######## block 1 ########
$ cat src/rtl/ram_pkg.sv
// ram_pkg: shared state type, depth helper and Hack word width for ram_param
package ram_pkg;
  localparam int HACK_WORD_W = 16;
  typedef enum logic {IDLE, CLEAR} state_t;
  function automatic int depth(input int addr_w);
    return 1 << addr_w;
  endfunction
endpackage

$ cat src/rtl/ram_word.sv
// ram_word: one storage word with async active-low reset, load enable and sync zero-write
module ram_word
  import ram_pkg::*;
#(
  parameter int WIDTH = HACK_WORD_W
) (
  input  logic             clock,
  input  logic             reset_n,
  input  logic             ld,
  input  logic             zero,
  input  logic [WIDTH-1:0] d,
  output logic [WIDTH-1:0] q
);
  // zero-write from the clear engine takes priority over a data load
  always_ff @(posedge clock or negedge reset_n)
    if (!reset_n) q <= '0;
    else if (zero) q <= '0;
    else if (ld) q <= d;
endmodule

$ cat src/rtl/ram_param.sv
// ram_param: parametrised word RAM with combinational read and bulk-clear engine; RAM_BYPASS_EN selects write-first read
module ram_param
  import ram_pkg::*;
#(
  parameter int WIDTH  = HACK_WORD_W,
  parameter int ADDR_W = 3
) (
  input  logic              clock,
  input  logic              reset_n,
  input  logic [WIDTH-1:0]  in,
  input  logic [ADDR_W-1:0] addr,
  input  logic              load,
  input  logic              clear,
  output logic [WIDTH-1:0]  out,
  output logic              busy,
  output logic              clear_done
);
  localparam int DEPTH = depth(ADDR_W);
  state_t state, state_n;
  logic [ADDR_W-1:0] cnt, cnt_n;
  logic done_n, wr_en, last;
  logic [DEPTH-1:0] ld_sel, clr_sel;
  logic [WIDTH-1:0] q [DEPTH];
  assign busy  = state == CLEAR;
  assign last  = cnt == '1;
  assign wr_en = load && !busy && !clear;
  // one-hot decode of the host write address and the clear pointer
  always_comb
    for (int i = 0; i < DEPTH; i++) begin
      ld_sel[i]  = wr_en && addr == ADDR_W'(i);
      clr_sel[i] = busy && cnt == ADDR_W'(i);
    end
  for (genvar g = 0; g < DEPTH; g++) begin : g_word
    ram_word #(.WIDTH(WIDTH)) u_word (
      .clock  (clock),
      .reset_n(reset_n),
      .ld     (ld_sel[g]),
      .zero   (clr_sel[g]),
      .d      (in),
      .q      (q[g])
    );
  end
`ifdef RAM_BYPASS_EN
  assign out = wr_en ? in : q[addr];
`else
  assign out = q[addr];
`endif
  // clear sequencing: counter walks every word, exit pulses clear_done for one cycle
  always_comb begin
    state_n = busy ? (last ? IDLE : CLEAR) : (clear ? CLEAR : IDLE);
    cnt_n   = busy ? cnt + 1'b1 : '0;
    done_n  = busy && last;
  end
  // state, counter and completion pulse registers
  always_ff @(posedge clock or negedge reset_n)
    if (!reset_n) begin
      state      <= IDLE;
      cnt        <= '0;
      clear_done <= 1'b0;
    end else begin
      state      <= state_n;
      cnt        <= cnt_n;
      clear_done <= done_n;
    end
endmodule

$ cat config.mk
export PLATFORM = sky130hd
export DESIGN_NAME = ram_param
export DESIGN_NICKNAME = d
export VERILOG_FILES = /design/src/rtl/ram_pkg.sv /design/src/rtl/ram_word.sv /design/src/rtl/ram_param.sv
export SDC_FILE = /design/constraint.sdc
export NUM_CORES = 1
export LEC_CHECK = 0
export CORE_ASPECT_RATIO = 1.75
export CORE_MARGIN = 2
export CORE_UTILIZATION = 45
export CTS_BUF_LIST = sky130_fd_sc_hd__clkbuf_16
export DETAILED_ROUTE_END_ITERATION = 12
export PLACE_DENSITY = 0.6
export SKIP_CTS_REPAIR_TIMING = 1
export SLEW_MARGIN = 40
export SYNTH_ARGS = -nofsm -noshare
export SYNTH_HDL_FRONTEND = slang
export SYNTH_SLANG_ARGS = --single-unit
$ cat constraint.sdc
create_clock -name clock -period 2.2 [get_ports clock]
set_input_delay 0.22 -clock clock [delete_from_list [all_inputs] [get_ports clock]]
set_output_delay 0.22 -clock clock [all_outputs]
set_load 0.005 [all_outputs]
######## block 2 ########
`src/rtl/mux_arbiter_2to1_pkg.sv`:
```
// mux_arbiter_2to1_pkg: shared state encodings and owner codes for the 2-to-1 bus arbiter
package mux_arbiter_2to1_pkg;
  typedef enum logic [1:0] {
    IDLE   = 2'b00,
    GRANT0 = 2'b01,
    GRANT1 = 2'b10
  } state_t;
  localparam logic OWNER0 = 1'b0;
  localparam logic OWNER1 = 1'b1;
  function automatic logic is_grant(input state_t s);
    return s == GRANT0 || s == GRANT1;
  endfunction
endpackage

```
`src/rtl/mux_2to1.sv`:
```
// mux_2to1: shared datapath select, 0 picks din1 and 1 picks din2
module mux_2to1 #(
  parameter int DATA_WIDTH = 8
) (
  input  logic                  sel,
  input  logic [DATA_WIDTH-1:0] din1,
  input  logic [DATA_WIDTH-1:0] din2,
  output logic [DATA_WIDTH-1:0] dout
);
  assign dout = sel ? din2 : din1;
endmodule

```
`src/rtl/mux_arbiter_2to1.sv`:
```
// mux_arbiter_2to1: round-robin req/gnt arbiter with bounded tenure driving a shared 2-to-1 data mux
module mux_arbiter_2to1
  import mux_arbiter_2to1_pkg::*;
#(
  parameter int DATA_WIDTH = 8,
  parameter int MAX_HOLD   = 4
) (
  input  logic                  clk,
  input  logic                  rst,
  input  logic                  req0,
  input  logic                  req1,
  input  logic [DATA_WIDTH-1:0] wdata0,
  input  logic [DATA_WIDTH-1:0] wdata1,
  output logic                  gnt0,
  output logic                  gnt1,
  output logic                  sel,
  output logic [DATA_WIDTH-1:0] dout,
  output logic                  dout_valid
);
  localparam int HW = $clog2(MAX_HOLD + 1);
  localparam logic [HW-1:0] HOLD_LAST = HW'(MAX_HOLD - 1);
  state_t        state;
  state_t        nxt;
  logic [HW-1:0] hold_cnt;
  logic          last_owner;
  logic          hold_done;
  logic          entering;
  assign hold_done = hold_cnt == HOLD_LAST;
  always_comb begin
    nxt = IDLE;
    case (state)
      IDLE:    nxt = (req0 && req1) ? (last_owner == OWNER1 ? GRANT0 : GRANT1) :
                     req0 ? GRANT0 : req1 ? GRANT1 : IDLE;
      GRANT0:  nxt = !req0 ? (req1 ? GRANT1 : IDLE) : (req1 && hold_done) ? GRANT1 : GRANT0;
      GRANT1:  nxt = !req1 ? (req0 ? GRANT0 : IDLE) : (req0 && hold_done) ? GRANT0 : GRANT1;
      default: nxt = IDLE;
    endcase
  end
  assign entering = is_grant(nxt) && nxt != state;
  always_ff @(posedge clk) begin
    if (rst) begin
      state      <= IDLE;
      gnt0       <= 1'b0;
      gnt1       <= 1'b0;
      sel        <= 1'b0;
      hold_cnt   <= '0;
      last_owner <= OWNER1;
    end else begin
      state      <= nxt;
      gnt0       <= nxt == GRANT0;
      gnt1       <= nxt == GRANT1;
      sel        <= nxt == GRANT0 ? 1'b0 : nxt == GRANT1 ? 1'b1 : sel;
      hold_cnt   <= (nxt == IDLE || entering) ? '0 : hold_done ? hold_cnt : hold_cnt + 1'b1;
      last_owner <= entering ? (nxt == GRANT1 ? OWNER1 : OWNER0) : last_owner;
    end
  end
  assign dout_valid = (gnt0 && req0) || (gnt1 && req1);
  mux_2to1 #(.DATA_WIDTH(DATA_WIDTH)) u_mux (
    .sel  (sel),
    .din1 (wdata0),
    .din2 (wdata1),
    .dout (dout)
  );
  assert property (@(posedge clk) disable iff (rst) !(gnt0 && gnt1));
endmodule

```
`config.mk`:
```
export PLATFORM = sky130hd
export DESIGN_NAME = mux_arbiter_2to1
export DESIGN_NICKNAME = d
export VERILOG_FILES = /design/src/rtl/mux_arbiter_2to1_pkg.sv /design/src/rtl/mux_2to1.sv /design/src/rtl/mux_arbiter_2to1.sv
export SDC_FILE = /design/constraint.sdc
export NUM_CORES = 1
export LEC_CHECK = 0
export ABC_CLOCK_PERIOD_IN_PS = 3300
export CAP_MARGIN = 30
export CELL_PAD_IN_SITES_DETAIL_PLACEMENT = 0
export CELL_PAD_IN_SITES_GLOBAL_PLACEMENT = 2
export CORE_MARGIN = 2
export CORE_UTILIZATION = 22
export CTS_CLUSTER_SIZE = 28
export DETAILED_ROUTE_END_ITERATION = 16
export PLACE_DENSITY = 0.9
export REMOVE_ABC_BUFFERS = 1
export SLEW_MARGIN = 10
export SYNTH_ARGS = -nofsm -noshare
export SYNTH_HDL_FRONTEND = slang
export SYNTH_SLANG_ARGS = --single-unit
```
`constraint.sdc`:
```
create_clock -name clk -period 3.3 [get_ports clk]
set_input_delay 0.66 -clock clk [delete_from_list [all_inputs] [get_ports clk]]
set_output_delay 0.66 -clock clk [all_outputs]
set_load 0.01 [all_outputs]
```
Figure 1. Met1 routing (block 2).
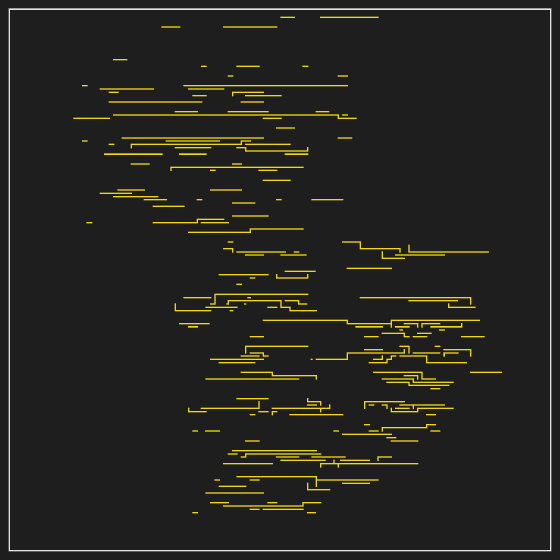
main direction	horizontal
share of all routed wire	43%
wire length on this layer	680 um
nets with wire on the layer	108

==> results.txt, block 2 <==
Figures from the flow reports.

Outcome:
- The run finished with clean final reports.

Layout:
- The run puts the buffer count excluding the clock tree in the final layout at 31.
- The run puts the number of flip-flops and latches at 9.
- The run puts the final core utilization at 36.92%.
- After layout, the clock buffer instance count stands at 4.
- In the final layout, the fill cell count is 271.

Clocking:
- The run puts the number of levels in the clock H-tree at 1.
- The clock reaches the later pin of the worst-skew pair after 260 ps.
- Post-CTS repair changed the size of 0 cells.
- The run gives the TritonCTS clock tree as yes.
- The run gives the post-cts hold buffer count as 0.

Die:
- The die is 56.36 um wide.

Synth:
- The run puts the count of instantiated cells in the yosys netlist at 64.
- Of the combinational cells, the family taking the most area is simple AND/OR/NAND/NOR gates.
- For this run, the chip area from Yosys synthesis comes to 603.1 um^2.
- The run puts the area fraction in compound gates after synthesis at 8.921%.
- The cell area that synthesis handed to floorplanning was 603.1 um^2.
- The run gives the count of library flops with an enable pin as 0.
- The run puts the total of flip-flops plus latches after synthesis at 9.

Power:
- Power attributed to combinational cells is 0.114 mW.
- The run puts the internal power at 0.2358 mW.
- Combinational logic burns 34.8% of the power.
- The run gives the maximum resistive drop on vdd as 0.1028 mV.

Placed design:
- The run gives the final RePlAce weighted congestion as 0.6700.
- In this run the cell area measured after placement is 913.4 um^2.

Global route:
- The via count of the first global-routing pass came to 551.
- The first global-routing pass estimated 2580 um of wire.
- The run puts the total global routing track utilization at 10.46%.
- Summed over all layers, the global routing overflow is 0.

Setup path:
- Measured in cells, the most critical reg-to-reg path has a length of 8.
- The timing report attributes the biggest portion of critical-path delay to buffers and inverters.
- For reference, the critical path is captured by dout_valid.
- The worst setup path is of the input port to primary output kind.
- The cell that appears most often on the critical path is clkdlybuf4s50_1.
- The run gives the critical path startpoint category as an input port.
- The run puts the number of buffer and inverter instances along the worst setup path at 2.

Min path:
- The worst hold path passes through 2 cells.

Timing:
- The run puts the hold violation count in the final report at 0.
- The run gives the final worst hold slack as 537.9 ps.

Routing:
- The count of nets left with antenna violations once routing finished came out at 0.
Figure 2. Cells coloured by class (block 1).
Fill, decap, tap and diode cells in grey.
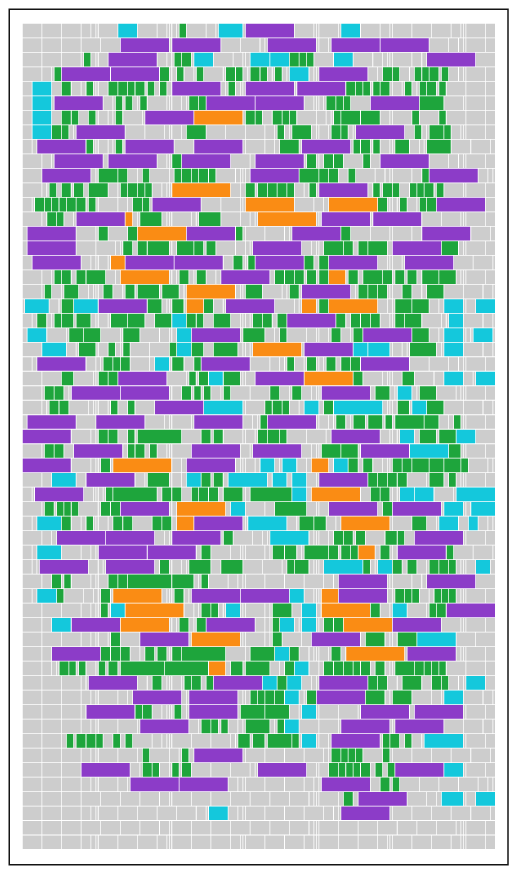
colour	class	cells	share of their area
cyan	remaining buffers and delay cells	88	12%
orange	clock drivers and dummy loads	32	8.5%
green	combinational and other logic	489	36%
purple	sequential cells	133	43%

==> results.txt, block 1 <==
Figures from the flow reports.

Die:
- The run gives the number of core rows as 57.
- The run gives the core area as 13760 um^2.
- According to the floorplan report, the die height is 160.3 um.
- The run gives the die span in x as 93.31 um.

Global route:
- After global routing the overflow that remains totals 0.
- The run gives the global-route track usage on met1 as 32.32%.
- The global routing report lists met3 layer usage as 3.821%.
- The run gives the total global routing track utilization as 26.19%.

Timing:
- The run puts the max-slew violation count at 0.
- The run gives the hold violation count in the final report as 0.
- Across the routed clock network, the largest skew measured is 8.207 ps.
- Dividing the final minimum period by the clock period gives 97.63%.
- The run puts the final worst hold slack at 224.9 ps.
- The flow reports an fmax of 465.6 MHz.

Layout:
- Registers take 3328 um^2.
- The layout stage reports a final design area of 7896 um^2.
- The run puts the clock-cell share of area at 8.303%.
- In the final layout, excluding clock inverters the inverter count is 22.
- The clock buffers instantiated in the layout total 17.
- The run puts the buffer count excluding the clock tree in the final layout at 88.
- The number of multi-input combinational cells in the layout is 467.
- The run gives the number of flip-flops in the largest register as 128.
- The run puts the count of nets after finishing at 758.

Setup path:
- The run puts the number of cells on the critical path at 5.
- The run puts the arrival time at the worst endpoint at 1930 ps.
- The run puts the number of buffer and inverter instances along the worst setup path at 1.
- The worst register-to-register path depth is 5.
- The setup check on the worst reg-to-reg path leaves a slack of 410 ps.

Synth:
- The run gives the post-synthesis chip area from yosys as 6281 um^2.
- The run puts the total of flip-flops plus latches after synthesis at 133.
- The run puts the area fraction in compound gates after synthesis at 17.11%.
- For reference, the top logic cell family by area is AND-OR/OR-AND gates.
- The run gives the share of the synthesized area in the top cell type as 52.99%.

Clocking:
- On the reported timing paths, the clock transition at the registers reads 60 ps.
- Counting along the longest clock path gives a buffer depth of 2.
- The run gives the clock sink total as 133.
- The tree is rooted in a clkbuf_16.

Min path:
- The most critical min-delay path falls under input port to asynchronous set/reset pin.

Placed design:
- The run gives the number of port buffers as 40.

Power:
- The power report lists cell-internal power as 5.918 mW.

Outcome:
- The flow ran to the end, and the final reports show no timing, DRC or antenna violations.

Routing:
- Signal routing reaches up to met4.

######## block 3 ########
Figure 3. Cells coloured by class (block 3).
Fill, decap, tap and diode cells in grey.
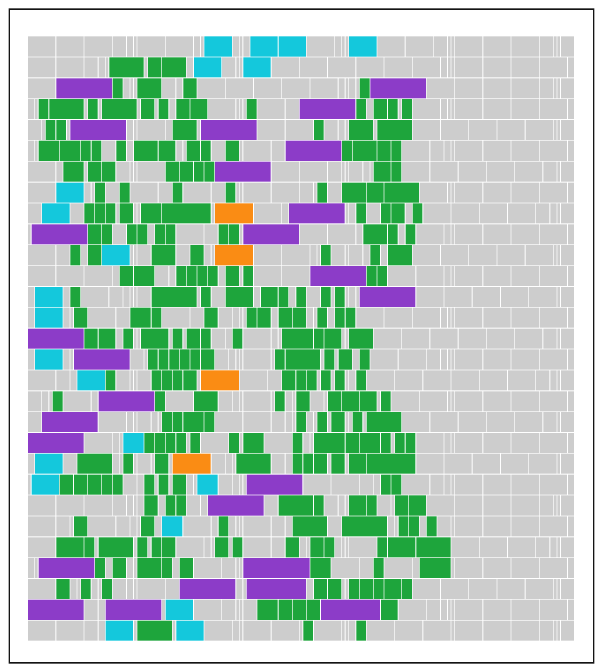

### src/rtl/game_pkg.sv
// Shared definitions for the game flow controller: state codes, player status
// codes and a width helper for parameter-derived port widths.
package game_pkg;

  typedef enum logic [2:0] {
    ST_START     = 3'd0,
    ST_PLAYING   = 3'd1,
    ST_LEVEL_INC = 3'd2,
    ST_WORLD_INC = 3'd3,
    ST_LIFE_INC  = 3'd4,
    ST_LOSE      = 3'd5,
    ST_WIN       = 3'd6,
    ST_DIED      = 3'd7
  } game_state_e;

  typedef enum logic [1:0] {
    PS_PLAYING  = 2'd0,
    PS_PASSED   = 2'd1,
    PS_DIED     = 2'd2,
    PS_RESERVED = 2'd3
  } player_status_e;

  // Bits needed to hold values 0..n-1, never less than one bit.
  function automatic int width_of(input int n);
    return (n > 1) ? $clog2(n) : 1;
  endfunction

endpackage

### src/rtl/dwell_timer.sv
// Counts tick_en strobes after a clear; done holds once PAUSE_TICKS strobes
// have been seen, and is already true right after a clear when PAUSE_TICKS is 0.
module dwell_timer
  import game_pkg::*;
#(
  parameter  int PAUSE_TICKS = 60,
  localparam int CNT_W       = width_of(PAUSE_TICKS + 1)
) (
  input  logic clk,
  input  logic clear,
  input  logic tick_en,
  output logic done
);

  logic [CNT_W-1:0] cnt_q, cnt_d;

  assign done = (cnt_q == CNT_W'(PAUSE_TICKS));

  always_comb begin
    cnt_d = cnt_q;
    if (clear) begin
      cnt_d = '0;
    end else if (tick_en && !done) begin
      cnt_d = cnt_q + CNT_W'(1);
    end
  end

  always_ff @(posedge clk) begin
    cnt_q <= cnt_d;
  end

endmodule

### src/rtl/game_flow_ctrl.sv
// Game flow sequencer: start / play / level and world advance / bonus life /
// death / win-lose, with timed dwell in each transition state.
module game_flow_ctrl
  import game_pkg::*;
#(
  parameter  int NUM_WORLDS       = 4,
  parameter  int LEVELS_PER_WORLD = 5,
  parameter  int START_LIVES      = 3,
  parameter  int MAX_LIVES        = 9,
  parameter  int LIFE_BONUS_EVERY = 3,
  parameter  int PAUSE_TICKS      = 60,
  localparam int WORLD_W          = width_of(NUM_WORLDS),
  localparam int LEVEL_W          = width_of(LEVELS_PER_WORLD),
  localparam int LIVES_W          = width_of(MAX_LIVES + 1)
) (
  input  logic               clk,
  input  logic               rst,
  input  logic               start_btn,
  input  logic               tick_en,
  input  logic [1:0]         player_status,
  output logic [2:0]         game_status,
  output logic [WORLD_W-1:0] world,
  output logic [LEVEL_W-1:0] level,
  output logic [LIVES_W-1:0] lives,
  output logic               level_load
);

  localparam int CLR_W     = width_of(NUM_WORLDS * LEVELS_PER_WORLD + 1);
  localparam int BONUS_DIV = (LIFE_BONUS_EVERY > 0) ? LIFE_BONUS_EVERY : 1;

  game_state_e        state_q, state_d;
  logic [WORLD_W-1:0] world_q, world_d;
  logic [LEVEL_W-1:0] level_q, level_d;
  logic [LIVES_W-1:0] lives_q, lives_d;
  logic [CLR_W-1:0]   cleared_q, cleared_d;
  logic               armed_q, armed_d;
  logic               start_prev_q, start_prev_d;
  logic               level_load_q, level_load_d;
  logic               start_rise;
  logic               dwell_clear;
  logic               dwell_done;
  logic               bonus_due;

  assign start_rise   = start_btn && !start_prev_q;
  assign start_prev_d = start_btn;

  assign bonus_due = (LIFE_BONUS_EVERY > 0)
                  && ((int'(cleared_q) % BONUS_DIV) == 0)
                  && (lives_q < LIVES_W'(MAX_LIVES));

  // Any state change restarts the dwell count, so each transition state
  // starts from zero no matter how it was entered.
  assign dwell_clear = !rst || (state_d != state_q);

  dwell_timer #(
    .PAUSE_TICKS(PAUSE_TICKS)
  ) u_dwell (
    .clk    (clk),
    .clear  (dwell_clear),
    .tick_en(tick_en),
    .done   (dwell_done)
  );

  always_comb begin
    state_d      = state_q;
    world_d      = world_q;
    level_d      = level_q;
    lives_d      = lives_q;
    cleared_d    = cleared_q;
    armed_d      = armed_q;
    level_load_d = 1'b0;

    case (state_q)
      ST_START: begin
        if (start_rise) begin
          state_d   = ST_PLAYING;
          world_d   = '0;
          level_d   = '0;
          lives_d   = LIVES_W'(START_LIVES);
          cleared_d = '0;
        end
      end

      ST_PLAYING: begin
        if (!armed_q) begin
          armed_d = (player_status == PS_PLAYING);
        end else if (player_status == PS_PASSED) begin
          if (level_q == LEVEL_W'(LEVELS_PER_WORLD - 1)) begin
            if (world_q == WORLD_W'(NUM_WORLDS - 1)) begin
              state_d = ST_WIN;
            end else begin
              state_d   = ST_WORLD_INC;
              world_d   = world_q + WORLD_W'(1);
              level_d   = '0;
              cleared_d = cleared_q + CLR_W'(1);
            end
          end else begin
            state_d   = ST_LEVEL_INC;
            level_d   = level_q + LEVEL_W'(1);
            cleared_d = cleared_q + CLR_W'(1);
          end
        end else if (player_status == PS_DIED) begin
          if (lives_q <= LIVES_W'(1)) begin
            state_d = ST_LOSE;
            lives_d = '0;
          end else begin
            state_d = ST_DIED;
            lives_d = lives_q - LIVES_W'(1);
          end
        end
      end

      ST_LEVEL_INC, ST_WORLD_INC: begin
        if (dwell_done) begin
          if (bonus_due) begin
            state_d = ST_LIFE_INC;
            lives_d = lives_q + LIVES_W'(1);
          end else begin
            state_d = ST_PLAYING;
          end
        end
      end

      ST_LIFE_INC, ST_DIED: begin
        if (dwell_done) begin
          state_d = ST_PLAYING;
        end
      end

      ST_LOSE, ST_WIN: begin
        if (start_rise) begin
          state_d = ST_START;
        end
      end

      default: state_d = ST_START;
    endcase

    // Every entry into play reloads the level and must re-arm on a clean status.
    if (state_d == ST_PLAYING && state_q != ST_PLAYING) begin
      armed_d      = 1'b0;
      level_load_d = 1'b1;
    end
  end

  always_ff @(posedge clk) begin
    if (!rst) begin
      state_q      <= ST_START;
      world_q      <= '0;
      level_q      <= '0;
      lives_q      <= LIVES_W'(START_LIVES);
      cleared_q    <= '0;
      armed_q      <= 1'b0;
      start_prev_q <= 1'b1;
      level_load_q <= 1'b0;
    end else begin
      state_q      <= state_d;
      world_q      <= world_d;
      level_q      <= level_d;
      lives_q      <= lives_d;
      cleared_q    <= cleared_d;
      armed_q      <= armed_d;
      start_prev_q <= start_prev_d;
      level_load_q <= level_load_d;
    end
  end

  assign game_status = state_q;
  assign world       = world_q;
  assign level       = level_q;
  assign lives       = lives_q;
  assign level_load  = level_load_q;

endmodule

### config.mk
export PLATFORM = sky130hd
export DESIGN_NAME = game_flow_ctrl
export DESIGN_NICKNAME = d
export VERILOG_FILES = /design/src/rtl/game_pkg.sv /design/src/rtl/dwell_timer.sv /design/src/rtl/game_flow_ctrl.sv
export SDC_FILE = /design/constraint.sdc
export NUM_CORES = 1
export LEC_CHECK = 0
export ABC_AREA = 1
export CORE_AREA = 2 2 74 83
export CTS_CLUSTER_SIZE = 25
export DETAILED_ROUTE_END_ITERATION = 6
export DIE_AREA = 0 0 76 85
export GPL_TIMING_DRIVEN = 1
export MAX_ROUTING_LAYER = met4
export PLACE_DENSITY = 0.58
export SYNTH_ARGS = -nofsm -noshare
export SYNTH_HDL_FRONTEND = slang
export SYNTH_SLANG_ARGS = --single-unit
### constraint.sdc
create_clock -name clk -period 3.1 [get_ports clk]
set_input_delay 0.775 -clock clk [delete_from_list [all_inputs] [get_ports clk]]
set_output_delay 0.775 -clock clk [all_outputs]
set_load 0.01 [all_outputs]
######## block 4 ########
--- src/rtl/uart_echo_fifo_if.sv ---
// Receive-side word stream and transmit-side valid/ready stream of the UART echo buffer.
// master = surrounding logic (UART RX + TX), slave = the buffer itself.
interface uart_echo_fifo_if #(
  parameter int W_OUT = 16
);
  logic             rx_valid;
  logic [W_OUT-1:0] rx_data;
  logic             tx_ready;
  logic             tx_valid;
  logic [W_OUT-1:0] tx_data;

  modport master (
    output rx_valid, rx_data, tx_ready,
    input  tx_valid, tx_data
  );

  modport slave (
    input  rx_valid, rx_data, tx_ready,
    output tx_valid, tx_data
  );
endinterface

--- src/rtl/uart_echo_fifo.sv ---
// First-word-fall-through FIFO between UART RX and TX, with overflow/drop statistics.
// Optional macro UART_ECHO_BYTESWAP_EN reverses byte-lane order on the read side.
module uart_echo_fifo #(
  parameter  int BITS_PER_WORD = 8,
  parameter  int W_OUT         = 16,
  parameter  int DEPTH         = 16,
  localparam int NUM_WORDS     = W_OUT / BITS_PER_WORD,
  localparam int ADDR_W        = $clog2(DEPTH)
) (
  input  logic                clk,
  input  logic                rst,
  uart_echo_fifo_if.slave     bus,
  input  logic                stat_clr,
  output logic [ADDR_W:0]     count,
  output logic                full,
  output logic                empty,
  output logic                overflow,
  output logic [7:0]          drop_count
);

  typedef logic [NUM_WORDS-1:0][BITS_PER_WORD-1:0] lane_t;

  lane_t           mem [DEPTH];
  logic [ADDR_W:0] wr_ptr;
  logic [ADDR_W:0] rd_ptr;
  logic            push;
  logic            pop;
  logic            drop;
  lane_t           head;
  lane_t           out_lanes;

  function automatic logic [7:0] sat_inc8(input logic [7:0] v);
    return (v == 8'hFF) ? v : v + 8'd1;
  endfunction

  // The extra pointer MSB separates a full ring from an empty one.
  assign count = wr_ptr - rd_ptr;
  assign full  = (count == (ADDR_W + 1)'(DEPTH));
  assign empty = (count == '0);

  assign bus.tx_valid = !empty;
  assign pop          = bus.tx_valid && bus.tx_ready;
  assign push         = bus.rx_valid && (!full || pop);
  assign drop         = bus.rx_valid && full && !pop;

  assign head = mem[rd_ptr[ADDR_W-1:0]];

  always_comb begin
    out_lanes = head;
`ifdef UART_ECHO_BYTESWAP_EN
    for (int i = 0; i < NUM_WORDS; i++) begin
      out_lanes[i] = head[NUM_WORDS-1-i];
    end
`endif
  end

  assign bus.tx_data = out_lanes;

  always_ff @(posedge clk) begin
    if (push && !rst) begin
      mem[wr_ptr[ADDR_W-1:0]] <= bus.rx_data;
    end
  end

  always_ff @(posedge clk) begin
    if (rst) begin
      wr_ptr <= '0;
      rd_ptr <= '0;
    end else begin
      if (push) wr_ptr <= wr_ptr + 1'b1;
      if (pop)  rd_ptr <= rd_ptr + 1'b1;
    end
  end

  // A drop in the same cycle as a clear restarts the statistics at one drop.
  always_ff @(posedge clk) begin
    if (rst) begin
      overflow   <= 1'b0;
      drop_count <= 8'd0;
    end else if (drop) begin
      overflow   <= 1'b1;
      drop_count <= stat_clr ? 8'd1 : sat_inc8(drop_count);
    end else if (stat_clr) begin
      overflow   <= 1'b0;
      drop_count <= 8'd0;
    end
  end

endmodule

--- src/flat_wrapper.sv ---
// flat-port wrapper written by rule: the top's interface ports become plain ports
module uart_echo_fifo_flat 
#(
  parameter  int BITS_PER_WORD = 8,
  parameter  int W_OUT         = 16,
  parameter  int DEPTH         = 16,
  localparam int NUM_WORDS     = W_OUT / BITS_PER_WORD,
  localparam int ADDR_W        = $clog2(DEPTH)
)
  (clk, rst, stat_clr, count, full, empty, overflow, drop_count, bus_rx_valid, bus_rx_data, bus_tx_ready, bus_tx_valid, bus_tx_data);
  uart_echo_fifo_if #(.W_OUT(W_OUT)) bus_i ();
  input  logic clk;
  input  logic rst;
  input  logic stat_clr;
  output logic [ADDR_W:0] count;
  output logic full;
  output logic empty;
  output logic overflow;
  output logic [7:0] drop_count;
  input wire logic [$bits(bus_i.rx_valid)-1:0] bus_rx_valid;
  input wire logic [$bits(bus_i.rx_data)-1:0] bus_rx_data;
  input wire logic [$bits(bus_i.tx_ready)-1:0] bus_tx_ready;
  output wire logic [$bits(bus_i.tx_valid)-1:0] bus_tx_valid;
  output wire logic [$bits(bus_i.tx_data)-1:0] bus_tx_data;
  assign bus_i.rx_valid = bus_rx_valid;
  assign bus_i.rx_data = bus_rx_data;
  assign bus_i.tx_ready = bus_tx_ready;
  assign bus_tx_valid = bus_i.tx_valid;
  assign bus_tx_data = bus_i.tx_data;
  uart_echo_fifo #(.BITS_PER_WORD(BITS_PER_WORD), .W_OUT(W_OUT), .DEPTH(DEPTH)) u_core (.clk(clk), .rst(rst), .bus(bus_i), .stat_clr(stat_clr), .count(count), .full(full), .empty(empty), .overflow(overflow), .drop_count(drop_count));
endmodule
--- config.mk ---
export PLATFORM = sky130hd
export DESIGN_NAME = uart_echo_fifo_flat
export DESIGN_NICKNAME = d
export VERILOG_FILES = /design/src/rtl/uart_echo_fifo_if.sv /design/src/rtl/uart_echo_fifo.sv /design/src/flat_wrapper.sv
export SDC_FILE = /design/constraint.sdc
export NUM_CORES = 1
export LEC_CHECK = 0
export CORE_MARGIN = 4
export CORE_UTILIZATION = 25
export DETAILED_ROUTE_END_ITERATION = 6
export PLACE_DENSITY_LB_ADDON = 0.2
export SYNTH_ARGS = -nofsm -noshare
export SYNTH_HDL_FRONTEND = slang
export SYNTH_SLANG_ARGS = --single-unit
export TNS_END_PERCENT = 50
--- constraint.sdc ---
create_clock -name clk -period 3.25 [get_ports clk]
set_input_delay 0.65 -clock clk [delete_from_list [all_inputs] [get_ports clk]]
set_output_delay 0.65 -clock clk [all_outputs]
set_load 0.01 [all_outputs]
######## block 5 ########
<file path="src/rtl/iomem_arb_pkg.sv">
`default_nettype none
// +-----------------------------------------------------------------------------+
// | Module   : iomem_arb_pkg                                                    |
// | Purpose  : Shared types and constants for the scalar/vector memory arbiter. |
// | Revision : 1.0                                                              |
// +-----------------------------------------------------------------------------+
package iomem_arb_pkg;

   typedef enum logic [1:0] {
      IDLE  = 2'd0,
      ISSUE = 2'd1,
      WAIT  = 2'd2,
      RESP  = 2'd3
   } arb_state_t;

   localparam logic PORT_SCALAR = 1'b0;
   localparam logic PORT_VECTOR = 1'b1;

   localparam int ADDR_W   = 32;
   localparam int SDATA_W  = 32;
   localparam int VWDATA_W = 64;
   localparam int VRDATA_W = 128;

endpackage : iomem_arb_pkg
`default_nettype wire

</file>
<file path="src/rtl/iomem_arb_select.sv">
`default_nettype none
// +-----------------------------------------------------------------------------+
// | Module   : iomem_arb_select                                                 |
// | Purpose  : Picks the owner of the next transaction from two requesters.     |
// |            IOMEM_ARB_RR_EN selects round-robin, otherwise port 0 wins.      |
// | Revision : 1.0                                                              |
// +-----------------------------------------------------------------------------+
module iomem_arb_select
   import iomem_arb_pkg::*;
(
   input  logic req0,
   input  logic req1,
   input  logic last_owner,
   output logic valid,
   output logic owner
);

`ifdef IOMEM_ARB_RR_EN
   always_comb begin
      valid = req0 | req1;
      owner = PORT_SCALAR;
      if (req0 && req1)
         owner = ~last_owner;
      else if (req1)
         owner = PORT_VECTOR;
   end
`else
   // Fixed priority never looks at history.
   logic w_unused_last;
   assign w_unused_last = last_owner;

   always_comb begin
      valid = req0 | req1;
      owner = PORT_SCALAR;
      if (!req0 && req1)
         owner = PORT_VECTOR;
   end
`endif

endmodule : iomem_arb_select
`default_nettype wire

</file>
<file path="src/rtl/iomem_arbiter.sv">
`default_nettype none
// +-----------------------------------------------------------------------------+
// | Module   : iomem_arbiter                                                    |
// | Purpose  : Shares one memory port between a scalar and a vector requester,  |
// |            one transaction in flight. Macro: IOMEM_ARB_RR_EN (round-robin). |
// | Revision : 1.0                                                              |
// +-----------------------------------------------------------------------------+
module iomem_arbiter
   import iomem_arb_pkg::*;
#(
   parameter int READ_LAT = 1
)
(
   input  logic                clk,
   input  logic                rst,
   input  logic                p0_req,
   input  logic                p0_we,
   input  logic [ADDR_W-1:0]   p0_addr,
   input  logic [SDATA_W-1:0]  p0_wdata,
   output logic                p0_gnt,
   output logic                p0_rvalid,
   output logic [SDATA_W-1:0]  p0_rdata,
   input  logic                p1_req,
   input  logic                p1_we,
   input  logic [ADDR_W-1:0]   p1_addr,
   input  logic [VWDATA_W-1:0] p1_wdata,
   output logic                p1_gnt,
   output logic                p1_rvalid,
   output logic [VRDATA_W-1:0] p1_rdata,
   output logic [ADDR_W-1:0]   mem_address,
   output logic [SDATA_W-1:0]  mem_data_input,
   output logic                mem_write_enable,
   output logic [VWDATA_W-1:0] mem_vector_input,
   input  logic [SDATA_W-1:0]  mem_data_output,
   input  logic [VRDATA_W-1:0] mem_vector_output
);

   // WAIT exits when the counter reaches zero, so it is preloaded with READ_LAT-2.
   localparam logic [1:0] c_wait_init = (READ_LAT >= 2) ? 2'(READ_LAT - 2) : 2'd0;

   arb_state_t  r_state;
   arb_state_t  w_next_state;
   logic        r_owner;
   logic        r_we;
   logic [1:0]  r_cnt;
   logic        w_valid;
   logic        w_owner;
   logic        w_last_owner;
   logic        w_capture;
   logic        w_sel_we;

`ifdef IOMEM_ARB_RR_EN
   // r_prio is the port that wins the next tie; the selector wants the last winner.
   logic r_prio;

   always_ff @(posedge clk) begin
      if (rst)
         r_prio <= PORT_SCALAR;
      else if (w_capture)
         r_prio <= ~w_owner;
   end

   assign w_last_owner = ~r_prio;
`else
   assign w_last_owner = PORT_VECTOR;
`endif

   iomem_arb_select u_select (
      .req0       (p0_req),
      .req1       (p1_req),
      .last_owner (w_last_owner),
      .valid      (w_valid),
      .owner      (w_owner)
   );

   assign w_sel_we = (w_owner == PORT_VECTOR) ? p1_we : p0_we;

   always_comb begin
      w_next_state = r_state;
      w_capture    = 1'b0;
      case (r_state)
         IDLE: begin
            if (w_valid) begin
               w_capture    = 1'b1;
               w_next_state = ISSUE;
            end
         end
         ISSUE: begin
            if (r_we)
               w_next_state = IDLE;
            else if (READ_LAT == 1)
               w_next_state = RESP;
            else
               w_next_state = WAIT;
         end
         WAIT: begin
            if (r_cnt == 2'd0)
               w_next_state = RESP;
         end
         RESP: begin
            w_next_state = IDLE;
         end
         default: begin
            w_next_state = IDLE;
         end
      endcase
   end

   always_ff @(posedge clk) begin
      if (rst) begin
         r_state          <= IDLE;
         r_owner          <= PORT_SCALAR;
         r_we             <= 1'b0;
         r_cnt            <= 2'd0;
         p0_gnt           <= 1'b0;
         p1_gnt           <= 1'b0;
         p0_rvalid        <= 1'b0;
         p1_rvalid        <= 1'b0;
         p0_rdata         <= '0;
         p1_rdata         <= '0;
         mem_address      <= '0;
         mem_data_input   <= '0;
         mem_vector_input <= '0;
         mem_write_enable <= 1'b0;
      end else begin
         r_state <= w_next_state;

         // Grant and strobe are registered off the capture so they line up with ISSUE.
         p0_gnt           <= w_capture && (w_owner == PORT_SCALAR);
         p1_gnt           <= w_capture && (w_owner == PORT_VECTOR);
         mem_write_enable <= w_capture && w_sel_we;

         p0_rvalid <= (r_state == RESP) && (r_owner == PORT_SCALAR);
         p1_rvalid <= (r_state == RESP) && (r_owner == PORT_VECTOR);

         if (w_capture) begin
            r_owner <= w_owner;
            r_we    <= w_sel_we;
            if (w_owner == PORT_VECTOR) begin
               mem_address      <= p1_addr;
               mem_vector_input <= p1_wdata;
            end else begin
               mem_address    <= p0_addr;
               mem_data_input <= p0_wdata;
            end
         end

         if (r_state == ISSUE)
            r_cnt <= c_wait_init;
         else if (r_state == WAIT)
            r_cnt <= r_cnt - 2'd1;

         if (r_state == RESP) begin
            if (r_owner == PORT_VECTOR)
               p1_rdata <= mem_vector_output;
            else
               p0_rdata <= mem_data_output;
         end
      end
   end

endmodule : iomem_arbiter
`default_nettype wire

</file>
<file path="config.mk">
export PLATFORM = sky130hd
export DESIGN_NAME = iomem_arbiter
export DESIGN_NICKNAME = d
export VERILOG_FILES = /design/src/rtl/iomem_arb_pkg.sv /design/src/rtl/iomem_arb_select.sv /design/src/rtl/iomem_arbiter.sv
export SDC_FILE = /design/constraint.sdc
export NUM_CORES = 1
export LEC_CHECK = 0
export ABC_CLOCK_PERIOD_IN_PS = 3400
export CORE_AREA = 2 2 243 245
export DETAILED_ROUTE_END_ITERATION = 8
export DIE_AREA = 0 0 245 247
export PLACE_DENSITY_LB_ADDON = 0.2
export SETUP_SLACK_MARGIN = 0.2
export SLEW_MARGIN = 40
export SYNTH_ARGS = -nofsm -noshare
export SYNTH_HDL_FRONTEND = slang
export SYNTH_SLANG_ARGS = --single-unit
</file>
<file path="constraint.sdc">
create_clock -name clk -period 3.4 [get_ports clk]
set_clock_uncertainty 0.05 [all_clocks]
set_input_delay 0.34 -clock clk [delete_from_list [all_inputs] [get_ports clk]]
set_output_delay 0.34 -clock clk [all_outputs]
set_load 0.01 [all_outputs]
</file>
Figure 4. Met3 routing (block 3).
The bar under the picture is 20 um long.
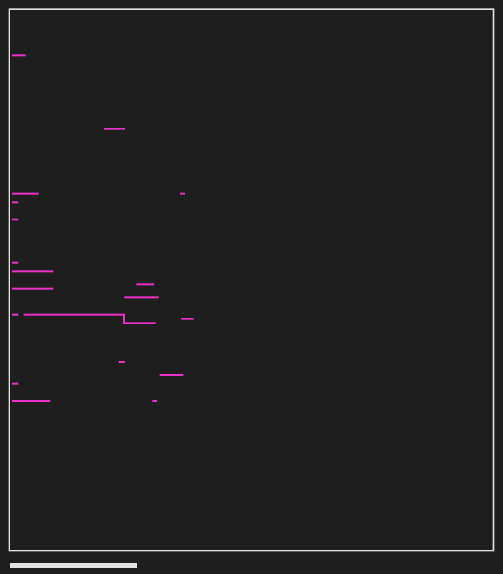
nets with wire on the layer	14
longest straight run	15.6 um

Notes on Figure 3 above:
colour	class	cells	share of their area
orange	clock drivers and dummy loads	4	2.5%
green	combinational and other logic	258	64%
purple	sequential cells	26	24%
cyan	remaining buffers and delay cells	21	9.3%

==> results.txt, block 3 <==
Figures from the flow reports.

Layout:
- The run gives the final core utilization as 40.65%.
- The run puts the signed area change from the synthesized netlist to the final layout at 19.26%.
- The run puts the number of flip-flops in the largest register at 6.
- The run gives the combinational gate count as 208.
- Ranked by flip-flop count, first place goes to u_dwell.cnt_q.
- The run gives the proportion of layout cells with a drive suffix above 1 as 10.68%.

Synth:
- The top cell type by area accounts for 27.15% of the synthesized area.
- The run gives the most used flip-flop cell as dfxtp_1.
- Before any placement, the netlist area is recorded as 1917 um^2.
- The run gives the most frequently used cell type in the post-synthesis netlist as nand2_1.

Timing:
- The run gives the accumulated negative setup slack as 0 ps.
- The run puts the total of endpoints with negative setup slack in the final report at 0.

Job:
- The run puts the number of logged tool warnings at 33.

Global route:
- The run gives the via count of the first global-routing pass as 1690.
- The run gives the first-pass GRT wire length as 6962 um.
- The run gives the initial antenna violation count as 0.

Clocking:
- Looking at the clock tree report, the H-tree level count equals 1.
- The run puts the maximum buffer depth of the clock tree at 2.

Setup path:
- The critical path's slowest stage uses the library cell dfxtp_2.

Outcome:
- The flow ran to the end, and the final reports show no timing, DRC or antenna violations.

Power:
- The run puts the proportion of power drawn by the clock network at 30.5%.
Figure 5. Clock nets (block 4).
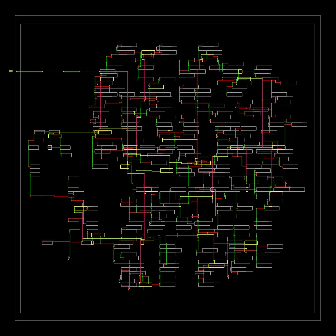
number of clock buffers inserted by TritonCTS: 30
clock buf count: 35
number of sinks handled by clock tree synthesis: 279
total clock network power: 3.19 mW

==> results.txt, block 4 <==
Figures from the flow reports.

Power:
- The run gives the maximum resistive drop on vdd as 0.4209 mV.
- The run puts the proportion of power drawn by the clock network at 33.1%.
- The run gives the power consumed by sequential cells as 4.01 mW.
- The run gives the switching power as 2.440 mW.

Timing:
- The run puts the total of endpoints with negative setup slack in the final report at 0.
- The run gives the post-layout period usage of the worst path as 98.31%.

Synth:
- Of all cell types, the one taking the most synthesized area is edfxtp_1.
- The run gives the most frequently used cell type in the post-synthesis netlist as edfxtp_1.
- Per the synthesis report, the number of distinct cell types is 50.
- The top cell type by area accounts for 69.50% of the synthesized area.
- The run puts the fraction of synthesis flops using an asynchronous set or reset pin at 0%.
- The run gives the dominant kind of combinational cell as multiplexers.
- The run gives the total of flip-flops plus latches after synthesis as 279.

Global route:
- The run gives the global-route met3 utilization as 2.002%.
- The run gives the first-pass GRT wire length as 40620 um.

Setup path:
- The timing report shows the most common cell along the critical path to be buf_12.
- The longest incremental delay of any stage on the critical path is reported as 490 ps.
- Per STA, the endpoint of the critical path is bus_tx_data[2].
- The run puts the data required time at the worst endpoint at 2600 ps.

Outcome:
- The flow ran to the end, and the final reports show no timing, DRC or antenna violations.

Layout:
- The run puts the count of nets after finishing at 705.
- The run gives the combinational gate count as 218.
- The layout summary lists the proportion of cells stronger than drive strength 1 as 37.79%.
- The register with the most flip-flops in the layout has 256 of them.
- Across the whole layout, storage elements account for 8155 um^2.

Min path:
- In the hold report, the worst path ends at u_core.overflow.
- Checking hold timing, the worst path is listed with class flip-flop to flip-flop.

Routing:
- The run gives the DRC violations left as 0.
- The run puts the post-route met1 wirelength at 12240 um.
- After the first detailed-routing iteration, the DRC count stood at 381.

Die:
- The run puts the number of well taps at 585.
- Row generation in the floorplan step produced 76 rows.

Clocking:
- TritonCTS built the clock tree.
Figure 6. Cells coloured by class (block 5).
Fill, decap, tap and diode cells in grey.
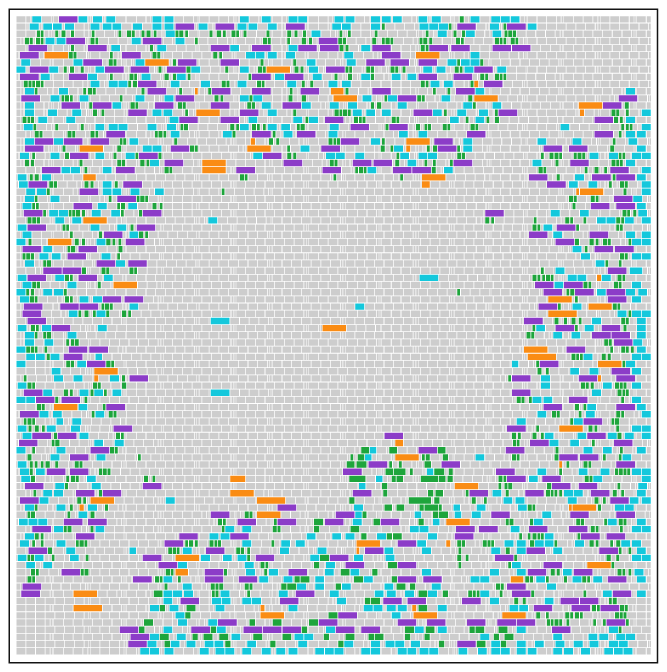
colour	class	cells	share of their area
orange	clock drivers and dummy loads	67	7.3%
green	combinational and other logic	874	23%
purple	sequential cells	299	34%
cyan	remaining buffers and delay cells	635	36%

Figure 7. Met1 routing (block 5).
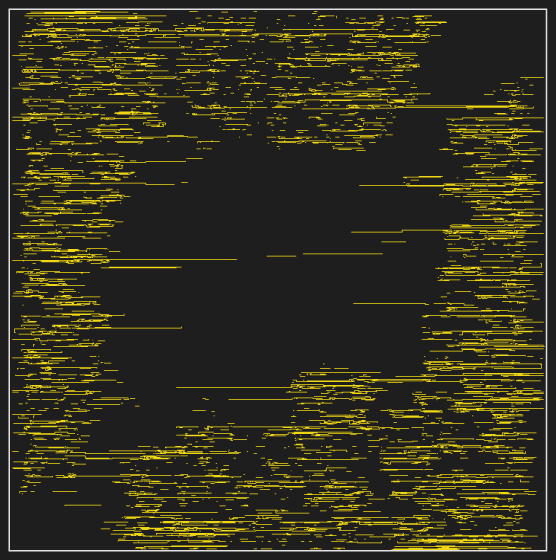
wire length on this layer	17700 um
share of all routed wire	40%
main direction	horizontal
longest straight run	74.5 um

==> results.txt, block 5 <==
Figures from the flow reports.

Layout:
- The run puts the combinational gate count at 871.
- The run gives the signed area change from the synthesized netlist to the final layout as 77.53%.
- The registers reported with the highest flop counts are p1_rdata x128, mem_vector_input x64.
- Registers represent a cell area share of 32.10%.
- The run puts the layout buffering overhead excluding clock cells at 34.08%.
- The run gives the clock-cell share of area as 6.878%.

Clocking:
- The cell sitting at the root of the clock tree is a clkbuf_16.

Global route:
- The run gives the layer carrying the most global-route usage as met2.

Routing:
- The run gives the post-detailed-route count of antenna-violating nets as 0.

Die:
- The run gives the die boundary height as 247 um.
- The run gives the die area as 60520 um^2.
- The run puts the die span in x at 245 um.

Synth:
- The synthesis run identifies the leading combinational cell family as simple AND/OR/NAND/NOR gates.
- The run puts the share of the synthesized area in the top cell type at 56.99%.
- According to the Yosys statistics, the synthesized design has a chip area of 10500 um^2.
- The main area contributors are dfxtp_1, nand2_1, a21oi_1.
- The run gives the area fraction in compound gates after synthesis as 16.00%.

Setup path:
- STA classifies the critical path endpoint as a flip-flop.
- Broken down by cell family, the worst path's largest delay share belongs to simple AND/OR/NAND/NOR gates.
- STA classifies the critical path startpoint as a flip-flop.
- The cell sequence reported for the critical path is buf_4, or4b_2, buf_4, nand2_1, a21oi_1.

Power:
- The run gives the static leakage as 6.382 nW.
- Summed over the clock group, the power is 4.15 mW.

Min path:
- The type recorded for the worst min-delay path is input port to flip-flop.

Timing:
- The run puts the post-layout period usage of the worst path at 60.90%.

Outcome:
- The run finished with clean final reports.

==> notes/layouts.md <==
Pictures saved along the way, in no particular order.

Signal metal coverage by tile.
panel A
The bar under the picture is 20 um long. 15 x 17 tiles, from dark blue (low) to red (high), scaled to the fullest tile. Values are wire area over tile area, all layers added.
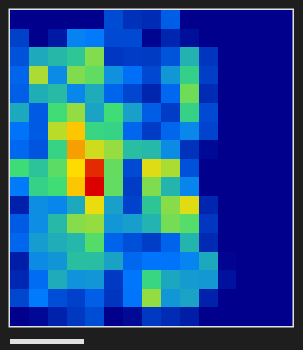
panel B
The bar under the picture is 50 um long. 24 x 25 tiles, from dark blue (low) to red (high), scaled to the fullest tile. Values are wire area over tile area, all layers added.
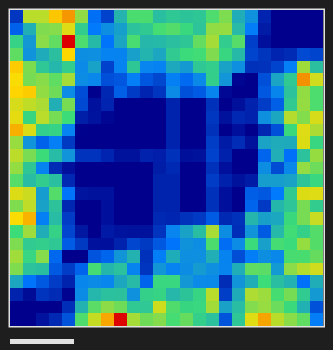
panel C
The bar under the picture is 50 um long. 22 x 22 tiles, from dark blue (low) to red (high), scaled to the fullest tile. Values are wire area over tile area, all layers added.
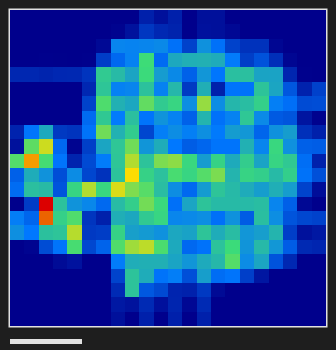
The one with the smallest die is panel A.
The one with the largest die is panel B.
panel B: block 5
panel A: block 3
panel C: block 4


######## block 6 ########
--- config.mk ---
export PLATFORM = sky130hd
export DESIGN_NAME = tdm_demux4
export DESIGN_NICKNAME = d
export VERILOG_FILES = /design/src/rtl/tdm_pkg.sv /design/src/rtl/tdm_slot_counter.sv /design/src/rtl/tdm_demux4.sv
export SDC_FILE = /design/constraint.sdc
export NUM_CORES = 1
export LEC_CHECK = 0
export CORE_AREA = 2 2 39 41
export CTS_BUF_LIST = sky130_fd_sc_hd__clkbuf_16
export DETAILED_ROUTE_END_ITERATION = 6
export DIE_AREA = 0 0 41 43
export DONT_BUFFER_PORTS = 1
export GPL_ROUTABILITY_DRIVEN = 0
export HOLD_SLACK_MARGIN = 0.06
export MAX_ROUTING_LAYER = met4
export PLACE_DENSITY_LB_ADDON = 0.05
export SYNTH_ARGS = -nofsm -noshare
export SYNTH_HDL_FRONTEND = slang
export SYNTH_SLANG_ARGS = --single-unit
--- constraint.sdc ---
create_clock -name clk -period 1.6 [get_ports clk]
set_clock_uncertainty 0.05 [all_clocks]
set_input_delay 0.32 -clock clk [delete_from_list [all_inputs] [get_ports clk]]
set_output_delay 0.32 -clock clk [all_outputs]
set_load 0.005 [all_outputs]
--- src/rtl/tdm_pkg.sv ---
// tdm_pkg: shared constants and types for the TDM mux/demux pair
package tdm_pkg;
  localparam int NCH = 4;
  localparam int SLOT_W = 2;
  typedef enum logic {HUNT, LOCKED} state_t;
  localparam logic [SLOT_W-1:0] SLOT_Y0 = 2'd0;
  localparam logic [SLOT_W-1:0] SLOT_Y1 = 2'd1;
  localparam logic [SLOT_W-1:0] SLOT_Y2 = 2'd2;
  localparam logic [SLOT_W-1:0] SLOT_Y3 = 2'd3;
endpackage

--- src/rtl/tdm_slot_counter.sv ---
// tdm_slot_counter: wrapping slot index counter with enable, load-to-1 and clear
module tdm_slot_counter
  import tdm_pkg::*;
(
  input  logic              clk,
  input  logic              rst_n,
  input  logic              en,
  input  logic              load1,
  input  logic              clr,
  output logic [SLOT_W-1:0] slot
);
  always_ff @(posedge clk)
    if (!rst_n || clr) slot <= '0;
    else if (load1) slot <= SLOT_W'(1);
    else if (en) slot <= slot + SLOT_W'(1);
endmodule

--- src/rtl/tdm_demux4.sv ---
// tdm_demux4: frame-synced 4-channel TDM demultiplexer with lock/hunt recovery
module tdm_demux4
  import tdm_pkg::*;
#(
  parameter int WIDTH = 1
) (
  input  logic             clk,
  input  logic             rst_n,
  input  logic             EN,
  input  logic [WIDTH-1:0] D,
  input  logic             FS,
  output logic [WIDTH-1:0] Y0,
  output logic [WIDTH-1:0] Y1,
  output logic [WIDTH-1:0] Y2,
  output logic [WIDTH-1:0] Y3,
  output logic             S0,
  output logic             S1,
  output logic             FV,
  output logic             LOCK,
  output logic             ERR
);
  state_t state;
  logic [SLOT_W-1:0] slot;
  logic [WIDTH-1:0] sh0, sh1, sh2;
  logic locked, data_slot;
  assign locked = state == LOCKED;
  assign data_slot = EN && !FS && locked;
  assign LOCK = locked;
  assign S0 = slot[1];
  assign S1 = slot[0];
  tdm_slot_counter u_cnt (
    .clk  (clk),
    .rst_n(rst_n),
    .en   (data_slot && slot != SLOT_Y0),
    .load1(EN && FS),
    .clr  (data_slot && slot == SLOT_Y0),
    .slot (slot)
  );
  // any FS restarts the frame; a sync away from slot 0 is flagged but keeps lock
  always_ff @(posedge clk)
    if (!rst_n) begin
      state <= HUNT;
      {sh0, sh1, sh2} <= '0;
      {Y0, Y1, Y2, Y3} <= '0;
      FV <= 1'b0;
      ERR <= 1'b0;
    end else begin
      FV <= 1'b0;
      ERR <= 1'b0;
      if (EN && FS) begin
        sh0 <= D;
        state <= LOCKED;
        ERR <= locked && slot != SLOT_Y0;
      end else if (data_slot) begin
        if (slot == SLOT_Y0) begin
          ERR <= 1'b1;
          state <= HUNT;
        end else if (slot == SLOT_Y1) sh1 <= D;
        else if (slot == SLOT_Y2) sh2 <= D;
        else if (slot == SLOT_Y3) begin
          {Y0, Y1, Y2, Y3} <= {sh0, sh1, sh2, D};
          FV <= 1'b1;
        end
      end
    end
endmodule

######## block 7 ########
File: src/rtl/uart_pkg.sv
// Shared types and defaults for the UART receive path.
package uart_pkg;

  typedef enum logic [2:0] {
    ST_IDLE,
    ST_START,
    ST_DATA,
    ST_PARITY,
    ST_STOP,
    ST_BREAK_WAIT
  } rx_state_t;

  localparam int OVERSAMPLE_DEF = 16;
  localparam int DATA_BITS_DEF  = 8;

  // Parity-select encoding for PARITY_ODD.
  localparam int PAR_EVEN = 0;
  localparam int PAR_ODD  = 1;

endpackage

File: src/rtl/uart_rx_shift.sv
// LSB-first receive shift register with bit counter and running parity.
module uart_rx_shift #(
  parameter int DATA_BITS = 8
) (
  input  logic                 clk_i,
  input  logic                 rst_i,
  input  logic                 clr_i,
  input  logic                 smp_i,
  input  logic                 bit_i,
  output logic [DATA_BITS-1:0] data_o,
  output logic                 par_o,
  output logic                 done_o
);
  localparam int CW = $clog2(DATA_BITS + 1);

  logic [DATA_BITS-1:0] data_q;
  logic [CW-1:0]        cnt_q;
  logic                 par_q;

  // done marks the sample that completes the character.
  assign done_o = smp_i && (cnt_q == CW'(DATA_BITS - 1));
  assign data_o = data_q;
  assign par_o  = par_q;

  always_ff @(posedge clk_i) begin
    if (rst_i || clr_i) begin
      data_q <= '0;
      cnt_q  <= '0;
      par_q  <= 1'b0;
    end else if (smp_i) begin
      data_q <= {bit_i, data_q[DATA_BITS-1:1]};
      par_q  <= par_q ^ bit_i;
      cnt_q  <= done_o ? '0 : cnt_q + CW'(1);
    end
  end

endmodule

File: src/rtl/uart_rx_ctrl.sv
// UART receive controller: start detection, mid-bit sampling, valid/ready
// delivery of each character with frame/parity error flags.
module uart_rx_ctrl
  import uart_pkg::*;
#(
  parameter int DATA_BITS  = DATA_BITS_DEF,
  parameter int OVERSAMPLE = OVERSAMPLE_DEF,
  parameter int PARITY_EN  = 0,
  parameter int PARITY_ODD = PAR_EVEN
) (
  input  logic                 CLK,
  input  logic                 RST,
  input  logic                 RXC,
  input  logic                 RXD,
  output logic [DATA_BITS-1:0] RX_DATA,
  output logic                 RX_VALID,
  input  logic                 RX_READY,
  output logic                 FRAME_ERR,
  output logic                 PARITY_ERR,
  output logic                 OVERRUN,
  output logic                 BUSY
);
  localparam int            TW      = $clog2(OVERSAMPLE);
  localparam logic [TW-1:0] HALF_M1 = TW'(OVERSAMPLE / 2 - 1);
  localparam logic [TW-1:0] FULL_M1 = TW'(OVERSAMPLE - 1);
  localparam logic          ODD     = (PARITY_ODD != 0);

  rx_state_t            state_q, state_d;
  logic [TW-1:0]        tick_q, tick_d;
  logic                 perr_q;
  logic [DATA_BITS-1:0] sh_data;
  logic                 sh_par, sh_done;
  logic                 mid, start_ok, data_smp, par_smp, stop_smp;

  assign mid      = (tick_q == FULL_M1);
  assign start_ok = RXC && (state_q == ST_START) && (tick_q == HALF_M1) && !RXD;
  assign data_smp = RXC && (state_q == ST_DATA) && mid;
  assign par_smp  = RXC && (state_q == ST_PARITY) && mid;
  assign stop_smp = RXC && (state_q == ST_STOP) && mid;

  uart_rx_shift #(.DATA_BITS(DATA_BITS)) u_shift (
    .clk_i  (CLK),
    .rst_i  (RST),
    .clr_i  (start_ok),
    .smp_i  (data_smp),
    .bit_i  (RXD),
    .data_o (sh_data),
    .par_o  (sh_par),
    .done_o (sh_done)
  );

  always_comb begin
    state_d = state_q;
    tick_d  = tick_q;
    if (RXC) begin
      unique case (state_q)
        ST_IDLE: begin
          tick_d = '0;
          if (!RXD) state_d = ST_START;
        end
        ST_START: begin
          if (tick_q == HALF_M1) begin
            tick_d  = '0;
            state_d = RXD ? ST_IDLE : ST_DATA;
          end else begin
            tick_d = tick_q + TW'(1);
          end
        end
        ST_DATA: begin
          tick_d = mid ? '0 : tick_q + TW'(1);
          if (sh_done) state_d = (PARITY_EN != 0) ? ST_PARITY : ST_STOP;
        end
        ST_PARITY: begin
          tick_d = mid ? '0 : tick_q + TW'(1);
          if (mid) state_d = ST_STOP;
        end
        ST_STOP: begin
          tick_d = mid ? '0 : tick_q + TW'(1);
          // An all-zero frame with a low stop bit is a break; park until the line idles.
          if (mid) state_d = (!RXD && sh_data == '0) ? ST_BREAK_WAIT : ST_IDLE;
        end
        ST_BREAK_WAIT: begin
          tick_d = '0;
          if (RXD) state_d = ST_IDLE;
        end
        default: begin
          tick_d  = '0;
          state_d = ST_IDLE;
        end
      endcase
    end
  end

  always_ff @(posedge CLK) begin
    if (RST) begin
      state_q    <= ST_IDLE;
      tick_q     <= '0;
      perr_q     <= 1'b0;
      RX_DATA    <= '0;
      RX_VALID   <= 1'b0;
      FRAME_ERR  <= 1'b0;
      PARITY_ERR <= 1'b0;
      OVERRUN    <= 1'b0;
      BUSY       <= 1'b0;
    end else begin
      state_q <= state_d;
      tick_q  <= tick_d;
      BUSY    <= (state_d != ST_IDLE);
      OVERRUN <= 1'b0;
      if (par_smp) perr_q <= ((sh_par ^ RXD) != ODD);
      if (stop_smp) begin
        // A completion coinciding with a transfer replaces the old character.
        if (!RX_VALID || RX_READY) begin
          RX_DATA    <= sh_data;
          FRAME_ERR  <= !RXD;
          PARITY_ERR <= (PARITY_EN != 0) ? perr_q : 1'b0;
          RX_VALID   <= 1'b1;
        end else begin
          OVERRUN <= 1'b1;
        end
      end else if (RX_VALID && RX_READY) begin
        RX_VALID <= 1'b0;
      end
    end
  end

endmodule

File: config.mk
export PLATFORM = sky130hd
export DESIGN_NAME = uart_rx_ctrl
export DESIGN_NICKNAME = d
export VERILOG_FILES = /design/src/rtl/uart_pkg.sv /design/src/rtl/uart_rx_shift.sv /design/src/rtl/uart_rx_ctrl.sv
export SDC_FILE = /design/constraint.sdc
export NUM_CORES = 1
export LEC_CHECK = 0
export ABC_AREA = 1
export CAP_MARGIN = 10
export CORE_UTILIZATION = 50
export CTS_CLUSTER_SIZE = 25
export DETAILED_ROUTE_END_ITERATION = 6
export PLACE_DENSITY = 0.73
export SYNTH_ARGS = -nofsm -noshare
export SYNTH_HDL_FRONTEND = slang
export SYNTH_SLANG_ARGS = --single-unit
File: constraint.sdc
create_clock -name CLK -period 1.9 [get_ports CLK]
set_input_delay 0.38 -clock CLK [delete_from_list [all_inputs] [get_ports CLK]]
set_output_delay 0.38 -clock CLK [all_outputs]
set_load 0.02 [all_outputs]
######## block 8 ########
### config.mk
export PLATFORM = sky130hd
export DESIGN_NAME = pad_ctrl_sampler
export DESIGN_NICKNAME = d
export VERILOG_FILES = /design/src/rtl/pad_ctrl_sampler.sv
export SDC_FILE = /design/constraint.sdc
export NUM_CORES = 1
export LEC_CHECK = 0
export CELL_PAD_IN_SITES_DETAIL_PLACEMENT = 0
export CELL_PAD_IN_SITES_GLOBAL_PLACEMENT = 1
export CORE_AREA = 2 2 106 57
export DETAILED_ROUTE_END_ITERATION = 10
export DIE_AREA = 0 0 108 59
export PLACE_DENSITY = 0.85
export RECOVER_POWER = 100
export SYNTH_ARGS = -nofsm -noshare
export SYNTH_HDL_FRONTEND = slang
export SYNTH_SLANG_ARGS = --single-unit
### constraint.sdc
create_clock -name clk_i -period 3.8 [get_ports clk_i]
set_input_delay 0.76 -clock clk_i [delete_from_list [all_inputs] [get_ports clk_i]]
set_output_delay 0.76 -clock clk_i [all_outputs]
set_load 0.02 [all_outputs]
### src/rtl/pad_ctrl_sampler.sv
// Pad-ring controller: registers OEN/I/PEN drive, samples pad O through a 2-FF synchronizer,
// a glitch filter and sticky edge interrupts. Optional open-drain mode: PAD_CTRL_OPEN_DRAIN_EN.
module pad_ctrl_sampler #(
    parameter int NPADS  = 4,
    parameter int FILT_W = 4
) (
    input  logic              clk_i,
    input  logic              rst_i,
    input  logic [NPADS-1:0]  cfg_dir_i,
    input  logic [NPADS-1:0]  cfg_out_i,
    input  logic [NPADS-1:0]  cfg_pen_i,
    input  logic [FILT_W-1:0] cfg_filt_i,
    input  logic [NPADS-1:0]  cfg_irq_en_i,
    input  logic [NPADS-1:0]  cfg_irq_rise_i,
    input  logic [NPADS-1:0]  irq_clr_i,
`ifdef PAD_CTRL_OPEN_DRAIN_EN
    input  logic [NPADS-1:0]  cfg_od_i,
`endif
    output logic [NPADS-1:0]  in_o,
    output logic [NPADS-1:0]  irq_pending_o,
    output logic              irq_o,
    output logic [NPADS-1:0]  pad_oen_o,
    output logic [NPADS-1:0]  pad_out_o,
    output logic [NPADS-1:0]  pad_pen_o,
    input  logic [NPADS-1:0]  pad_in_i
);

    logic [NPADS-1:0] oen_q, oen_d, out_q, out_d, pen_q;
    logic [NPADS-1:0] s1_q, s2_q;
    logic [NPADS-1:0] filt_q, filt_d, filt_prev_q;
    logic [NPADS-1:0] pend_q, pend_d;
    logic [NPADS-1:0] rise_ev, fall_ev, sel_ev;
    logic [NPADS-1:0][FILT_W-1:0] cnt_q, cnt_d;

`ifdef PAD_CTRL_OPEN_DRAIN_EN
    // Open-drain pads only ever drive low; data 1 releases the pad.
    assign oen_d = (~cfg_dir_i & ~cfg_od_i) | (cfg_out_i & cfg_od_i);
    assign out_d = cfg_out_i & ~cfg_od_i;
`else
    assign oen_d = ~cfg_dir_i;
    assign out_d = cfg_out_i;
`endif

    // A disagreement must persist past the threshold before in_o follows; >= tolerates a lowered threshold.
    always_comb begin
        filt_d = filt_q;
        cnt_d  = '0;
        for (int i = 0; i < NPADS; i++) begin
            if (s2_q[i] != filt_q[i]) begin
                if (cnt_q[i] >= cfg_filt_i) begin
                    filt_d[i] = s2_q[i];
                end else begin
                    cnt_d[i] = cnt_q[i] + FILT_W'(1);
                end
            end
        end
    end

    assign rise_ev = filt_q & ~filt_prev_q;
    assign fall_ev = ~filt_q & filt_prev_q;
    assign sel_ev  = (cfg_irq_rise_i & rise_ev) | (~cfg_irq_rise_i & fall_ev);
    assign pend_d  = (pend_q & ~irq_clr_i) | (cfg_irq_en_i & sel_ev);

    always_ff @(posedge clk_i or posedge rst_i) begin
        if (rst_i) begin
            oen_q       <= '1;
            out_q       <= '0;
            pen_q       <= '0;
            s1_q        <= '0;
            s2_q        <= '0;
            filt_q      <= '0;
            filt_prev_q <= '0;
            cnt_q       <= '0;
            pend_q      <= '0;
        end else begin
            oen_q       <= oen_d;
            out_q       <= out_d;
            pen_q       <= cfg_pen_i;
            s1_q        <= pad_in_i;
            s2_q        <= s1_q;
            filt_q      <= filt_d;
            filt_prev_q <= filt_q;
            cnt_q       <= cnt_d;
            pend_q      <= pend_d;
        end
    end

    assign in_o          = filt_q;
    assign irq_pending_o = pend_q;
    assign irq_o         = |pend_q;
    assign pad_oen_o     = oen_q;
    assign pad_out_o     = out_q;
    assign pad_pen_o     = pen_q;

endmodule

Figure 8. Signal metal coverage by tile (block 8).
The bar under the picture is 20 um long. 22 x 12 tiles, from dark blue (low) to red (high), scaled to the fullest tile. Values are wire area over tile area, all layers added.
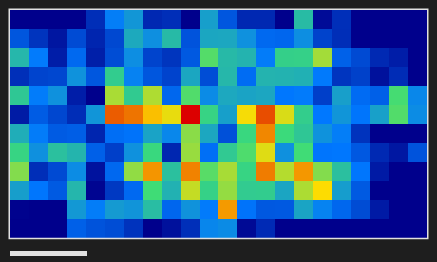
mean over tiles	0.090
tiles over half the peak	14%
emptiest ninth of the die	north-east
nearly empty tiles	16%
fullest tile	0.33

Figure 9. Clock nets (block 8).
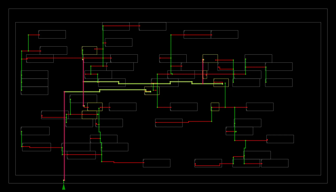
total clock network power: 0.310 mW
Setup Skew: 3.363 ps

==> results.txt, block 8 <==
Figures from the flow reports.

Routing:
- The run puts the total via count in the routed design at 1353.
- The routed design uses 174 um of met3 wire.

Job:
- The run gives the number of logged tool warnings as 26.
- Max-cap violations in this run came to 1.

Clocking:
- The run gives the number of gates given a new drive strength after cts as 0.
- The clock H-tree reported by CTS has 2 levels.
- The run gives the clock slew seen by the registers of the worst setup and hold paths as 80 ps.

Timing:
- The run puts the highest clock rate at 358.9 MHz.
- The run gives the max-slew violation count as 49.
- The final hold violation count recorded for this run is 0.

Setup path:
- For reference, the critical path cell chain is dlygate4sd3_1, ha_1, nand2b_1, a2111oi_0, o21ai_0, nor2_1.
- The run gives the endpoint of the worst setup timing path as cnt_q[7].
- STA lists the startpoint of the worst register-to-register path as cnt_q[4].

Placed design:
- Input and output buffers added on the ports amount to 54.
- The run puts the cell area after placement at 2770 um^2.
- The run gives the detailed placement HPWL as 2717 um.

Global route:
- The run puts the largest net degree at the start of global routing at 49.
- The initial antenna violation count is 0.
- The run gives the global-route met3 utilization as 4.176%.

Synth:
- In the synthesized netlist, the dominant kind of combinational cell is adder cells.
- The cell-mix breakdown from Yosys lists the simple-gate area share as 11.29%.
- The run puts the post-synthesis cell type count at 17.
- The run puts the total of flip-flops plus latches after synthesis at 48.
- The run puts the post-synthesis chip area from yosys at 2138 um^2.
- By instance count, the leading cell after synthesis is dfrtp_1.
- The run puts the fraction of synthesis flops using an asynchronous set or reset pin at 100.0%.
- For reference, the top cells by area after synthesis are dfrtp_1, ha_1, a2111oi_4.

Die:
- The run puts the core area at 5349 um^2.
- The run puts the number of core rows at 19.
- The run puts the floorplan core density at 39.98%.

Outcome:
- The run finished, with violations left.
- The checks that failed: capacitance limit, slew limit.

Layout:
- The run puts the combinational cell area excluding buffers and inverters at 744.5 um^2.
- In this run the layout overhead on the synthesized area is reported as 28.67%.
- The run gives the proportion of layout cells with a drive suffix above 1 as 7.359%.
- Counting only logic cells after layout, the most numerous master is dfrtp_1.
Figure 10. Met3 routing (block 6).
The bar under the picture is 10 um long.
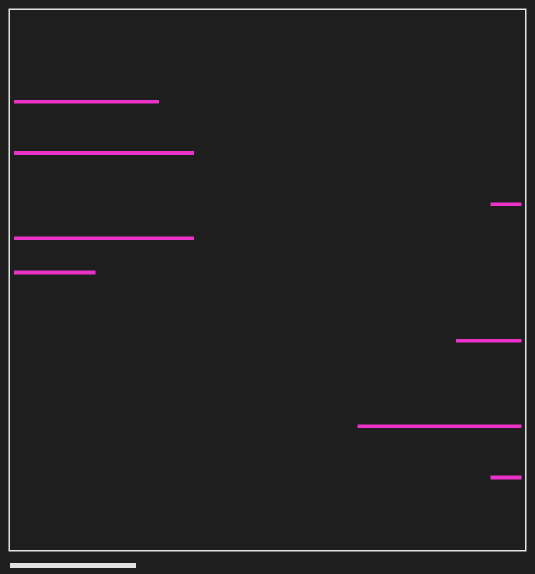
nets with wire on the layer	8
longest straight run	14.0 um
main direction	horizontal

==> results.txt, block 6 <==
Figures from the flow reports.

Power:
- The run gives the power drawn by the combinational cells as 0.0329 mW.
- Switching power as a fraction of the total was reported as 18.33%.
- The run puts the power consumed by sequential cells at 0.309 mW.
- The run puts the static leakage at 0.2833 nW.

Synth:
- For reference, compound AND-OR and OR-AND cells occupy 6.089% of the area reported after synthesis.
- Yosys reports a chip area of 534.3 um^2.
- The run gives the share of the synthesized area in the top cell type as 44.96%.
- Sequential cells were found to cover 44.96% of the synthesized design area.

Placed design:
- The run puts the post-placement setup slack at 158.6 ps.
- The detailed placer reported the number of placed instances as 74.
- The wire-length estimate of the detail-placed layout is 745.6 um.
- The run gives the number of port buffers as 0.

Clocking:
- The run puts the number of levels in the clock H-tree at 1.
- The run puts the number of buffers created by CTS at 3.

Setup path:
- The run puts the number of cells on the critical path at 5.
- The run gives the source of the worst register-to-register timing path as u_cnt.slot[0].
- The worst setup path is launched from a flip-flop.
- The run puts the arrival time at the worst endpoint at 1510 ps.

Layout:
- The layout report lists the non-clock buffer share of cell area as 2.335%.
- The run puts the fraction of standard cell area in multi-input logic at 43.19%.
- For this run, the share of the core covered by cells in the final layout is 46.47%.
- The run gives the final instance area as 643.1 um^2.
- The run gives the count of nets after finishing as 72.
- The run puts the count of inverters not on the clock network in the layout at 3.
- The run puts the number of fill cells at 131.
- The run gives the flop share of the area as 37.35%.
- After layout the clock buffers and inverters come to 12.26% of cell area.
- The run puts the area of all sequential standard cells at 240.2 um^2.
- The register with the most flip-flops in the final layout is u_cnt.slot.
- Per the run report, area growth between synthesis and finish was 20.37%.

Global route:
- Global routing used 8.901% of the available met3 tracks.
- The run gives the layer carrying the most global-route usage as met2.
- The run puts the met2 layer usage reported by global route at 20.94%.

Timing:
- Setup repair after global routing left no endpoint under its margin.
- The run puts the minimum setup slack in the final design at 155.1 ps.
- The run puts the max-slew violation count at 0.

Routing:
- The run puts the number of DRC markers in iteration 0 at 3.

Min path:
- The startpoint identified for the worst hold timing path is D.
- The run gives the cell depth of the worst hold path as 2.
- The run gives the class of the most critical hold timing path as input port to flip-flop.

Die:
- For reference, the placement row count at floorplan is 14.

Outcome:
- The flow ran to the end, and the final reports show no timing, DRC or antenna violations.
Figure 11. Cells coloured by class (block 7).
Fill, decap, tap and diode cells in grey.
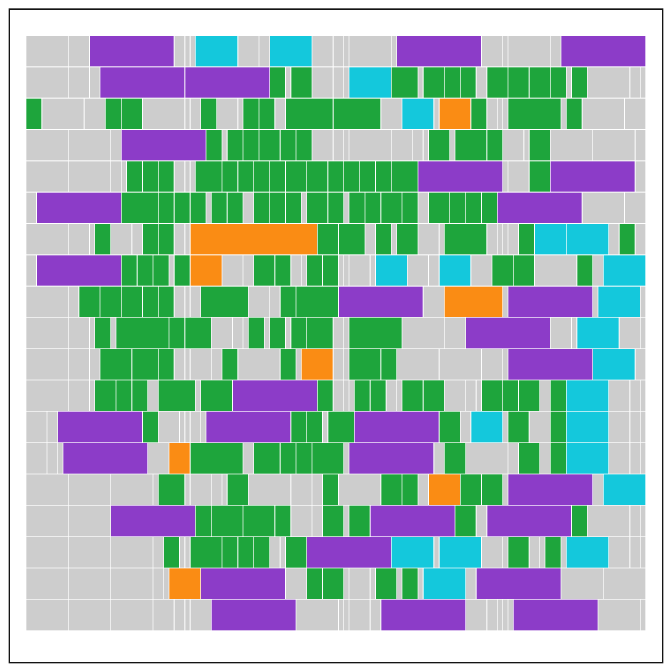
colour	class	cells	share of their area
green	combinational and other logic	168	48%
purple	sequential cells	31	36%
orange	clock drivers and dummy loads	8	5.0%
cyan	remaining buffers and delay cells	21	11%

==> results.txt, block 7 <==
Figures from the flow reports.

Layout:
- The run gives the proportion of layout cells with a drive suffix above 1 as 11.84%.
- The run puts the fraction of standard cell area in multi-input logic at 38.40%.
- The run puts the count of clock-net buffers in the final layout at 6.
- The run gives the clock-cell share of area as 4.897%.

Routing:
- The run gives the DRC violations left as 0.
- The routed design uses 172 um of met3 wire.
- The run gives the detail-routed via count per cell as 5.046.
- The run puts the total via count in the routed design at 1307.

Power:
- Total power normalized to cell area comes to 718.7 nW/um^2.
- The run gives the internal power as 0.9929 mW.

Outcome:
- The flow ran to the end, and the final reports show no timing, DRC or antenna violations.

Synth:
- The run gives the share of synthesized area spent on multiplexers as 0%.

Clocking:
- The run puts the number of levels in the clock H-tree at 2.

Setup path:
- The run puts the highest fanout seen on the critical path at 2.

Global route:
- The run gives the total global routing track utilization as 18.48%.
- met2 is the most crowded layer.

Placed design:
- The placed instances occupy a cell area of 1677 um^2.

Die:
- The run puts the die boundary height at 56.62 um.

==> notes/layouts.md <==
Pictures saved along the way, in no particular order.

Met1 routing.
image #1
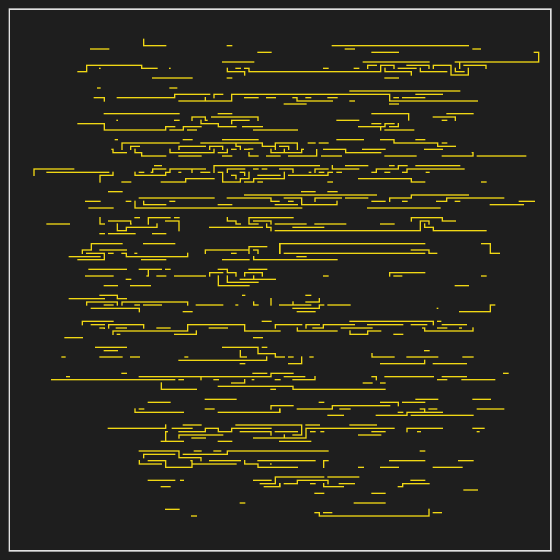
image #2
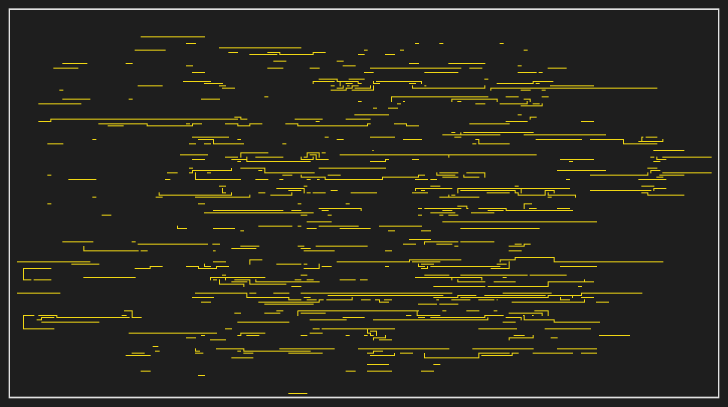
image #3
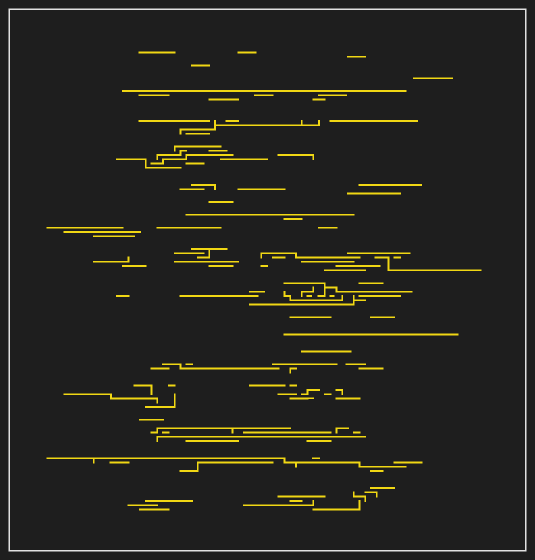
| from | picture |
|---|---|
| block 8 | image #2 |
| block 6 | image #3 |
| block 7 | image #1 |


######## block 9 ########
Figure 12. Cells coloured by class (block 9).
Fill, decap, tap and diode cells in grey.
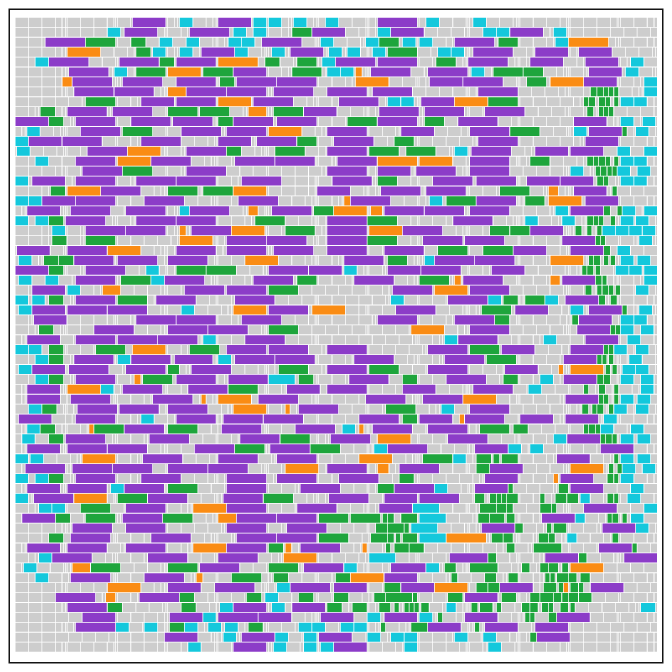

**config.mk**
```make
export PLATFORM = sky130hd
export DESIGN_NAME = fpu_cmd_sequencer_flat
export DESIGN_NICKNAME = d
export VERILOG_FILES = /design/src/rtl/fpu_cmd_sequencer_if.sv /design/src/rtl/fpu_cmd_sequencer.sv /design/src/flat_wrapper.sv
export SDC_FILE = /design/constraint.sdc
export NUM_CORES = 1
export LEC_CHECK = 0
export CELL_PAD_IN_SITES_DETAIL_PLACEMENT = 0
export CELL_PAD_IN_SITES_GLOBAL_PLACEMENT = 1
export CORE_UTILIZATION = 47
export DETAILED_ROUTE_END_ITERATION = 12
export PLACE_DENSITY_LB_ADDON = 0.1
export SETUP_SLACK_MARGIN = 0.1
export SLEW_MARGIN = 20
export SYNTH_ARGS = -nofsm -noshare
export SYNTH_HDL_FRONTEND = slang
export SYNTH_SLANG_ARGS = --single-unit
export TNS_END_PERCENT = 30
```
**constraint.sdc**
```tcl
create_clock -name clk -period 3.45 [get_ports clk]
set_clock_uncertainty 0.1 [all_clocks]
set_input_delay 1.035 -clock clk [delete_from_list [all_inputs] [get_ports clk]]
set_output_delay 1.035 -clock clk [all_outputs]
set_load 0.02 [all_outputs]
```
**src/rtl/fpu_cmd_sequencer_if.sv**
```systemverilog
// Command, FPU and response signal bundle of the FPU command sequencer.
// slave is the sequencer's view; master is the surrounding system (bus + FPU).
interface fpu_cmd_sequencer_if #(
  parameter int unsigned WIDTH   = 32,
  parameter int unsigned OP_BITS = 2,
  parameter int unsigned DEPTH   = 4
);
  localparam int unsigned LVL_W = $clog2(DEPTH) + 1;

  logic               cmd_valid;
  logic               cmd_ready;
  logic [WIDTH-1:0]   cmd_a;
  logic [WIDTH-1:0]   cmd_b;
  logic [OP_BITS-1:0] cmd_op;

  logic               fpu_start;
  logic [WIDTH-1:0]   fpu_inpA;
  logic [WIDTH-1:0]   fpu_inpB;
  logic [OP_BITS-1:0] fpu_operation;
  logic [WIDTH-1:0]   fpu_res;
  logic               fpu_ready;

  logic               rsp_valid;
  logic               rsp_ready;
  logic [WIDTH-1:0]   rsp_data;
  logic               rsp_timeout;
  logic               err_halt;
  logic [LVL_W-1:0]   fifo_level;

  modport slave (
    input  cmd_valid, cmd_a, cmd_b, cmd_op, fpu_res, fpu_ready, rsp_ready,
    output cmd_ready, fpu_start, fpu_inpA, fpu_inpB, fpu_operation,
           rsp_valid, rsp_data, rsp_timeout, err_halt, fifo_level
  );

  modport master (
    output cmd_valid, cmd_a, cmd_b, cmd_op, fpu_res, fpu_ready, rsp_ready,
    input  cmd_ready, fpu_start, fpu_inpA, fpu_inpB, fpu_operation,
           rsp_valid, rsp_data, rsp_timeout, err_halt, fifo_level
  );
endinterface

```
**src/rtl/fpu_cmd_sequencer.sv**
```systemverilog
// Initiator side of the FPU start/ready handshake: command FIFO, one-shot issue,
// guarded wait with timeout, and a held valid/ready response.
module fpu_cmd_sequencer #(
  parameter int unsigned WIDTH   = 32,
  parameter int unsigned OP_BITS = 2,
  parameter int unsigned DEPTH   = 4,
  parameter int unsigned TIMEOUT = 1023
) (
  input  logic                  clk,
  input  logic                  rst,
  fpu_cmd_sequencer_if.slave    bus
);
  localparam int unsigned PTR_W = $clog2(DEPTH);
  localparam int unsigned LVL_W = PTR_W + 1;
  localparam int unsigned CNT_W = $clog2(TIMEOUT);

  typedef enum logic [2:0] {
    S_IDLE,
    S_ISSUE,
    S_GUARD,
    S_WAIT,
    S_HALT
  } state_t;

  state_t state_q, state_d;

  logic [WIDTH-1:0]   mem_a_q  [DEPTH];
  logic [WIDTH-1:0]   mem_b_q  [DEPTH];
  logic [OP_BITS-1:0] mem_op_q [DEPTH];

  logic [PTR_W-1:0]   wr_ptr_q, wr_ptr_d;
  logic [PTR_W-1:0]   rd_ptr_q, rd_ptr_d;
  logic [LVL_W-1:0]   level_q, level_d;
  logic               cmd_ready_q, cmd_ready_d;
  logic [CNT_W-1:0]   cnt_q, cnt_d;

  logic               fpu_start_q, fpu_start_d;
  logic [WIDTH-1:0]   inp_a_q, inp_a_d;
  logic [WIDTH-1:0]   inp_b_q, inp_b_d;
  logic [OP_BITS-1:0] op_q, op_d;

  logic               rsp_valid_q, rsp_valid_d;
  logic [WIDTH-1:0]   rsp_data_q, rsp_data_d;
  logic               rsp_timeout_q, rsp_timeout_d;
  logic               err_halt_q, err_halt_d;

  logic               push;
  logic               pop;

  // Next-state, FIFO bookkeeping and registered-output computation
  always_comb begin
    state_d       = state_q;
    wr_ptr_d      = wr_ptr_q;
    rd_ptr_d      = rd_ptr_q;
    cnt_d         = cnt_q;
    fpu_start_d   = 1'b0;
    inp_a_d       = inp_a_q;
    inp_b_d       = inp_b_q;
    op_d          = op_q;
    rsp_valid_d   = rsp_valid_q;
    rsp_data_d    = rsp_data_q;
    rsp_timeout_d = rsp_timeout_q;
    err_halt_d    = err_halt_q;
    push          = bus.cmd_valid & cmd_ready_q;
    pop           = 1'b0;

    if (rsp_valid_q && bus.rsp_ready) begin
      rsp_valid_d = 1'b0;
    end

    case (state_q)
      S_IDLE: begin
        if ((level_q != '0) && !rsp_valid_q) begin
          pop         = 1'b1;
          inp_a_d     = mem_a_q[rd_ptr_q];
          inp_b_d     = mem_b_q[rd_ptr_q];
          op_d        = mem_op_q[rd_ptr_q];
          fpu_start_d = 1'b1;
          state_d     = S_ISSUE;
        end
      end
      S_ISSUE: state_d = S_GUARD;
      // One dead cycle so a ready left over from the previous op is never captured
      S_GUARD: begin
        cnt_d   = '0;
        state_d = S_WAIT;
      end
      S_WAIT: begin
        cnt_d = cnt_q + CNT_W'(1);
        if (bus.fpu_ready) begin
          rsp_data_d    = bus.fpu_res;
          rsp_timeout_d = 1'b0;
          rsp_valid_d   = 1'b1;
          state_d       = S_IDLE;
        end else if (cnt_q == CNT_W'(TIMEOUT - 1)) begin
          rsp_data_d    = '0;
          rsp_timeout_d = 1'b1;
          rsp_valid_d   = 1'b1;
          err_halt_d    = 1'b1;
          state_d       = S_HALT;
        end
      end
      S_HALT:  state_d = S_HALT;
      default: state_d = S_IDLE;
    endcase

    if (push) begin
      wr_ptr_d = wr_ptr_q + PTR_W'(1);
    end
    if (pop) begin
      rd_ptr_d = rd_ptr_q + PTR_W'(1);
    end
    level_d     = level_q + LVL_W'(push) - LVL_W'(pop);
    cmd_ready_d = (level_d != LVL_W'(DEPTH));
  end

  always_ff @(posedge clk or negedge rst) begin
    if (!rst) begin
      state_q       <= S_IDLE;
      wr_ptr_q      <= '0;
      rd_ptr_q      <= '0;
      level_q       <= '0;
      cmd_ready_q   <= 1'b1;
      cnt_q         <= '0;
      fpu_start_q   <= 1'b0;
      inp_a_q       <= '0;
      inp_b_q       <= '0;
      op_q          <= '0;
      rsp_valid_q   <= 1'b0;
      rsp_data_q    <= '0;
      rsp_timeout_q <= 1'b0;
      err_halt_q    <= 1'b0;
    end else begin
      state_q       <= state_d;
      wr_ptr_q      <= wr_ptr_d;
      rd_ptr_q      <= rd_ptr_d;
      level_q       <= level_d;
      cmd_ready_q   <= cmd_ready_d;
      cnt_q         <= cnt_d;
      fpu_start_q   <= fpu_start_d;
      inp_a_q       <= inp_a_d;
      inp_b_q       <= inp_b_d;
      op_q          <= op_d;
      rsp_valid_q   <= rsp_valid_d;
      rsp_data_q    <= rsp_data_d;
      rsp_timeout_q <= rsp_timeout_d;
      err_halt_q    <= err_halt_d;
    end
  end

  // Storage needs no reset; occupancy is tracked by the pointers and level
  always_ff @(posedge clk) begin
    if (push) begin
      mem_a_q[wr_ptr_q]  <= bus.cmd_a;
      mem_b_q[wr_ptr_q]  <= bus.cmd_b;
      mem_op_q[wr_ptr_q] <= bus.cmd_op;
    end
  end

  assign bus.cmd_ready     = cmd_ready_q;
  assign bus.fpu_start     = fpu_start_q;
  assign bus.fpu_inpA      = inp_a_q;
  assign bus.fpu_inpB      = inp_b_q;
  assign bus.fpu_operation = op_q;
  assign bus.rsp_valid     = rsp_valid_q;
  assign bus.rsp_data      = rsp_data_q;
  assign bus.rsp_timeout   = rsp_timeout_q;
  assign bus.err_halt      = err_halt_q;
  assign bus.fifo_level    = level_q;
endmodule
```
**src/flat_wrapper.sv**
```systemverilog
// flat-port wrapper written by rule: the top's interface ports become plain ports
module fpu_cmd_sequencer_flat 
#(
  parameter int unsigned WIDTH   = 32,
  parameter int unsigned OP_BITS = 2,
  parameter int unsigned DEPTH   = 4,
  parameter int unsigned TIMEOUT = 1023
)
  (clk, rst, bus_cmd_valid, bus_cmd_a, bus_cmd_b, bus_cmd_op, bus_fpu_res, bus_fpu_ready, bus_rsp_ready, bus_cmd_ready, bus_fpu_start, bus_fpu_inpA, bus_fpu_inpB, bus_fpu_operation, bus_rsp_valid, bus_rsp_data, bus_rsp_timeout, bus_err_halt, bus_fifo_level);
  fpu_cmd_sequencer_if #(.WIDTH(WIDTH), .OP_BITS(OP_BITS), .DEPTH(DEPTH)) bus_i ();
  input  logic clk;
  input  logic rst;
  input wire logic [$bits(bus_i.cmd_valid)-1:0] bus_cmd_valid;
  input wire logic [$bits(bus_i.cmd_a)-1:0] bus_cmd_a;
  input wire logic [$bits(bus_i.cmd_b)-1:0] bus_cmd_b;
  input wire logic [$bits(bus_i.cmd_op)-1:0] bus_cmd_op;
  input wire logic [$bits(bus_i.fpu_res)-1:0] bus_fpu_res;
  input wire logic [$bits(bus_i.fpu_ready)-1:0] bus_fpu_ready;
  input wire logic [$bits(bus_i.rsp_ready)-1:0] bus_rsp_ready;
  output wire logic [$bits(bus_i.cmd_ready)-1:0] bus_cmd_ready;
  output wire logic [$bits(bus_i.fpu_start)-1:0] bus_fpu_start;
  output wire logic [$bits(bus_i.fpu_inpA)-1:0] bus_fpu_inpA;
  output wire logic [$bits(bus_i.fpu_inpB)-1:0] bus_fpu_inpB;
  output wire logic [$bits(bus_i.fpu_operation)-1:0] bus_fpu_operation;
  output wire logic [$bits(bus_i.rsp_valid)-1:0] bus_rsp_valid;
  output wire logic [$bits(bus_i.rsp_data)-1:0] bus_rsp_data;
  output wire logic [$bits(bus_i.rsp_timeout)-1:0] bus_rsp_timeout;
  output wire logic [$bits(bus_i.err_halt)-1:0] bus_err_halt;
  output wire logic [$bits(bus_i.fifo_level)-1:0] bus_fifo_level;
  assign bus_i.cmd_valid = bus_cmd_valid;
  assign bus_i.cmd_a = bus_cmd_a;
  assign bus_i.cmd_b = bus_cmd_b;
  assign bus_i.cmd_op = bus_cmd_op;
  assign bus_i.fpu_res = bus_fpu_res;
  assign bus_i.fpu_ready = bus_fpu_ready;
  assign bus_i.rsp_ready = bus_rsp_ready;
  assign bus_cmd_ready = bus_i.cmd_ready;
  assign bus_fpu_start = bus_i.fpu_start;
  assign bus_fpu_inpA = bus_i.fpu_inpA;
  assign bus_fpu_inpB = bus_i.fpu_inpB;
  assign bus_fpu_operation = bus_i.fpu_operation;
  assign bus_rsp_valid = bus_i.rsp_valid;
  assign bus_rsp_data = bus_i.rsp_data;
  assign bus_rsp_timeout = bus_i.rsp_timeout;
  assign bus_err_halt = bus_i.err_halt;
  assign bus_fifo_level = bus_i.fifo_level;
  fpu_cmd_sequencer #(.WIDTH(WIDTH), .OP_BITS(OP_BITS), .DEPTH(DEPTH), .TIMEOUT(TIMEOUT)) u_core (.clk(clk), .rst(rst), .bus(bus_i));
endmodule
```
######## block 10 ########
[config.mk]
export PLATFORM = sky130hd
export DESIGN_NAME = instr_fill_ctrl_flat
export DESIGN_NICKNAME = d
export VERILOG_FILES = /design/src/rtl/instr_fill_ctrl_pkg.sv /design/src/rtl/instr_fill_ctrl_if.sv /design/src/rtl/instr_fill_ctrl.sv /design/src/flat_wrapper.sv
export SDC_FILE = /design/constraint.sdc
export NUM_CORES = 1
export LEC_CHECK = 0
export ABC_AREA = 1
export CAP_MARGIN = 15
export CORE_MARGIN = 8
export CORE_UTILIZATION = 36
export DETAILED_ROUTE_END_ITERATION = 8
export GPL_ROUTABILITY_DRIVEN = 0
export PLACE_DENSITY = 0.71
export SYNTH_ARGS = -nofsm -noshare
export SYNTH_HDL_FRONTEND = slang
export SYNTH_SLANG_ARGS = --single-unit
[constraint.sdc]
create_clock -name clk -period 2.3 [get_ports clk]
set_clock_uncertainty 0.1 [all_clocks]
set_input_delay 0.345 -clock clk [delete_from_list [all_inputs] [get_ports clk]]
set_output_delay 0.345 -clock clk [all_outputs]
set_load 0.005 [all_outputs]
[src/rtl/instr_fill_ctrl_pkg.sv]
// rtl/instr_fill_ctrl_pkg.sv - shared cache geometry and fill-state encoding
//
// Purpose: geometry constants for the instruction-cache fill path and the
//          state enum used by the line-fill controller.
// Ports:   none (package).

package cache_pkg;

   localparam int ADDR_SIZE        = 14;
   localparam int WORD_SIZE        = 32;
   localparam int WORDS_PER_LINE   = 8;
   localparam int WORD_OFFSET_BITS = $clog2(WORDS_PER_LINE);

   typedef enum logic [1:0] {
      ST_IDLE = 2'd0,
      ST_REQ  = 2'd1,
      ST_FILL = 2'd2,
      ST_DONE = 2'd3
   } fill_state_e;

endpackage

[src/rtl/instr_fill_ctrl_if.sv]
// rtl/instr_fill_ctrl_if.sv - CPU / L1 / backing-memory signal bundle of the fill controller
//
// Purpose: groups the fetch request, L1 fill and memory read signals.
// Ports (modport master = fill controller side):
//   in : req_valid, req_addr, l1_hit, mem_gnt, mem_rvalid, mem_rdata
//   out: stall, mem_req, mem_addr, l1_we, l1_addr, l1_data, fill_done
// modport slave is the mirror image (CPU, L1 and memory side).

interface instr_fill_ctrl_if #(
   parameter int ADDR_SIZE = cache_pkg::ADDR_SIZE,
   parameter int WORD_SIZE = cache_pkg::WORD_SIZE
);

   logic                 req_valid;
   logic [ADDR_SIZE-1:0] req_addr;
   logic                 l1_hit;
   logic                 stall;

   logic                 mem_req;
   logic [ADDR_SIZE-1:0] mem_addr;
   logic                 mem_gnt;
   logic                 mem_rvalid;
   logic [WORD_SIZE-1:0] mem_rdata;

   logic                 l1_we;
   logic [ADDR_SIZE-1:0] l1_addr;
   logic [WORD_SIZE-1:0] l1_data;
   logic                 fill_done;

   modport master (
      input  req_valid, req_addr, l1_hit, mem_gnt, mem_rvalid, mem_rdata,
      output stall, mem_req, mem_addr, l1_we, l1_addr, l1_data, fill_done
   );

   modport slave (
      output req_valid, req_addr, l1_hit, mem_gnt, mem_rvalid, mem_rdata,
      input  stall, mem_req, mem_addr, l1_we, l1_addr, l1_data, fill_done
   );

endinterface

[src/rtl/instr_fill_ctrl.sv]
// rtl/instr_fill_ctrl.sv - instruction-cache line fill controller
//
// Purpose: on an L1 miss, requests the whole line from backing memory and
//          writes the returned beats into the L1 in offset order 0..N-1, so
//          the final-offset word (which flips the L1 LRU bit) lands last.
// Ports:
//   clk      : single clock, rising edge
//   reset_n  : asynchronous active-low reset
//   bus      : instr_fill_ctrl_if.master (fetch request, memory read, L1 fill)

module instr_fill_ctrl #(
   parameter int ADDR_SIZE      = cache_pkg::ADDR_SIZE,
   parameter int WORD_SIZE      = cache_pkg::WORD_SIZE,
   parameter int WORDS_PER_LINE = cache_pkg::WORDS_PER_LINE
) (
   input logic                clk,
   input logic                reset_n,
   instr_fill_ctrl_if.master  bus
);

   import cache_pkg::*;

   localparam int                    OFF_BITS = $clog2(WORDS_PER_LINE);
   localparam logic [OFF_BITS-1:0]   LAST_OFF = OFF_BITS'(WORDS_PER_LINE - 1);
   localparam logic [ADDR_SIZE-1:0]  OFF_MASK = ADDR_SIZE'(WORDS_PER_LINE - 1);

   fill_state_e           state_q, state_d;
   logic [ADDR_SIZE-1:0]  base_q, base_d;
   logic [OFF_BITS-1:0]   count_q, count_d;
   logic                  l1_we_q, l1_we_d;
   logic [ADDR_SIZE-1:0]  l1_addr_q, l1_addr_d;
   logic [WORD_SIZE-1:0]  l1_data_q, l1_data_d;

   logic                  miss;
   logic                  beat;

   // A miss is only acted on from IDLE; in other states the request is held
   // by the CPU through stall and the captured base is used instead.
   assign miss = bus.req_valid && !bus.l1_hit;
   assign beat = (state_q == ST_FILL) && bus.mem_rvalid;

   // ---------------------------------------------------------------- state reg
   always_ff @(posedge clk or negedge reset_n) begin
      if (!reset_n) begin
         state_q <= ST_IDLE;
      end else begin
         state_q <= state_d;
      end
   end

   // ---------------------------------------------------------- next state
   always_comb begin
      state_d = state_q;
      case (state_q)
         ST_IDLE: if (miss)        state_d = ST_REQ;
         ST_REQ:  if (bus.mem_gnt) state_d = ST_FILL;
         ST_FILL: if (beat && (count_q == LAST_OFF)) state_d = ST_DONE;
         // DONE always returns to IDLE so the L1 sees the completed line
         // before any new miss decision is taken.
         ST_DONE: state_d = ST_IDLE;
         default: state_d = ST_IDLE;
      endcase
   end

   // ------------------------------------------------------------- outputs
   always_comb begin
      bus.mem_req   = (state_q == ST_REQ);
      bus.fill_done = (state_q == ST_DONE);
      bus.stall     = (state_q != ST_IDLE) || miss;
   end

   assign bus.mem_addr = base_q;
   assign bus.l1_we    = l1_we_q;
   assign bus.l1_addr  = l1_addr_q;
   assign bus.l1_data  = l1_data_q;

   // ------------------------------------------------------------ datapath
   always_comb begin
      base_d    = base_q;
      count_d   = count_q;
      l1_we_d   = 1'b0;
      l1_addr_d = l1_addr_q;
      l1_data_d = l1_data_q;
      case (state_q)
         ST_IDLE: begin
            if (miss) begin
               base_d = bus.req_addr & ~OFF_MASK;
            end
         end
         ST_REQ: begin
            if (bus.mem_gnt) begin
               count_d = '0;
            end
         end
         ST_FILL: begin
            // Memory returns beats in offset order, so the beat counter is
            // the word offset; it wraps after the last beat and is reloaded
            // on the next grant before it is used again.
            if (bus.mem_rvalid) begin
               l1_we_d   = 1'b1;
               l1_addr_d = base_q | {{(ADDR_SIZE - OFF_BITS){1'b0}}, count_q};
               l1_data_d = bus.mem_rdata;
               count_d   = count_q + OFF_BITS'(1);
            end
         end
         default: begin
         end
      endcase
   end

   always_ff @(posedge clk or negedge reset_n) begin
      if (!reset_n) begin
         base_q    <= '0;
         count_q   <= '0;
         l1_we_q   <= 1'b0;
         l1_addr_q <= '0;
         l1_data_q <= '0;
      end else begin
         base_q    <= base_d;
         count_q   <= count_d;
         l1_we_q   <= l1_we_d;
         l1_addr_q <= l1_addr_d;
         l1_data_q <= l1_data_d;
      end
   end

endmodule

[src/flat_wrapper.sv]
// flat-port wrapper written by rule: the top's interface ports become plain ports
module instr_fill_ctrl_flat import cache_pkg::*;
#(
   parameter int ADDR_SIZE      = cache_pkg::ADDR_SIZE,
   parameter int WORD_SIZE      = cache_pkg::WORD_SIZE,
   parameter int WORDS_PER_LINE = cache_pkg::WORDS_PER_LINE
)
  (clk, reset_n, bus_req_valid, bus_req_addr, bus_l1_hit, bus_mem_gnt, bus_mem_rvalid, bus_mem_rdata, bus_stall, bus_mem_req, bus_mem_addr, bus_l1_we, bus_l1_addr, bus_l1_data, bus_fill_done);
  instr_fill_ctrl_if #(.ADDR_SIZE(ADDR_SIZE), .WORD_SIZE(WORD_SIZE)) bus_i ();
  input logic clk;
  input logic reset_n;
  input wire logic [$bits(bus_i.req_valid)-1:0] bus_req_valid;
  input wire logic [$bits(bus_i.req_addr)-1:0] bus_req_addr;
  input wire logic [$bits(bus_i.l1_hit)-1:0] bus_l1_hit;
  input wire logic [$bits(bus_i.mem_gnt)-1:0] bus_mem_gnt;
  input wire logic [$bits(bus_i.mem_rvalid)-1:0] bus_mem_rvalid;
  input wire logic [$bits(bus_i.mem_rdata)-1:0] bus_mem_rdata;
  output wire logic [$bits(bus_i.stall)-1:0] bus_stall;
  output wire logic [$bits(bus_i.mem_req)-1:0] bus_mem_req;
  output wire logic [$bits(bus_i.mem_addr)-1:0] bus_mem_addr;
  output wire logic [$bits(bus_i.l1_we)-1:0] bus_l1_we;
  output wire logic [$bits(bus_i.l1_addr)-1:0] bus_l1_addr;
  output wire logic [$bits(bus_i.l1_data)-1:0] bus_l1_data;
  output wire logic [$bits(bus_i.fill_done)-1:0] bus_fill_done;
  assign bus_i.req_valid = bus_req_valid;
  assign bus_i.req_addr = bus_req_addr;
  assign bus_i.l1_hit = bus_l1_hit;
  assign bus_i.mem_gnt = bus_mem_gnt;
  assign bus_i.mem_rvalid = bus_mem_rvalid;
  assign bus_i.mem_rdata = bus_mem_rdata;
  assign bus_stall = bus_i.stall;
  assign bus_mem_req = bus_i.mem_req;
  assign bus_mem_addr = bus_i.mem_addr;
  assign bus_l1_we = bus_i.l1_we;
  assign bus_l1_addr = bus_i.l1_addr;
  assign bus_l1_data = bus_i.l1_data;
  assign bus_fill_done = bus_i.fill_done;
  instr_fill_ctrl #(.ADDR_SIZE(ADDR_SIZE), .WORD_SIZE(WORD_SIZE), .WORDS_PER_LINE(WORDS_PER_LINE)) u_core (.clk(clk), .reset_n(reset_n), .bus(bus_i));
endmodule
######## block 11 ########
`config.mk`:
```
export PLATFORM = sky130hd
export DESIGN_NAME = alu_op_sequencer
export DESIGN_NICKNAME = d
export VERILOG_FILES = /design/src/rtl/alu_op_sequencer.sv
export SDC_FILE = /design/constraint.sdc
export NUM_CORES = 1
export LEC_CHECK = 0
export CORE_MARGIN = 2
export CORE_UTILIZATION = 43
export CTS_CLUSTER_DIAMETER = 50
export DETAILED_ROUTE_END_ITERATION = 8
export PLACE_DENSITY = 0.9
export SYNTH_ARGS = -nofsm -noshare
export SYNTH_HDL_FRONTEND = slang
export SYNTH_SLANG_ARGS = --single-unit
```
`constraint.sdc`:
```
create_clock -name clk -period 1.97 [get_ports clk]
set_input_delay 0.394 -clock clk [delete_from_list [all_inputs] [get_ports clk]]
set_output_delay 0.394 -clock clk [all_outputs]
set_load 0.05 [all_outputs]
```
`src/rtl/alu_op_sequencer.sv`:
```
// alu_op_sequencer: accepts one instruction at a time over a valid/ready
// handshake, decodes its opcode into ALU controls, holds those controls for
// an opcode-dependent number of EXEC cycles and then pulses write-back.
// Undefined opcodes are consumed and reported with a one-cycle illegal_op pulse.
module alu_op_sequencer #(
    parameter int INSTR_W = 16,
    parameter int OPC_W   = 3,
    parameter int MUL_LAT = 4,
    parameter int DIV_LAT = 16
) (
    input  logic               clk,
    input  logic               rst_n,
    input  logic               instr_valid,
    input  logic [INSTR_W-1:0] instr,
    output logic               instr_ready,
    input  logic               abort,
    output logic [2:0]         op_select,
    output logic               sub,
    output logic               alu_en,
    output logic               wb_valid,
    output logic               illegal_op,
    output logic               busy
);

    localparam int MAX_LAT = (MUL_LAT > DIV_LAT) ? MUL_LAT : DIV_LAT;
    localparam int CNT_W   = $clog2(MAX_LAT + 1);

    typedef enum logic [1:0] {
        IDLE = 2'd0,
        EXEC = 2'd1,
        DONE = 2'd2
    } state_t;

    state_t           state;
    state_t           state_next;
    logic [CNT_W-1:0] count;
    logic [CNT_W-1:0] count_next;
    logic [2:0]       op_next;
    logic             sub_next;
    logic             illegal_next;

    logic [OPC_W-1:0] opcode;
    logic             dec_legal;
    logic [2:0]       dec_op;
    logic             dec_sub;
    logic [CNT_W-1:0] dec_lat;
    logic             handshake;

    // Only the opcode field matters; the operand bits are routed elsewhere.
    logic             unused_instr_bits;

    assign opcode            = instr[INSTR_W-1 -: OPC_W];
    assign unused_instr_bits = ^instr;
    assign handshake         = instr_valid && instr_ready;

    // The sequencer can take a new instruction whenever it is not executing.
    assign instr_ready = (state != EXEC);
    assign alu_en      = (state == EXEC);
    assign busy        = (state == EXEC);
    assign wb_valid    = (state == DONE);

    // Opcode decode; the full opcode field is compared so upper bits must be zero.
    always_comb begin
        dec_legal = 1'b1;
        dec_op    = 3'b000;
        dec_sub   = 1'b0;
        dec_lat   = CNT_W'(1);
        case (opcode)
            OPC_W'(0): dec_op = 3'b000;
            OPC_W'(1): dec_sub = 1'b1;
            OPC_W'(2): dec_op = 3'b010;
            OPC_W'(3): dec_op = 3'b011;
            OPC_W'(4): begin
                dec_op  = 3'b100;
                dec_lat = CNT_W'(MUL_LAT);
            end
            OPC_W'(5): begin
                dec_op  = 3'b101;
                dec_lat = CNT_W'(DIV_LAT);
            end
            default: dec_legal = 1'b0;
        endcase
    end

    // Next-state logic: acceptance in IDLE/DONE, countdown and abort in EXEC.
    always_comb begin
        state_next   = state;
        count_next   = count;
        op_next      = op_select;
        sub_next     = sub;
        illegal_next = 1'b0;
        case (state)
            IDLE, DONE: begin
                if (handshake && dec_legal) begin
                    state_next = EXEC;
                    count_next = dec_lat;
                    op_next    = dec_op;
                    sub_next   = dec_sub;
                end else begin
                    state_next   = IDLE;
                    illegal_next = handshake;
                end
            end
            EXEC: begin
                if (abort) begin
                    state_next = IDLE;
                    count_next = '0;
                end else if (count == CNT_W'(1)) begin
                    state_next = DONE;
                    count_next = '0;
                end else begin
                    count_next = count - CNT_W'(1);
                end
            end
            default: begin
                state_next = IDLE;
                count_next = '0;
            end
        endcase
    end

    // State, counter and registered ALU controls with synchronous reset.
    always_ff @(posedge clk) begin
        if (!rst_n) begin
            state      <= IDLE;
            count      <= '0;
            op_select  <= 3'b000;
            sub        <= 1'b0;
            illegal_op <= 1'b0;
        end else begin
            state      <= state_next;
            count      <= count_next;
            op_select  <= op_next;
            sub        <= sub_next;
            illegal_op <= illegal_next;
        end
    end

endmodule

```
Figure 13. Met3 routing (block 11).
The bar under the picture is 10 um long.
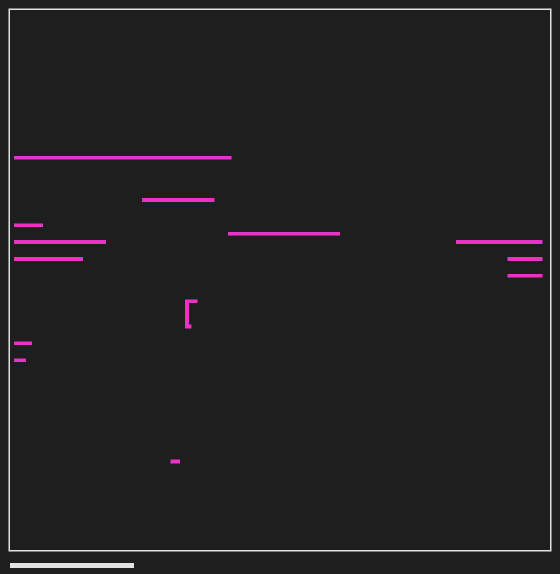
main direction	horizontal
wire length on this layer	62.8 um
longest straight run	17.2 um
nets with wire on the layer	12
share of all routed wire	4.7%

==> results.txt, block 11 <==
Figures from the flow reports.

Outcome:
- The flow ran to the end, and the final reports show no timing, DRC or antenna violations.

Die:
- The run puts the floorplan core density at 45.13%.
- The run puts the number of placed I/O pins at 29.

Layout:
- The run gives the most frequent logic cell in the layout as dfxtp_1.
- The run puts the clock-cell share of area at 4.167%.

Power:
- The run gives the top power consumer group as sequential cells.
- The run puts the switching share of total power at 30.76%.
- The power report lists the clock group at 0.198 mW.

Placed design:
- OpenSTA, run right after detailed placement, puts the worst setup slack at 233.5 ps.
- Including well taps, the total number of placed cells is 103.

Timing:
- The run puts the max-slew violation count at 0.
- The routed design could run at a clock period as short as 1819 ps.

Synth:
- The run gives the number of warning messages in the yosys log as 0.

Routing:
- The run gives the met3 wirelength from detailed routing as 62 um.

Clocking:
- TritonCTS built the clock tree.
- The run puts the buffer count from post-CTS setup fixing at 0.

Setup path:
- The run gives the setup slack on the worst flop-to-flop path as 610 ps.
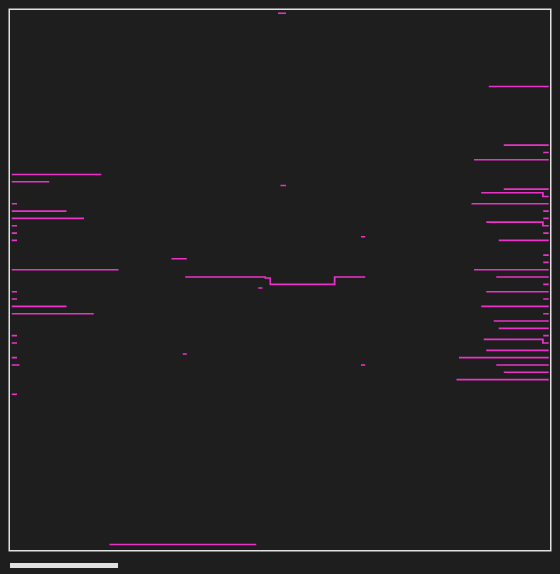
Figure 14: block 10, met3 routing.
The bar under the picture is 20 um long.
nets with wire on the layer	51
main direction	horizontal
share of all routed wire	6.1%
wire length on this layer	401 um

Figure 15. Signal metal coverage by tile (block 10).
The bar under the picture is 20 um long. 20 x 20 tiles, from dark blue (low) to red (high), scaled to the fullest tile. Values are wire area over tile area, all layers added.
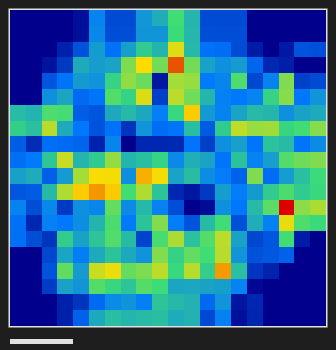
mean over tiles	0.10
tiles over half the peak	19%
fullest tile	0.35
nearly empty tiles	16%

==> results.txt, block 10 <==
Figures from the flow reports.

Outcome:
- The flow ran to the end, and the final reports show no timing, DRC or antenna violations.

Placed design:
- Logged for this run, the post-placement worst setup slack is 361.2 ps.
- The run puts the cell area after placement at 3690 um^2.
- Buffers placed on the I/O ports in this run total 109.

Global route:
- For this run the aggregate overflow at the end of global routing stands at 0.
- Global routing consumed, on the met2 layer, 22.41% of the routing resources.

Power:
- The run gives the power consumed by sequential cells as 1.89 mW.

Routing:
- Once detail routing completed, the nets flagged for antenna violations numbered 0.
- After detailed routing, the wire length on met1 is 2864 um.

Clocking:
- The H-tree was split into 3 levels.
- The run puts the maximum buffer depth of the clock tree at 2.
- The run puts the post-cts hold buffer count at 1.

Layout:
- The top cell types in the final layout, fill and taps aside, are nand2_1, clkdlybuf4s50_1, dfrtp_1, inv_1, o21ai_0.
- The plain and repair buffers instantiated in the layout total 115.
- The run puts the count of nets after finishing at 452.
- The run gives the proportion of layout cells with a drive suffix above 1 as 5.528%.

Die:
- Pin placement for this block handled 116 I/O pins.
Figure 16. Signal metal coverage by tile (block 9).
The bar under the picture is 50 um long. 36 x 36 tiles, from dark blue (low) to red (high), scaled to the fullest tile. Values are wire area over tile area, all layers added.
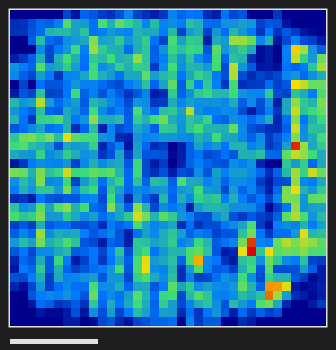
densest ninth of the die	west
emptiest ninth of the die	south-west
mean over tiles	0.14
tiles over half the peak	12%

Figure 17. Met3 routing (block 9).
The bar under the picture is 50 um long.
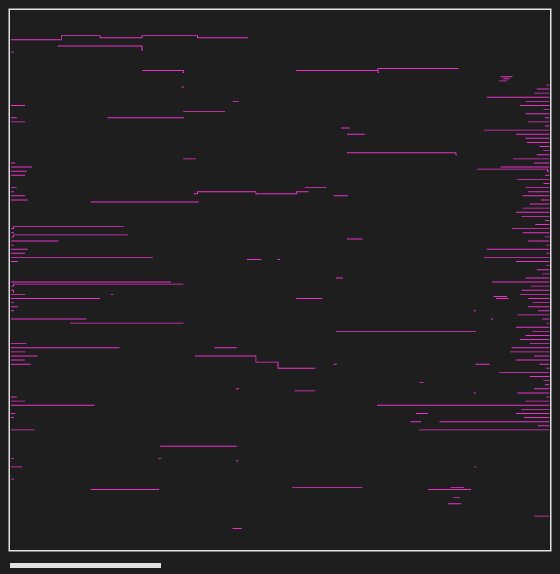
nets with wire on the layer	153
wire length on this layer	1850 um

## Picture notes: Figure 12
colour	class	cells	share of their area
purple	sequential cells	387	61%
orange	clock drivers and dummy loads	75	7.7%
green	combinational and other logic	331	19%
cyan	remaining buffers and delay cells	220	12%

==> results.txt, block 9 <==
Figures from the flow reports.

Outcome:
- The run finished with clean final reports.

Setup path:
- The run puts the highest fanout seen on the critical path at 7.
- For reference, the critical path is captured by bus_cmd_ready.

Layout:
- The run puts the fraction of standard cell area in multi-input logic at 18.37%.
- Among logic cells in the layout, the one with the most instances is edfxtp_1.
- The run gives the count of nets after finishing as 1093.
- The run gives the clock-cell share of area as 7.461%.
- The largest registers in the layout are u_core.mem_a_q x128, u_core.mem_b_q x128.

Synth:
- The run puts the average size of a mapped cell at 19.42 um^2.
- Post-synth the commonest register cell is edfxtp_1.
- Sorting the synthesized cells by area gives the leading types as edfxtp_1, dfrtp_1, mux4_2.
- After technology mapping, the gate count stands at 757.
- The run gives the arithmetic-cell share of the synthesized area counting full adders, half adders and majority gates as 0.8172%.
- The most frequently used library cell after synthesis is edfxtp_1.
- Sorting the synthesized cells by how often they occur yields edfxtp_1, dfrtp_1, nand2_1.
- The run gives the share of the synthesized area in the top cell type as 53.94%.

Power:
- Sequential power for this build is 7.08 mW.
- The run puts the power drawn by the combinational cells at 5.44 mW.
- The run gives the switching share of total power as 29.83%.
- The design draws 16.92 mW.

Timing:
- Across all setup checks in the final design, the least slack found is 590.4 ps.
- The run gives the accumulated negative setup slack as 0 ps.
- The run gives the remaining max-slew budget at the tightest pin as 26.49%.

Clocking:
- In this run, post-CTS repair resized a total of 0 instances.
- The run gives the number of buffers created by CTS as 41.
- The run puts the buffer count from post-CTS setup fixing at 0.
- The H-tree was split into 2 levels.
- As reported, the later end of the worst-skew pair has a clock insertion delay of 520 ps.

Routing:
- The run gives the post-detailed-route count of antenna-violating nets as 0.
- The run gives the wire length on met2 as 14670 um.
- According to the report, the first pass of detailed routing completed in 4 iterations.
- The run gives the met3 wirelength from detailed routing as 1853 um.

Global route:
- The run gives the total global routing overflow as 0.

Job:
- The report counts max-capacitance violations totalling 0.

Placed design:
- The run gives the final RePlAce weighted congestion as 0.8094.
- The run gives the detailed placement HPWL as 17600 um.
- The run gives the number of port buffers as 208.

## Gallery

Clock nets.
picture 1
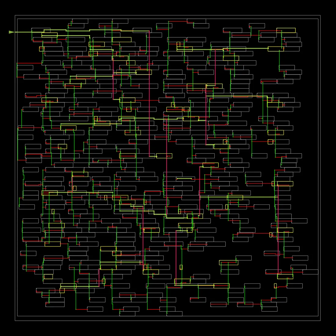
picture 2
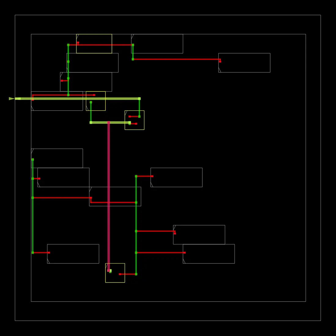
picture 3
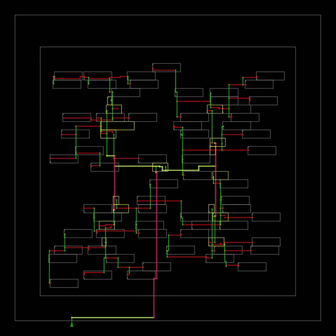
picture 2: block 11
picture 1: block 9
picture 3: block 10


######## block 12 ########
Figure 18. Clock nets (block 12).
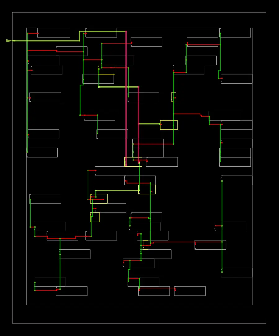
Figure 19. Met3 routing (block 12).
The bar under the picture is 20 um long.
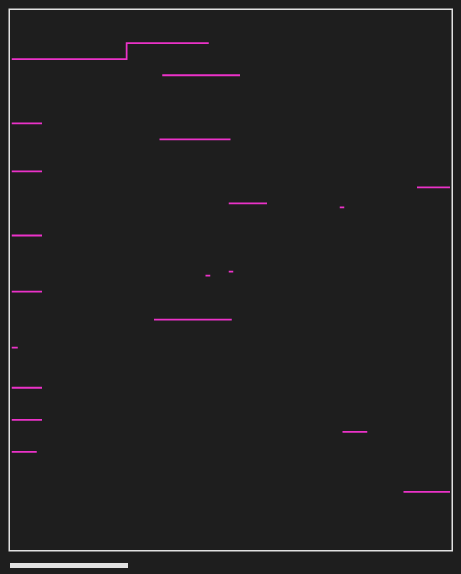
==> src/rtl/adc_word_tx.sv <==
`timescale 1ns/1ps
// adc_word_tx: one-word buffered, UART-style serializer for 10-bit ADC samples.
// Frame: start bit, 10 data bits LSB-first, optional even parity, 1 or 2 stop bits.
module adc_word_tx #(
  parameter int CLKS_PER_BIT = 16,
  parameter int PARITY_EN    = 1,
  parameter int STOP_BITS    = 1
) (
  input  logic       clk,
  input  logic       reset,
  input  logic [9:0] din,
  input  logic       din_valid,
  output logic       din_ready,
  output logic       tx,
  output logic       busy,
  output logic       frame_done
);

  typedef enum logic [2:0] {S_IDLE, S_START, S_DATA, S_PARITY, S_STOP} state_t;

  localparam logic [15:0] CYC_LAST  = 16'(CLKS_PER_BIT - 1);
  localparam logic [3:0]  STOP_LAST = 4'(STOP_BITS - 1);
  localparam logic [3:0]  DATA_LAST = 4'd9;

  state_t      state, state_next;
  logic [9:0]  buf_data, shifter;
  logic        buf_full, buf_full_next, parity_bit;
  logic [15:0] cyc_cnt;
  logic [3:0]  bit_cnt;
  logic        accept, cyc_last, frame_end, load;
  logic        tx_next, busy_next, done_next;

  assign accept        = din_valid && din_ready;
  assign cyc_last      = (cyc_cnt == CYC_LAST);
  assign frame_end     = (state == S_STOP) && cyc_last && (bit_cnt == STOP_LAST);
  // The buffer drains into the shifter from idle, or straight from the last stop cycle.
  assign load          = buf_full && ((state == S_IDLE) || frame_end);
  assign buf_full_next = accept || (buf_full && !load);

  // NOTE: every flop uses <= so all registers update from the same pre-edge values.
  always_ff @(posedge clk or negedge reset) begin
    if (!reset) begin
      buf_full  <= 1'b0;
      din_ready <= 1'b1;
      buf_data  <= '0;
    end else begin
      if (accept) buf_data <= din;
      buf_full  <= buf_full_next;
      din_ready <= !buf_full_next;
    end
  end

  always_ff @(posedge clk or negedge reset) begin
    if (!reset) state <= S_IDLE;
    else        state <= state_next;
  end

  // NOTE: assign a default before the case so no path leaves state_next unassigned (no latch).
  always_comb begin
    state_next = state;
    case (state)
      S_IDLE:   if (buf_full) state_next = S_START;
      S_START:  if (cyc_last) state_next = S_DATA;
      S_DATA:   if (cyc_last && (bit_cnt == DATA_LAST))
                  state_next = (PARITY_EN != 0) ? S_PARITY : S_STOP;
      S_PARITY: if (cyc_last) state_next = S_STOP;
      S_STOP:   if (frame_end) state_next = buf_full ? S_START : S_IDLE;
      default:  state_next = S_IDLE;
    endcase
  end

  always_ff @(posedge clk or negedge reset) begin
    if (!reset) begin
      cyc_cnt    <= '0;
      bit_cnt    <= '0;
      shifter    <= '0;
      parity_bit <= 1'b0;
    end else begin
      if ((state == S_IDLE) || cyc_last) cyc_cnt <= '0;
      else                               cyc_cnt <= cyc_cnt + 16'd1;

      if (state_next != state) bit_cnt <= '0;
      else if (cyc_last)       bit_cnt <= bit_cnt + 4'd1;

      if (load) begin
        shifter    <= buf_data;
        parity_bit <= ^buf_data;
      end else if ((state == S_DATA) && cyc_last) begin
        shifter <= {1'b0, shifter[9:1]};
      end
    end
  end

  always_comb begin
    tx_next   = 1'b1;
    busy_next = (state != S_IDLE);
    done_next = frame_end;
    case (state)
      S_START:  tx_next = 1'b0;
      S_DATA:   tx_next = shifter[0];
      S_PARITY: tx_next = parity_bit;
      default:  tx_next = 1'b1;
    endcase
  end

  // Registered outputs keep tx glitch-free; the async reset still forces the line high at once.
  always_ff @(posedge clk or negedge reset) begin
    if (!reset) begin
      tx         <= 1'b1;
      busy       <= 1'b0;
      frame_done <= 1'b0;
    end else begin
      tx         <= tx_next;
      busy       <= busy_next;
      frame_done <= done_next;
    end
  end

endmodule

==> config.mk <==
export PLATFORM = sky130hd
export DESIGN_NAME = adc_word_tx
export DESIGN_NICKNAME = d
export VERILOG_FILES = /design/src/rtl/adc_word_tx.sv
export SDC_FILE = /design/constraint.sdc
export NUM_CORES = 1
export LEC_CHECK = 0
export ABC_AREA = 1
export CAP_MARGIN = 5
export CELL_PAD_IN_SITES_DETAIL_PLACEMENT = 1
export CELL_PAD_IN_SITES_GLOBAL_PLACEMENT = 1
export CORE_ASPECT_RATIO = 1.25
export CORE_MARGIN = 4
export CORE_UTILIZATION = 47
export CTS_CLUSTER_SIZE = 8
export DETAILED_ROUTE_END_ITERATION = 12
export PLACE_DENSITY_LB_ADDON = 0.1
export SYNTH_ARGS = -nofsm -noshare
export SYNTH_HDL_FRONTEND = slang
export SYNTH_SLANG_ARGS = --single-unit
==> constraint.sdc <==
create_clock -name clk -period 2.6 [get_ports clk]
set_input_delay 0.39 -clock clk [delete_from_list [all_inputs] [get_ports clk]]
set_output_delay 0.39 -clock clk [all_outputs]
set_load 0.03 [all_outputs]
==> results.txt <==
Figures from the flow reports.

Power:
- The run puts the static leakage at 1.431 nW.
- The run puts the power consumed by sequential cells at 0.862 mW.
- The run gives the proportion of power drawn by the clock network as 27.3%.
- The run puts the internal power at 1.121 mW.
- The run gives the power density normalized to cell area as 543.9 nW/um^2.
- The run puts the combinational power share at 18.9%.

Setup path:
- Per the timing report, the most critical flop-to-flop path finishes at cyc_cnt[8].
- STA classifies the critical path startpoint as a flip-flop.
- The run puts the data required time at the worst endpoint at 2210 ps.
- The cell family contributing the most delay on the critical path is buffers and inverters.
- In this run the critical register-to-register path is launched from cyc_cnt[0].

Synth:
- The run puts the number of warning messages in the yosys log at 0.
- The run gives the synthesized-area fraction occupied by xor and xnor cells as 2.663%.
- The run gives the summed instance area of the synthesized netlist as 2631 um^2.
- The run gives the simple-gate share of the synthesized area as 35.05%.
- The run puts the count of instantiated cells in the yosys netlist at 344.
- The run puts the fraction of synthesis flops using an asynchronous set or reset pin at 100.0%.
- The run gives the post-synthesis cell type count as 25.
- Ranked by total cell area, the synthesized netlist is headed by dfrtp_1, nand2_1, nor2_1.
- After synthesis, the share of cell area in mux cells is 0.4280%.
- Counting flops and latches in the post-synthesis netlist gives 49.

Timing:
- The run gives the hold violation count in the final report as 0.
- The run puts the final worst hold slack at 29.85 ps.
- The run gives the post-layout period usage of the worst path as 72.33%.

Layout:
- The run gives the number of fill cells as 696.
- The run puts the antenna cell count at 0.
- Sequential cells make up 41.75% of the cell area.
- The run puts the combinational gate count at 247.
- The layout report lists the non-clock buffer share of cell area as 5.782%.
- The run puts the count of inverters not on the clock network in the layout at 44.

Die:
- The run gives the die span in x as 74.93 um.

Global route:
- met1 track demand over resource after global routing is 23.13%.
- The run gives the via count of the first global-routing pass as 2410.
- Entering global routing, the biggest net connects 21 pins.

Clocking:
- For this design, the CTS-stage hold fixing added 0 buffers.

Placed design:
- The run gives the final RePlAce weighted congestion as 0.7926.
- The run gives the cell area after placement as 2859 um^2.

Routing:
- The run gives the total wire length after detailed routing as 5924 um.
- The run gives the total via count in the routed design as 2245.

Job:
- The run puts the number of logged tool warnings at 28.

Outcome:
- The flow ran to the end, and the final reports show no timing, DRC or antenna violations.
## Picture notes: Figure 18
number of clock buffers inserted by TritonCTS: 5
clock insertion delay at the later pin of the skew report: 300 ps
total clock network power: 0.436 mW

## Picture notes: Figure 19
share of all routed wire	2.2%
nets with wire on the layer	14
longest straight run	19.3 um



==> layout pictures side by side <==
Cells coloured by class.
Fill, decap, tap and diode cells in grey.
(a)
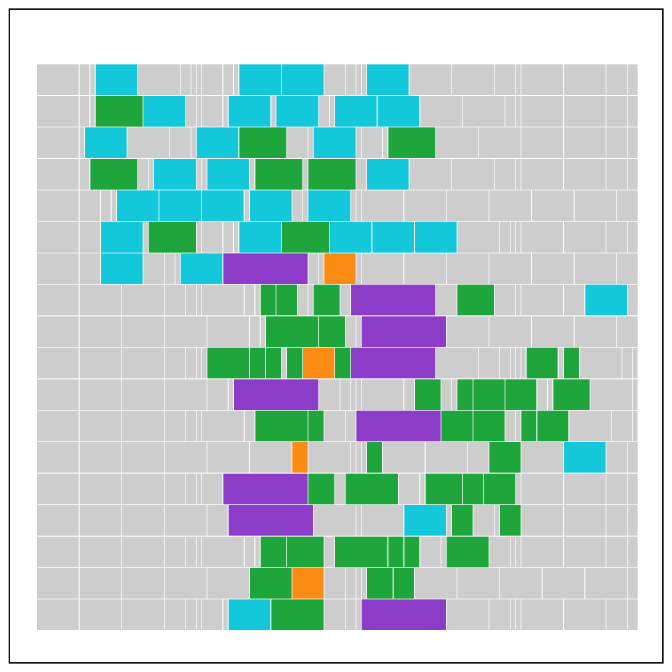
(b)
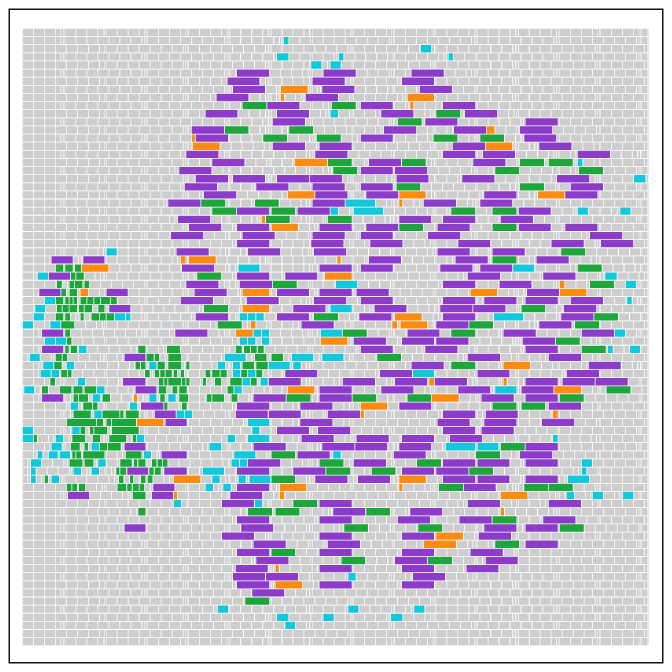
(c)
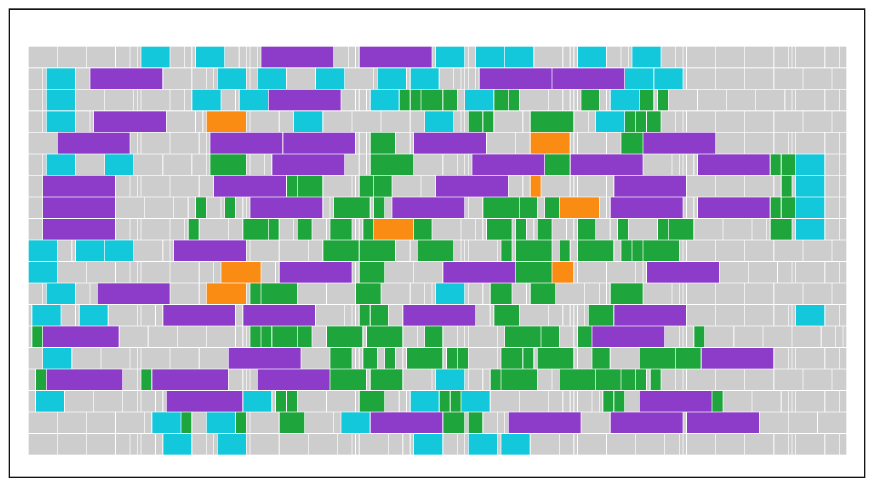
(d)
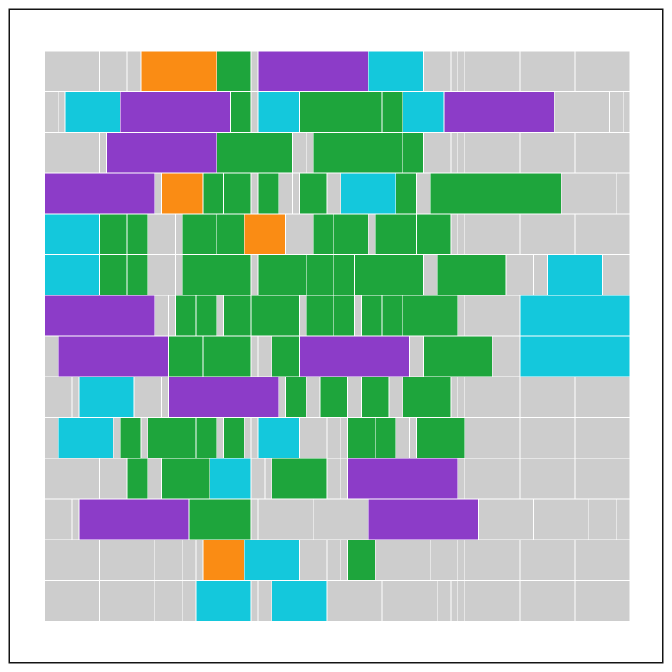
(e)
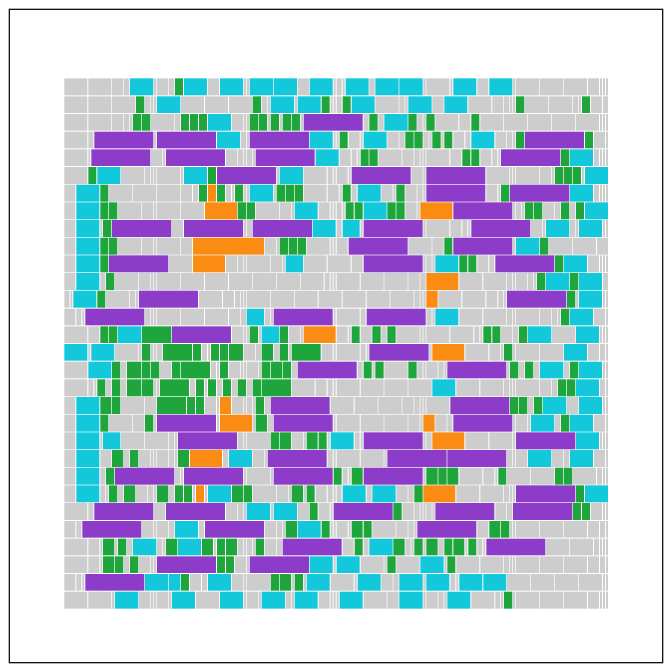
(f)
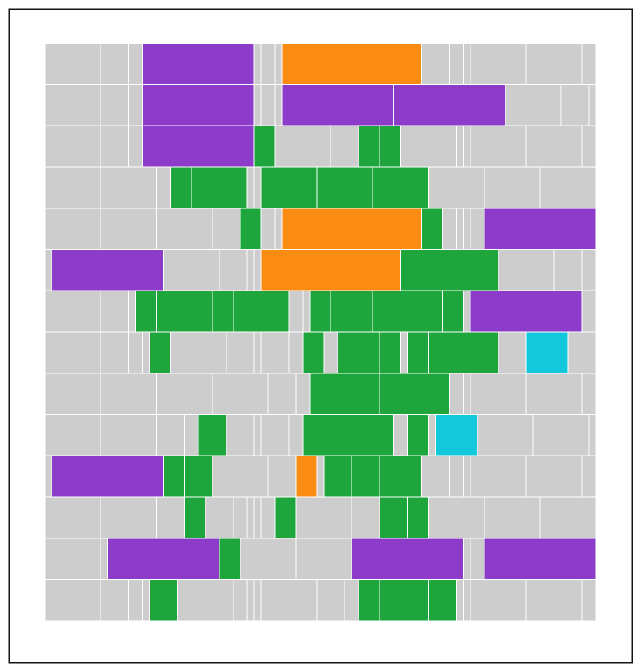
- fewest cells: (f)
- most cells: (b)
- (d) = block 11
- (b) = block 4
- (c) = block 8
- (f) = block 6
- (a) = block 2
- (e) = block 10


==> screenshots <==
Clock nets.
Plate I
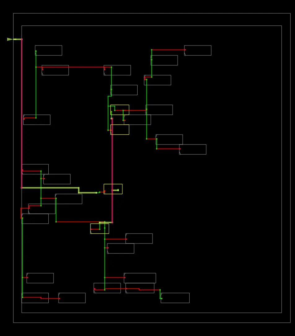
Plate II
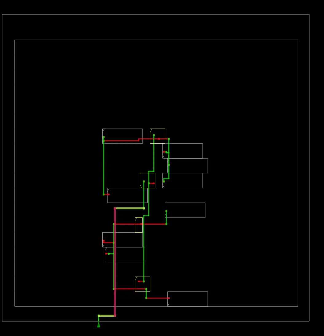
Plate III
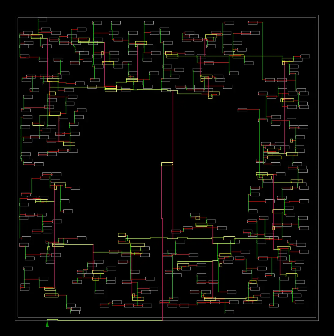
Plate IV
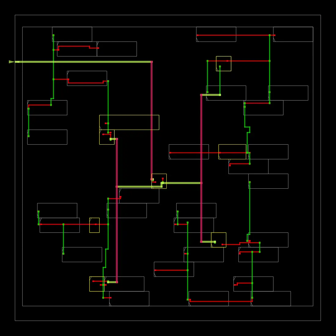
Plate V
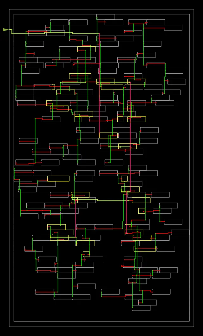
Plate VI
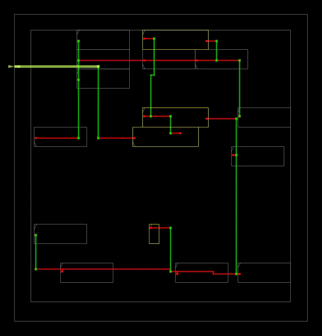
Plate II comes from block 2.
Plate I comes from block 3.
Plate III comes from block 5.
Plate IV comes from block 7.
Plate V comes from block 1.
Plate VI comes from block 6.
Of these, most sequential cells: Plate III

Power and IR drop assume default switching activity.
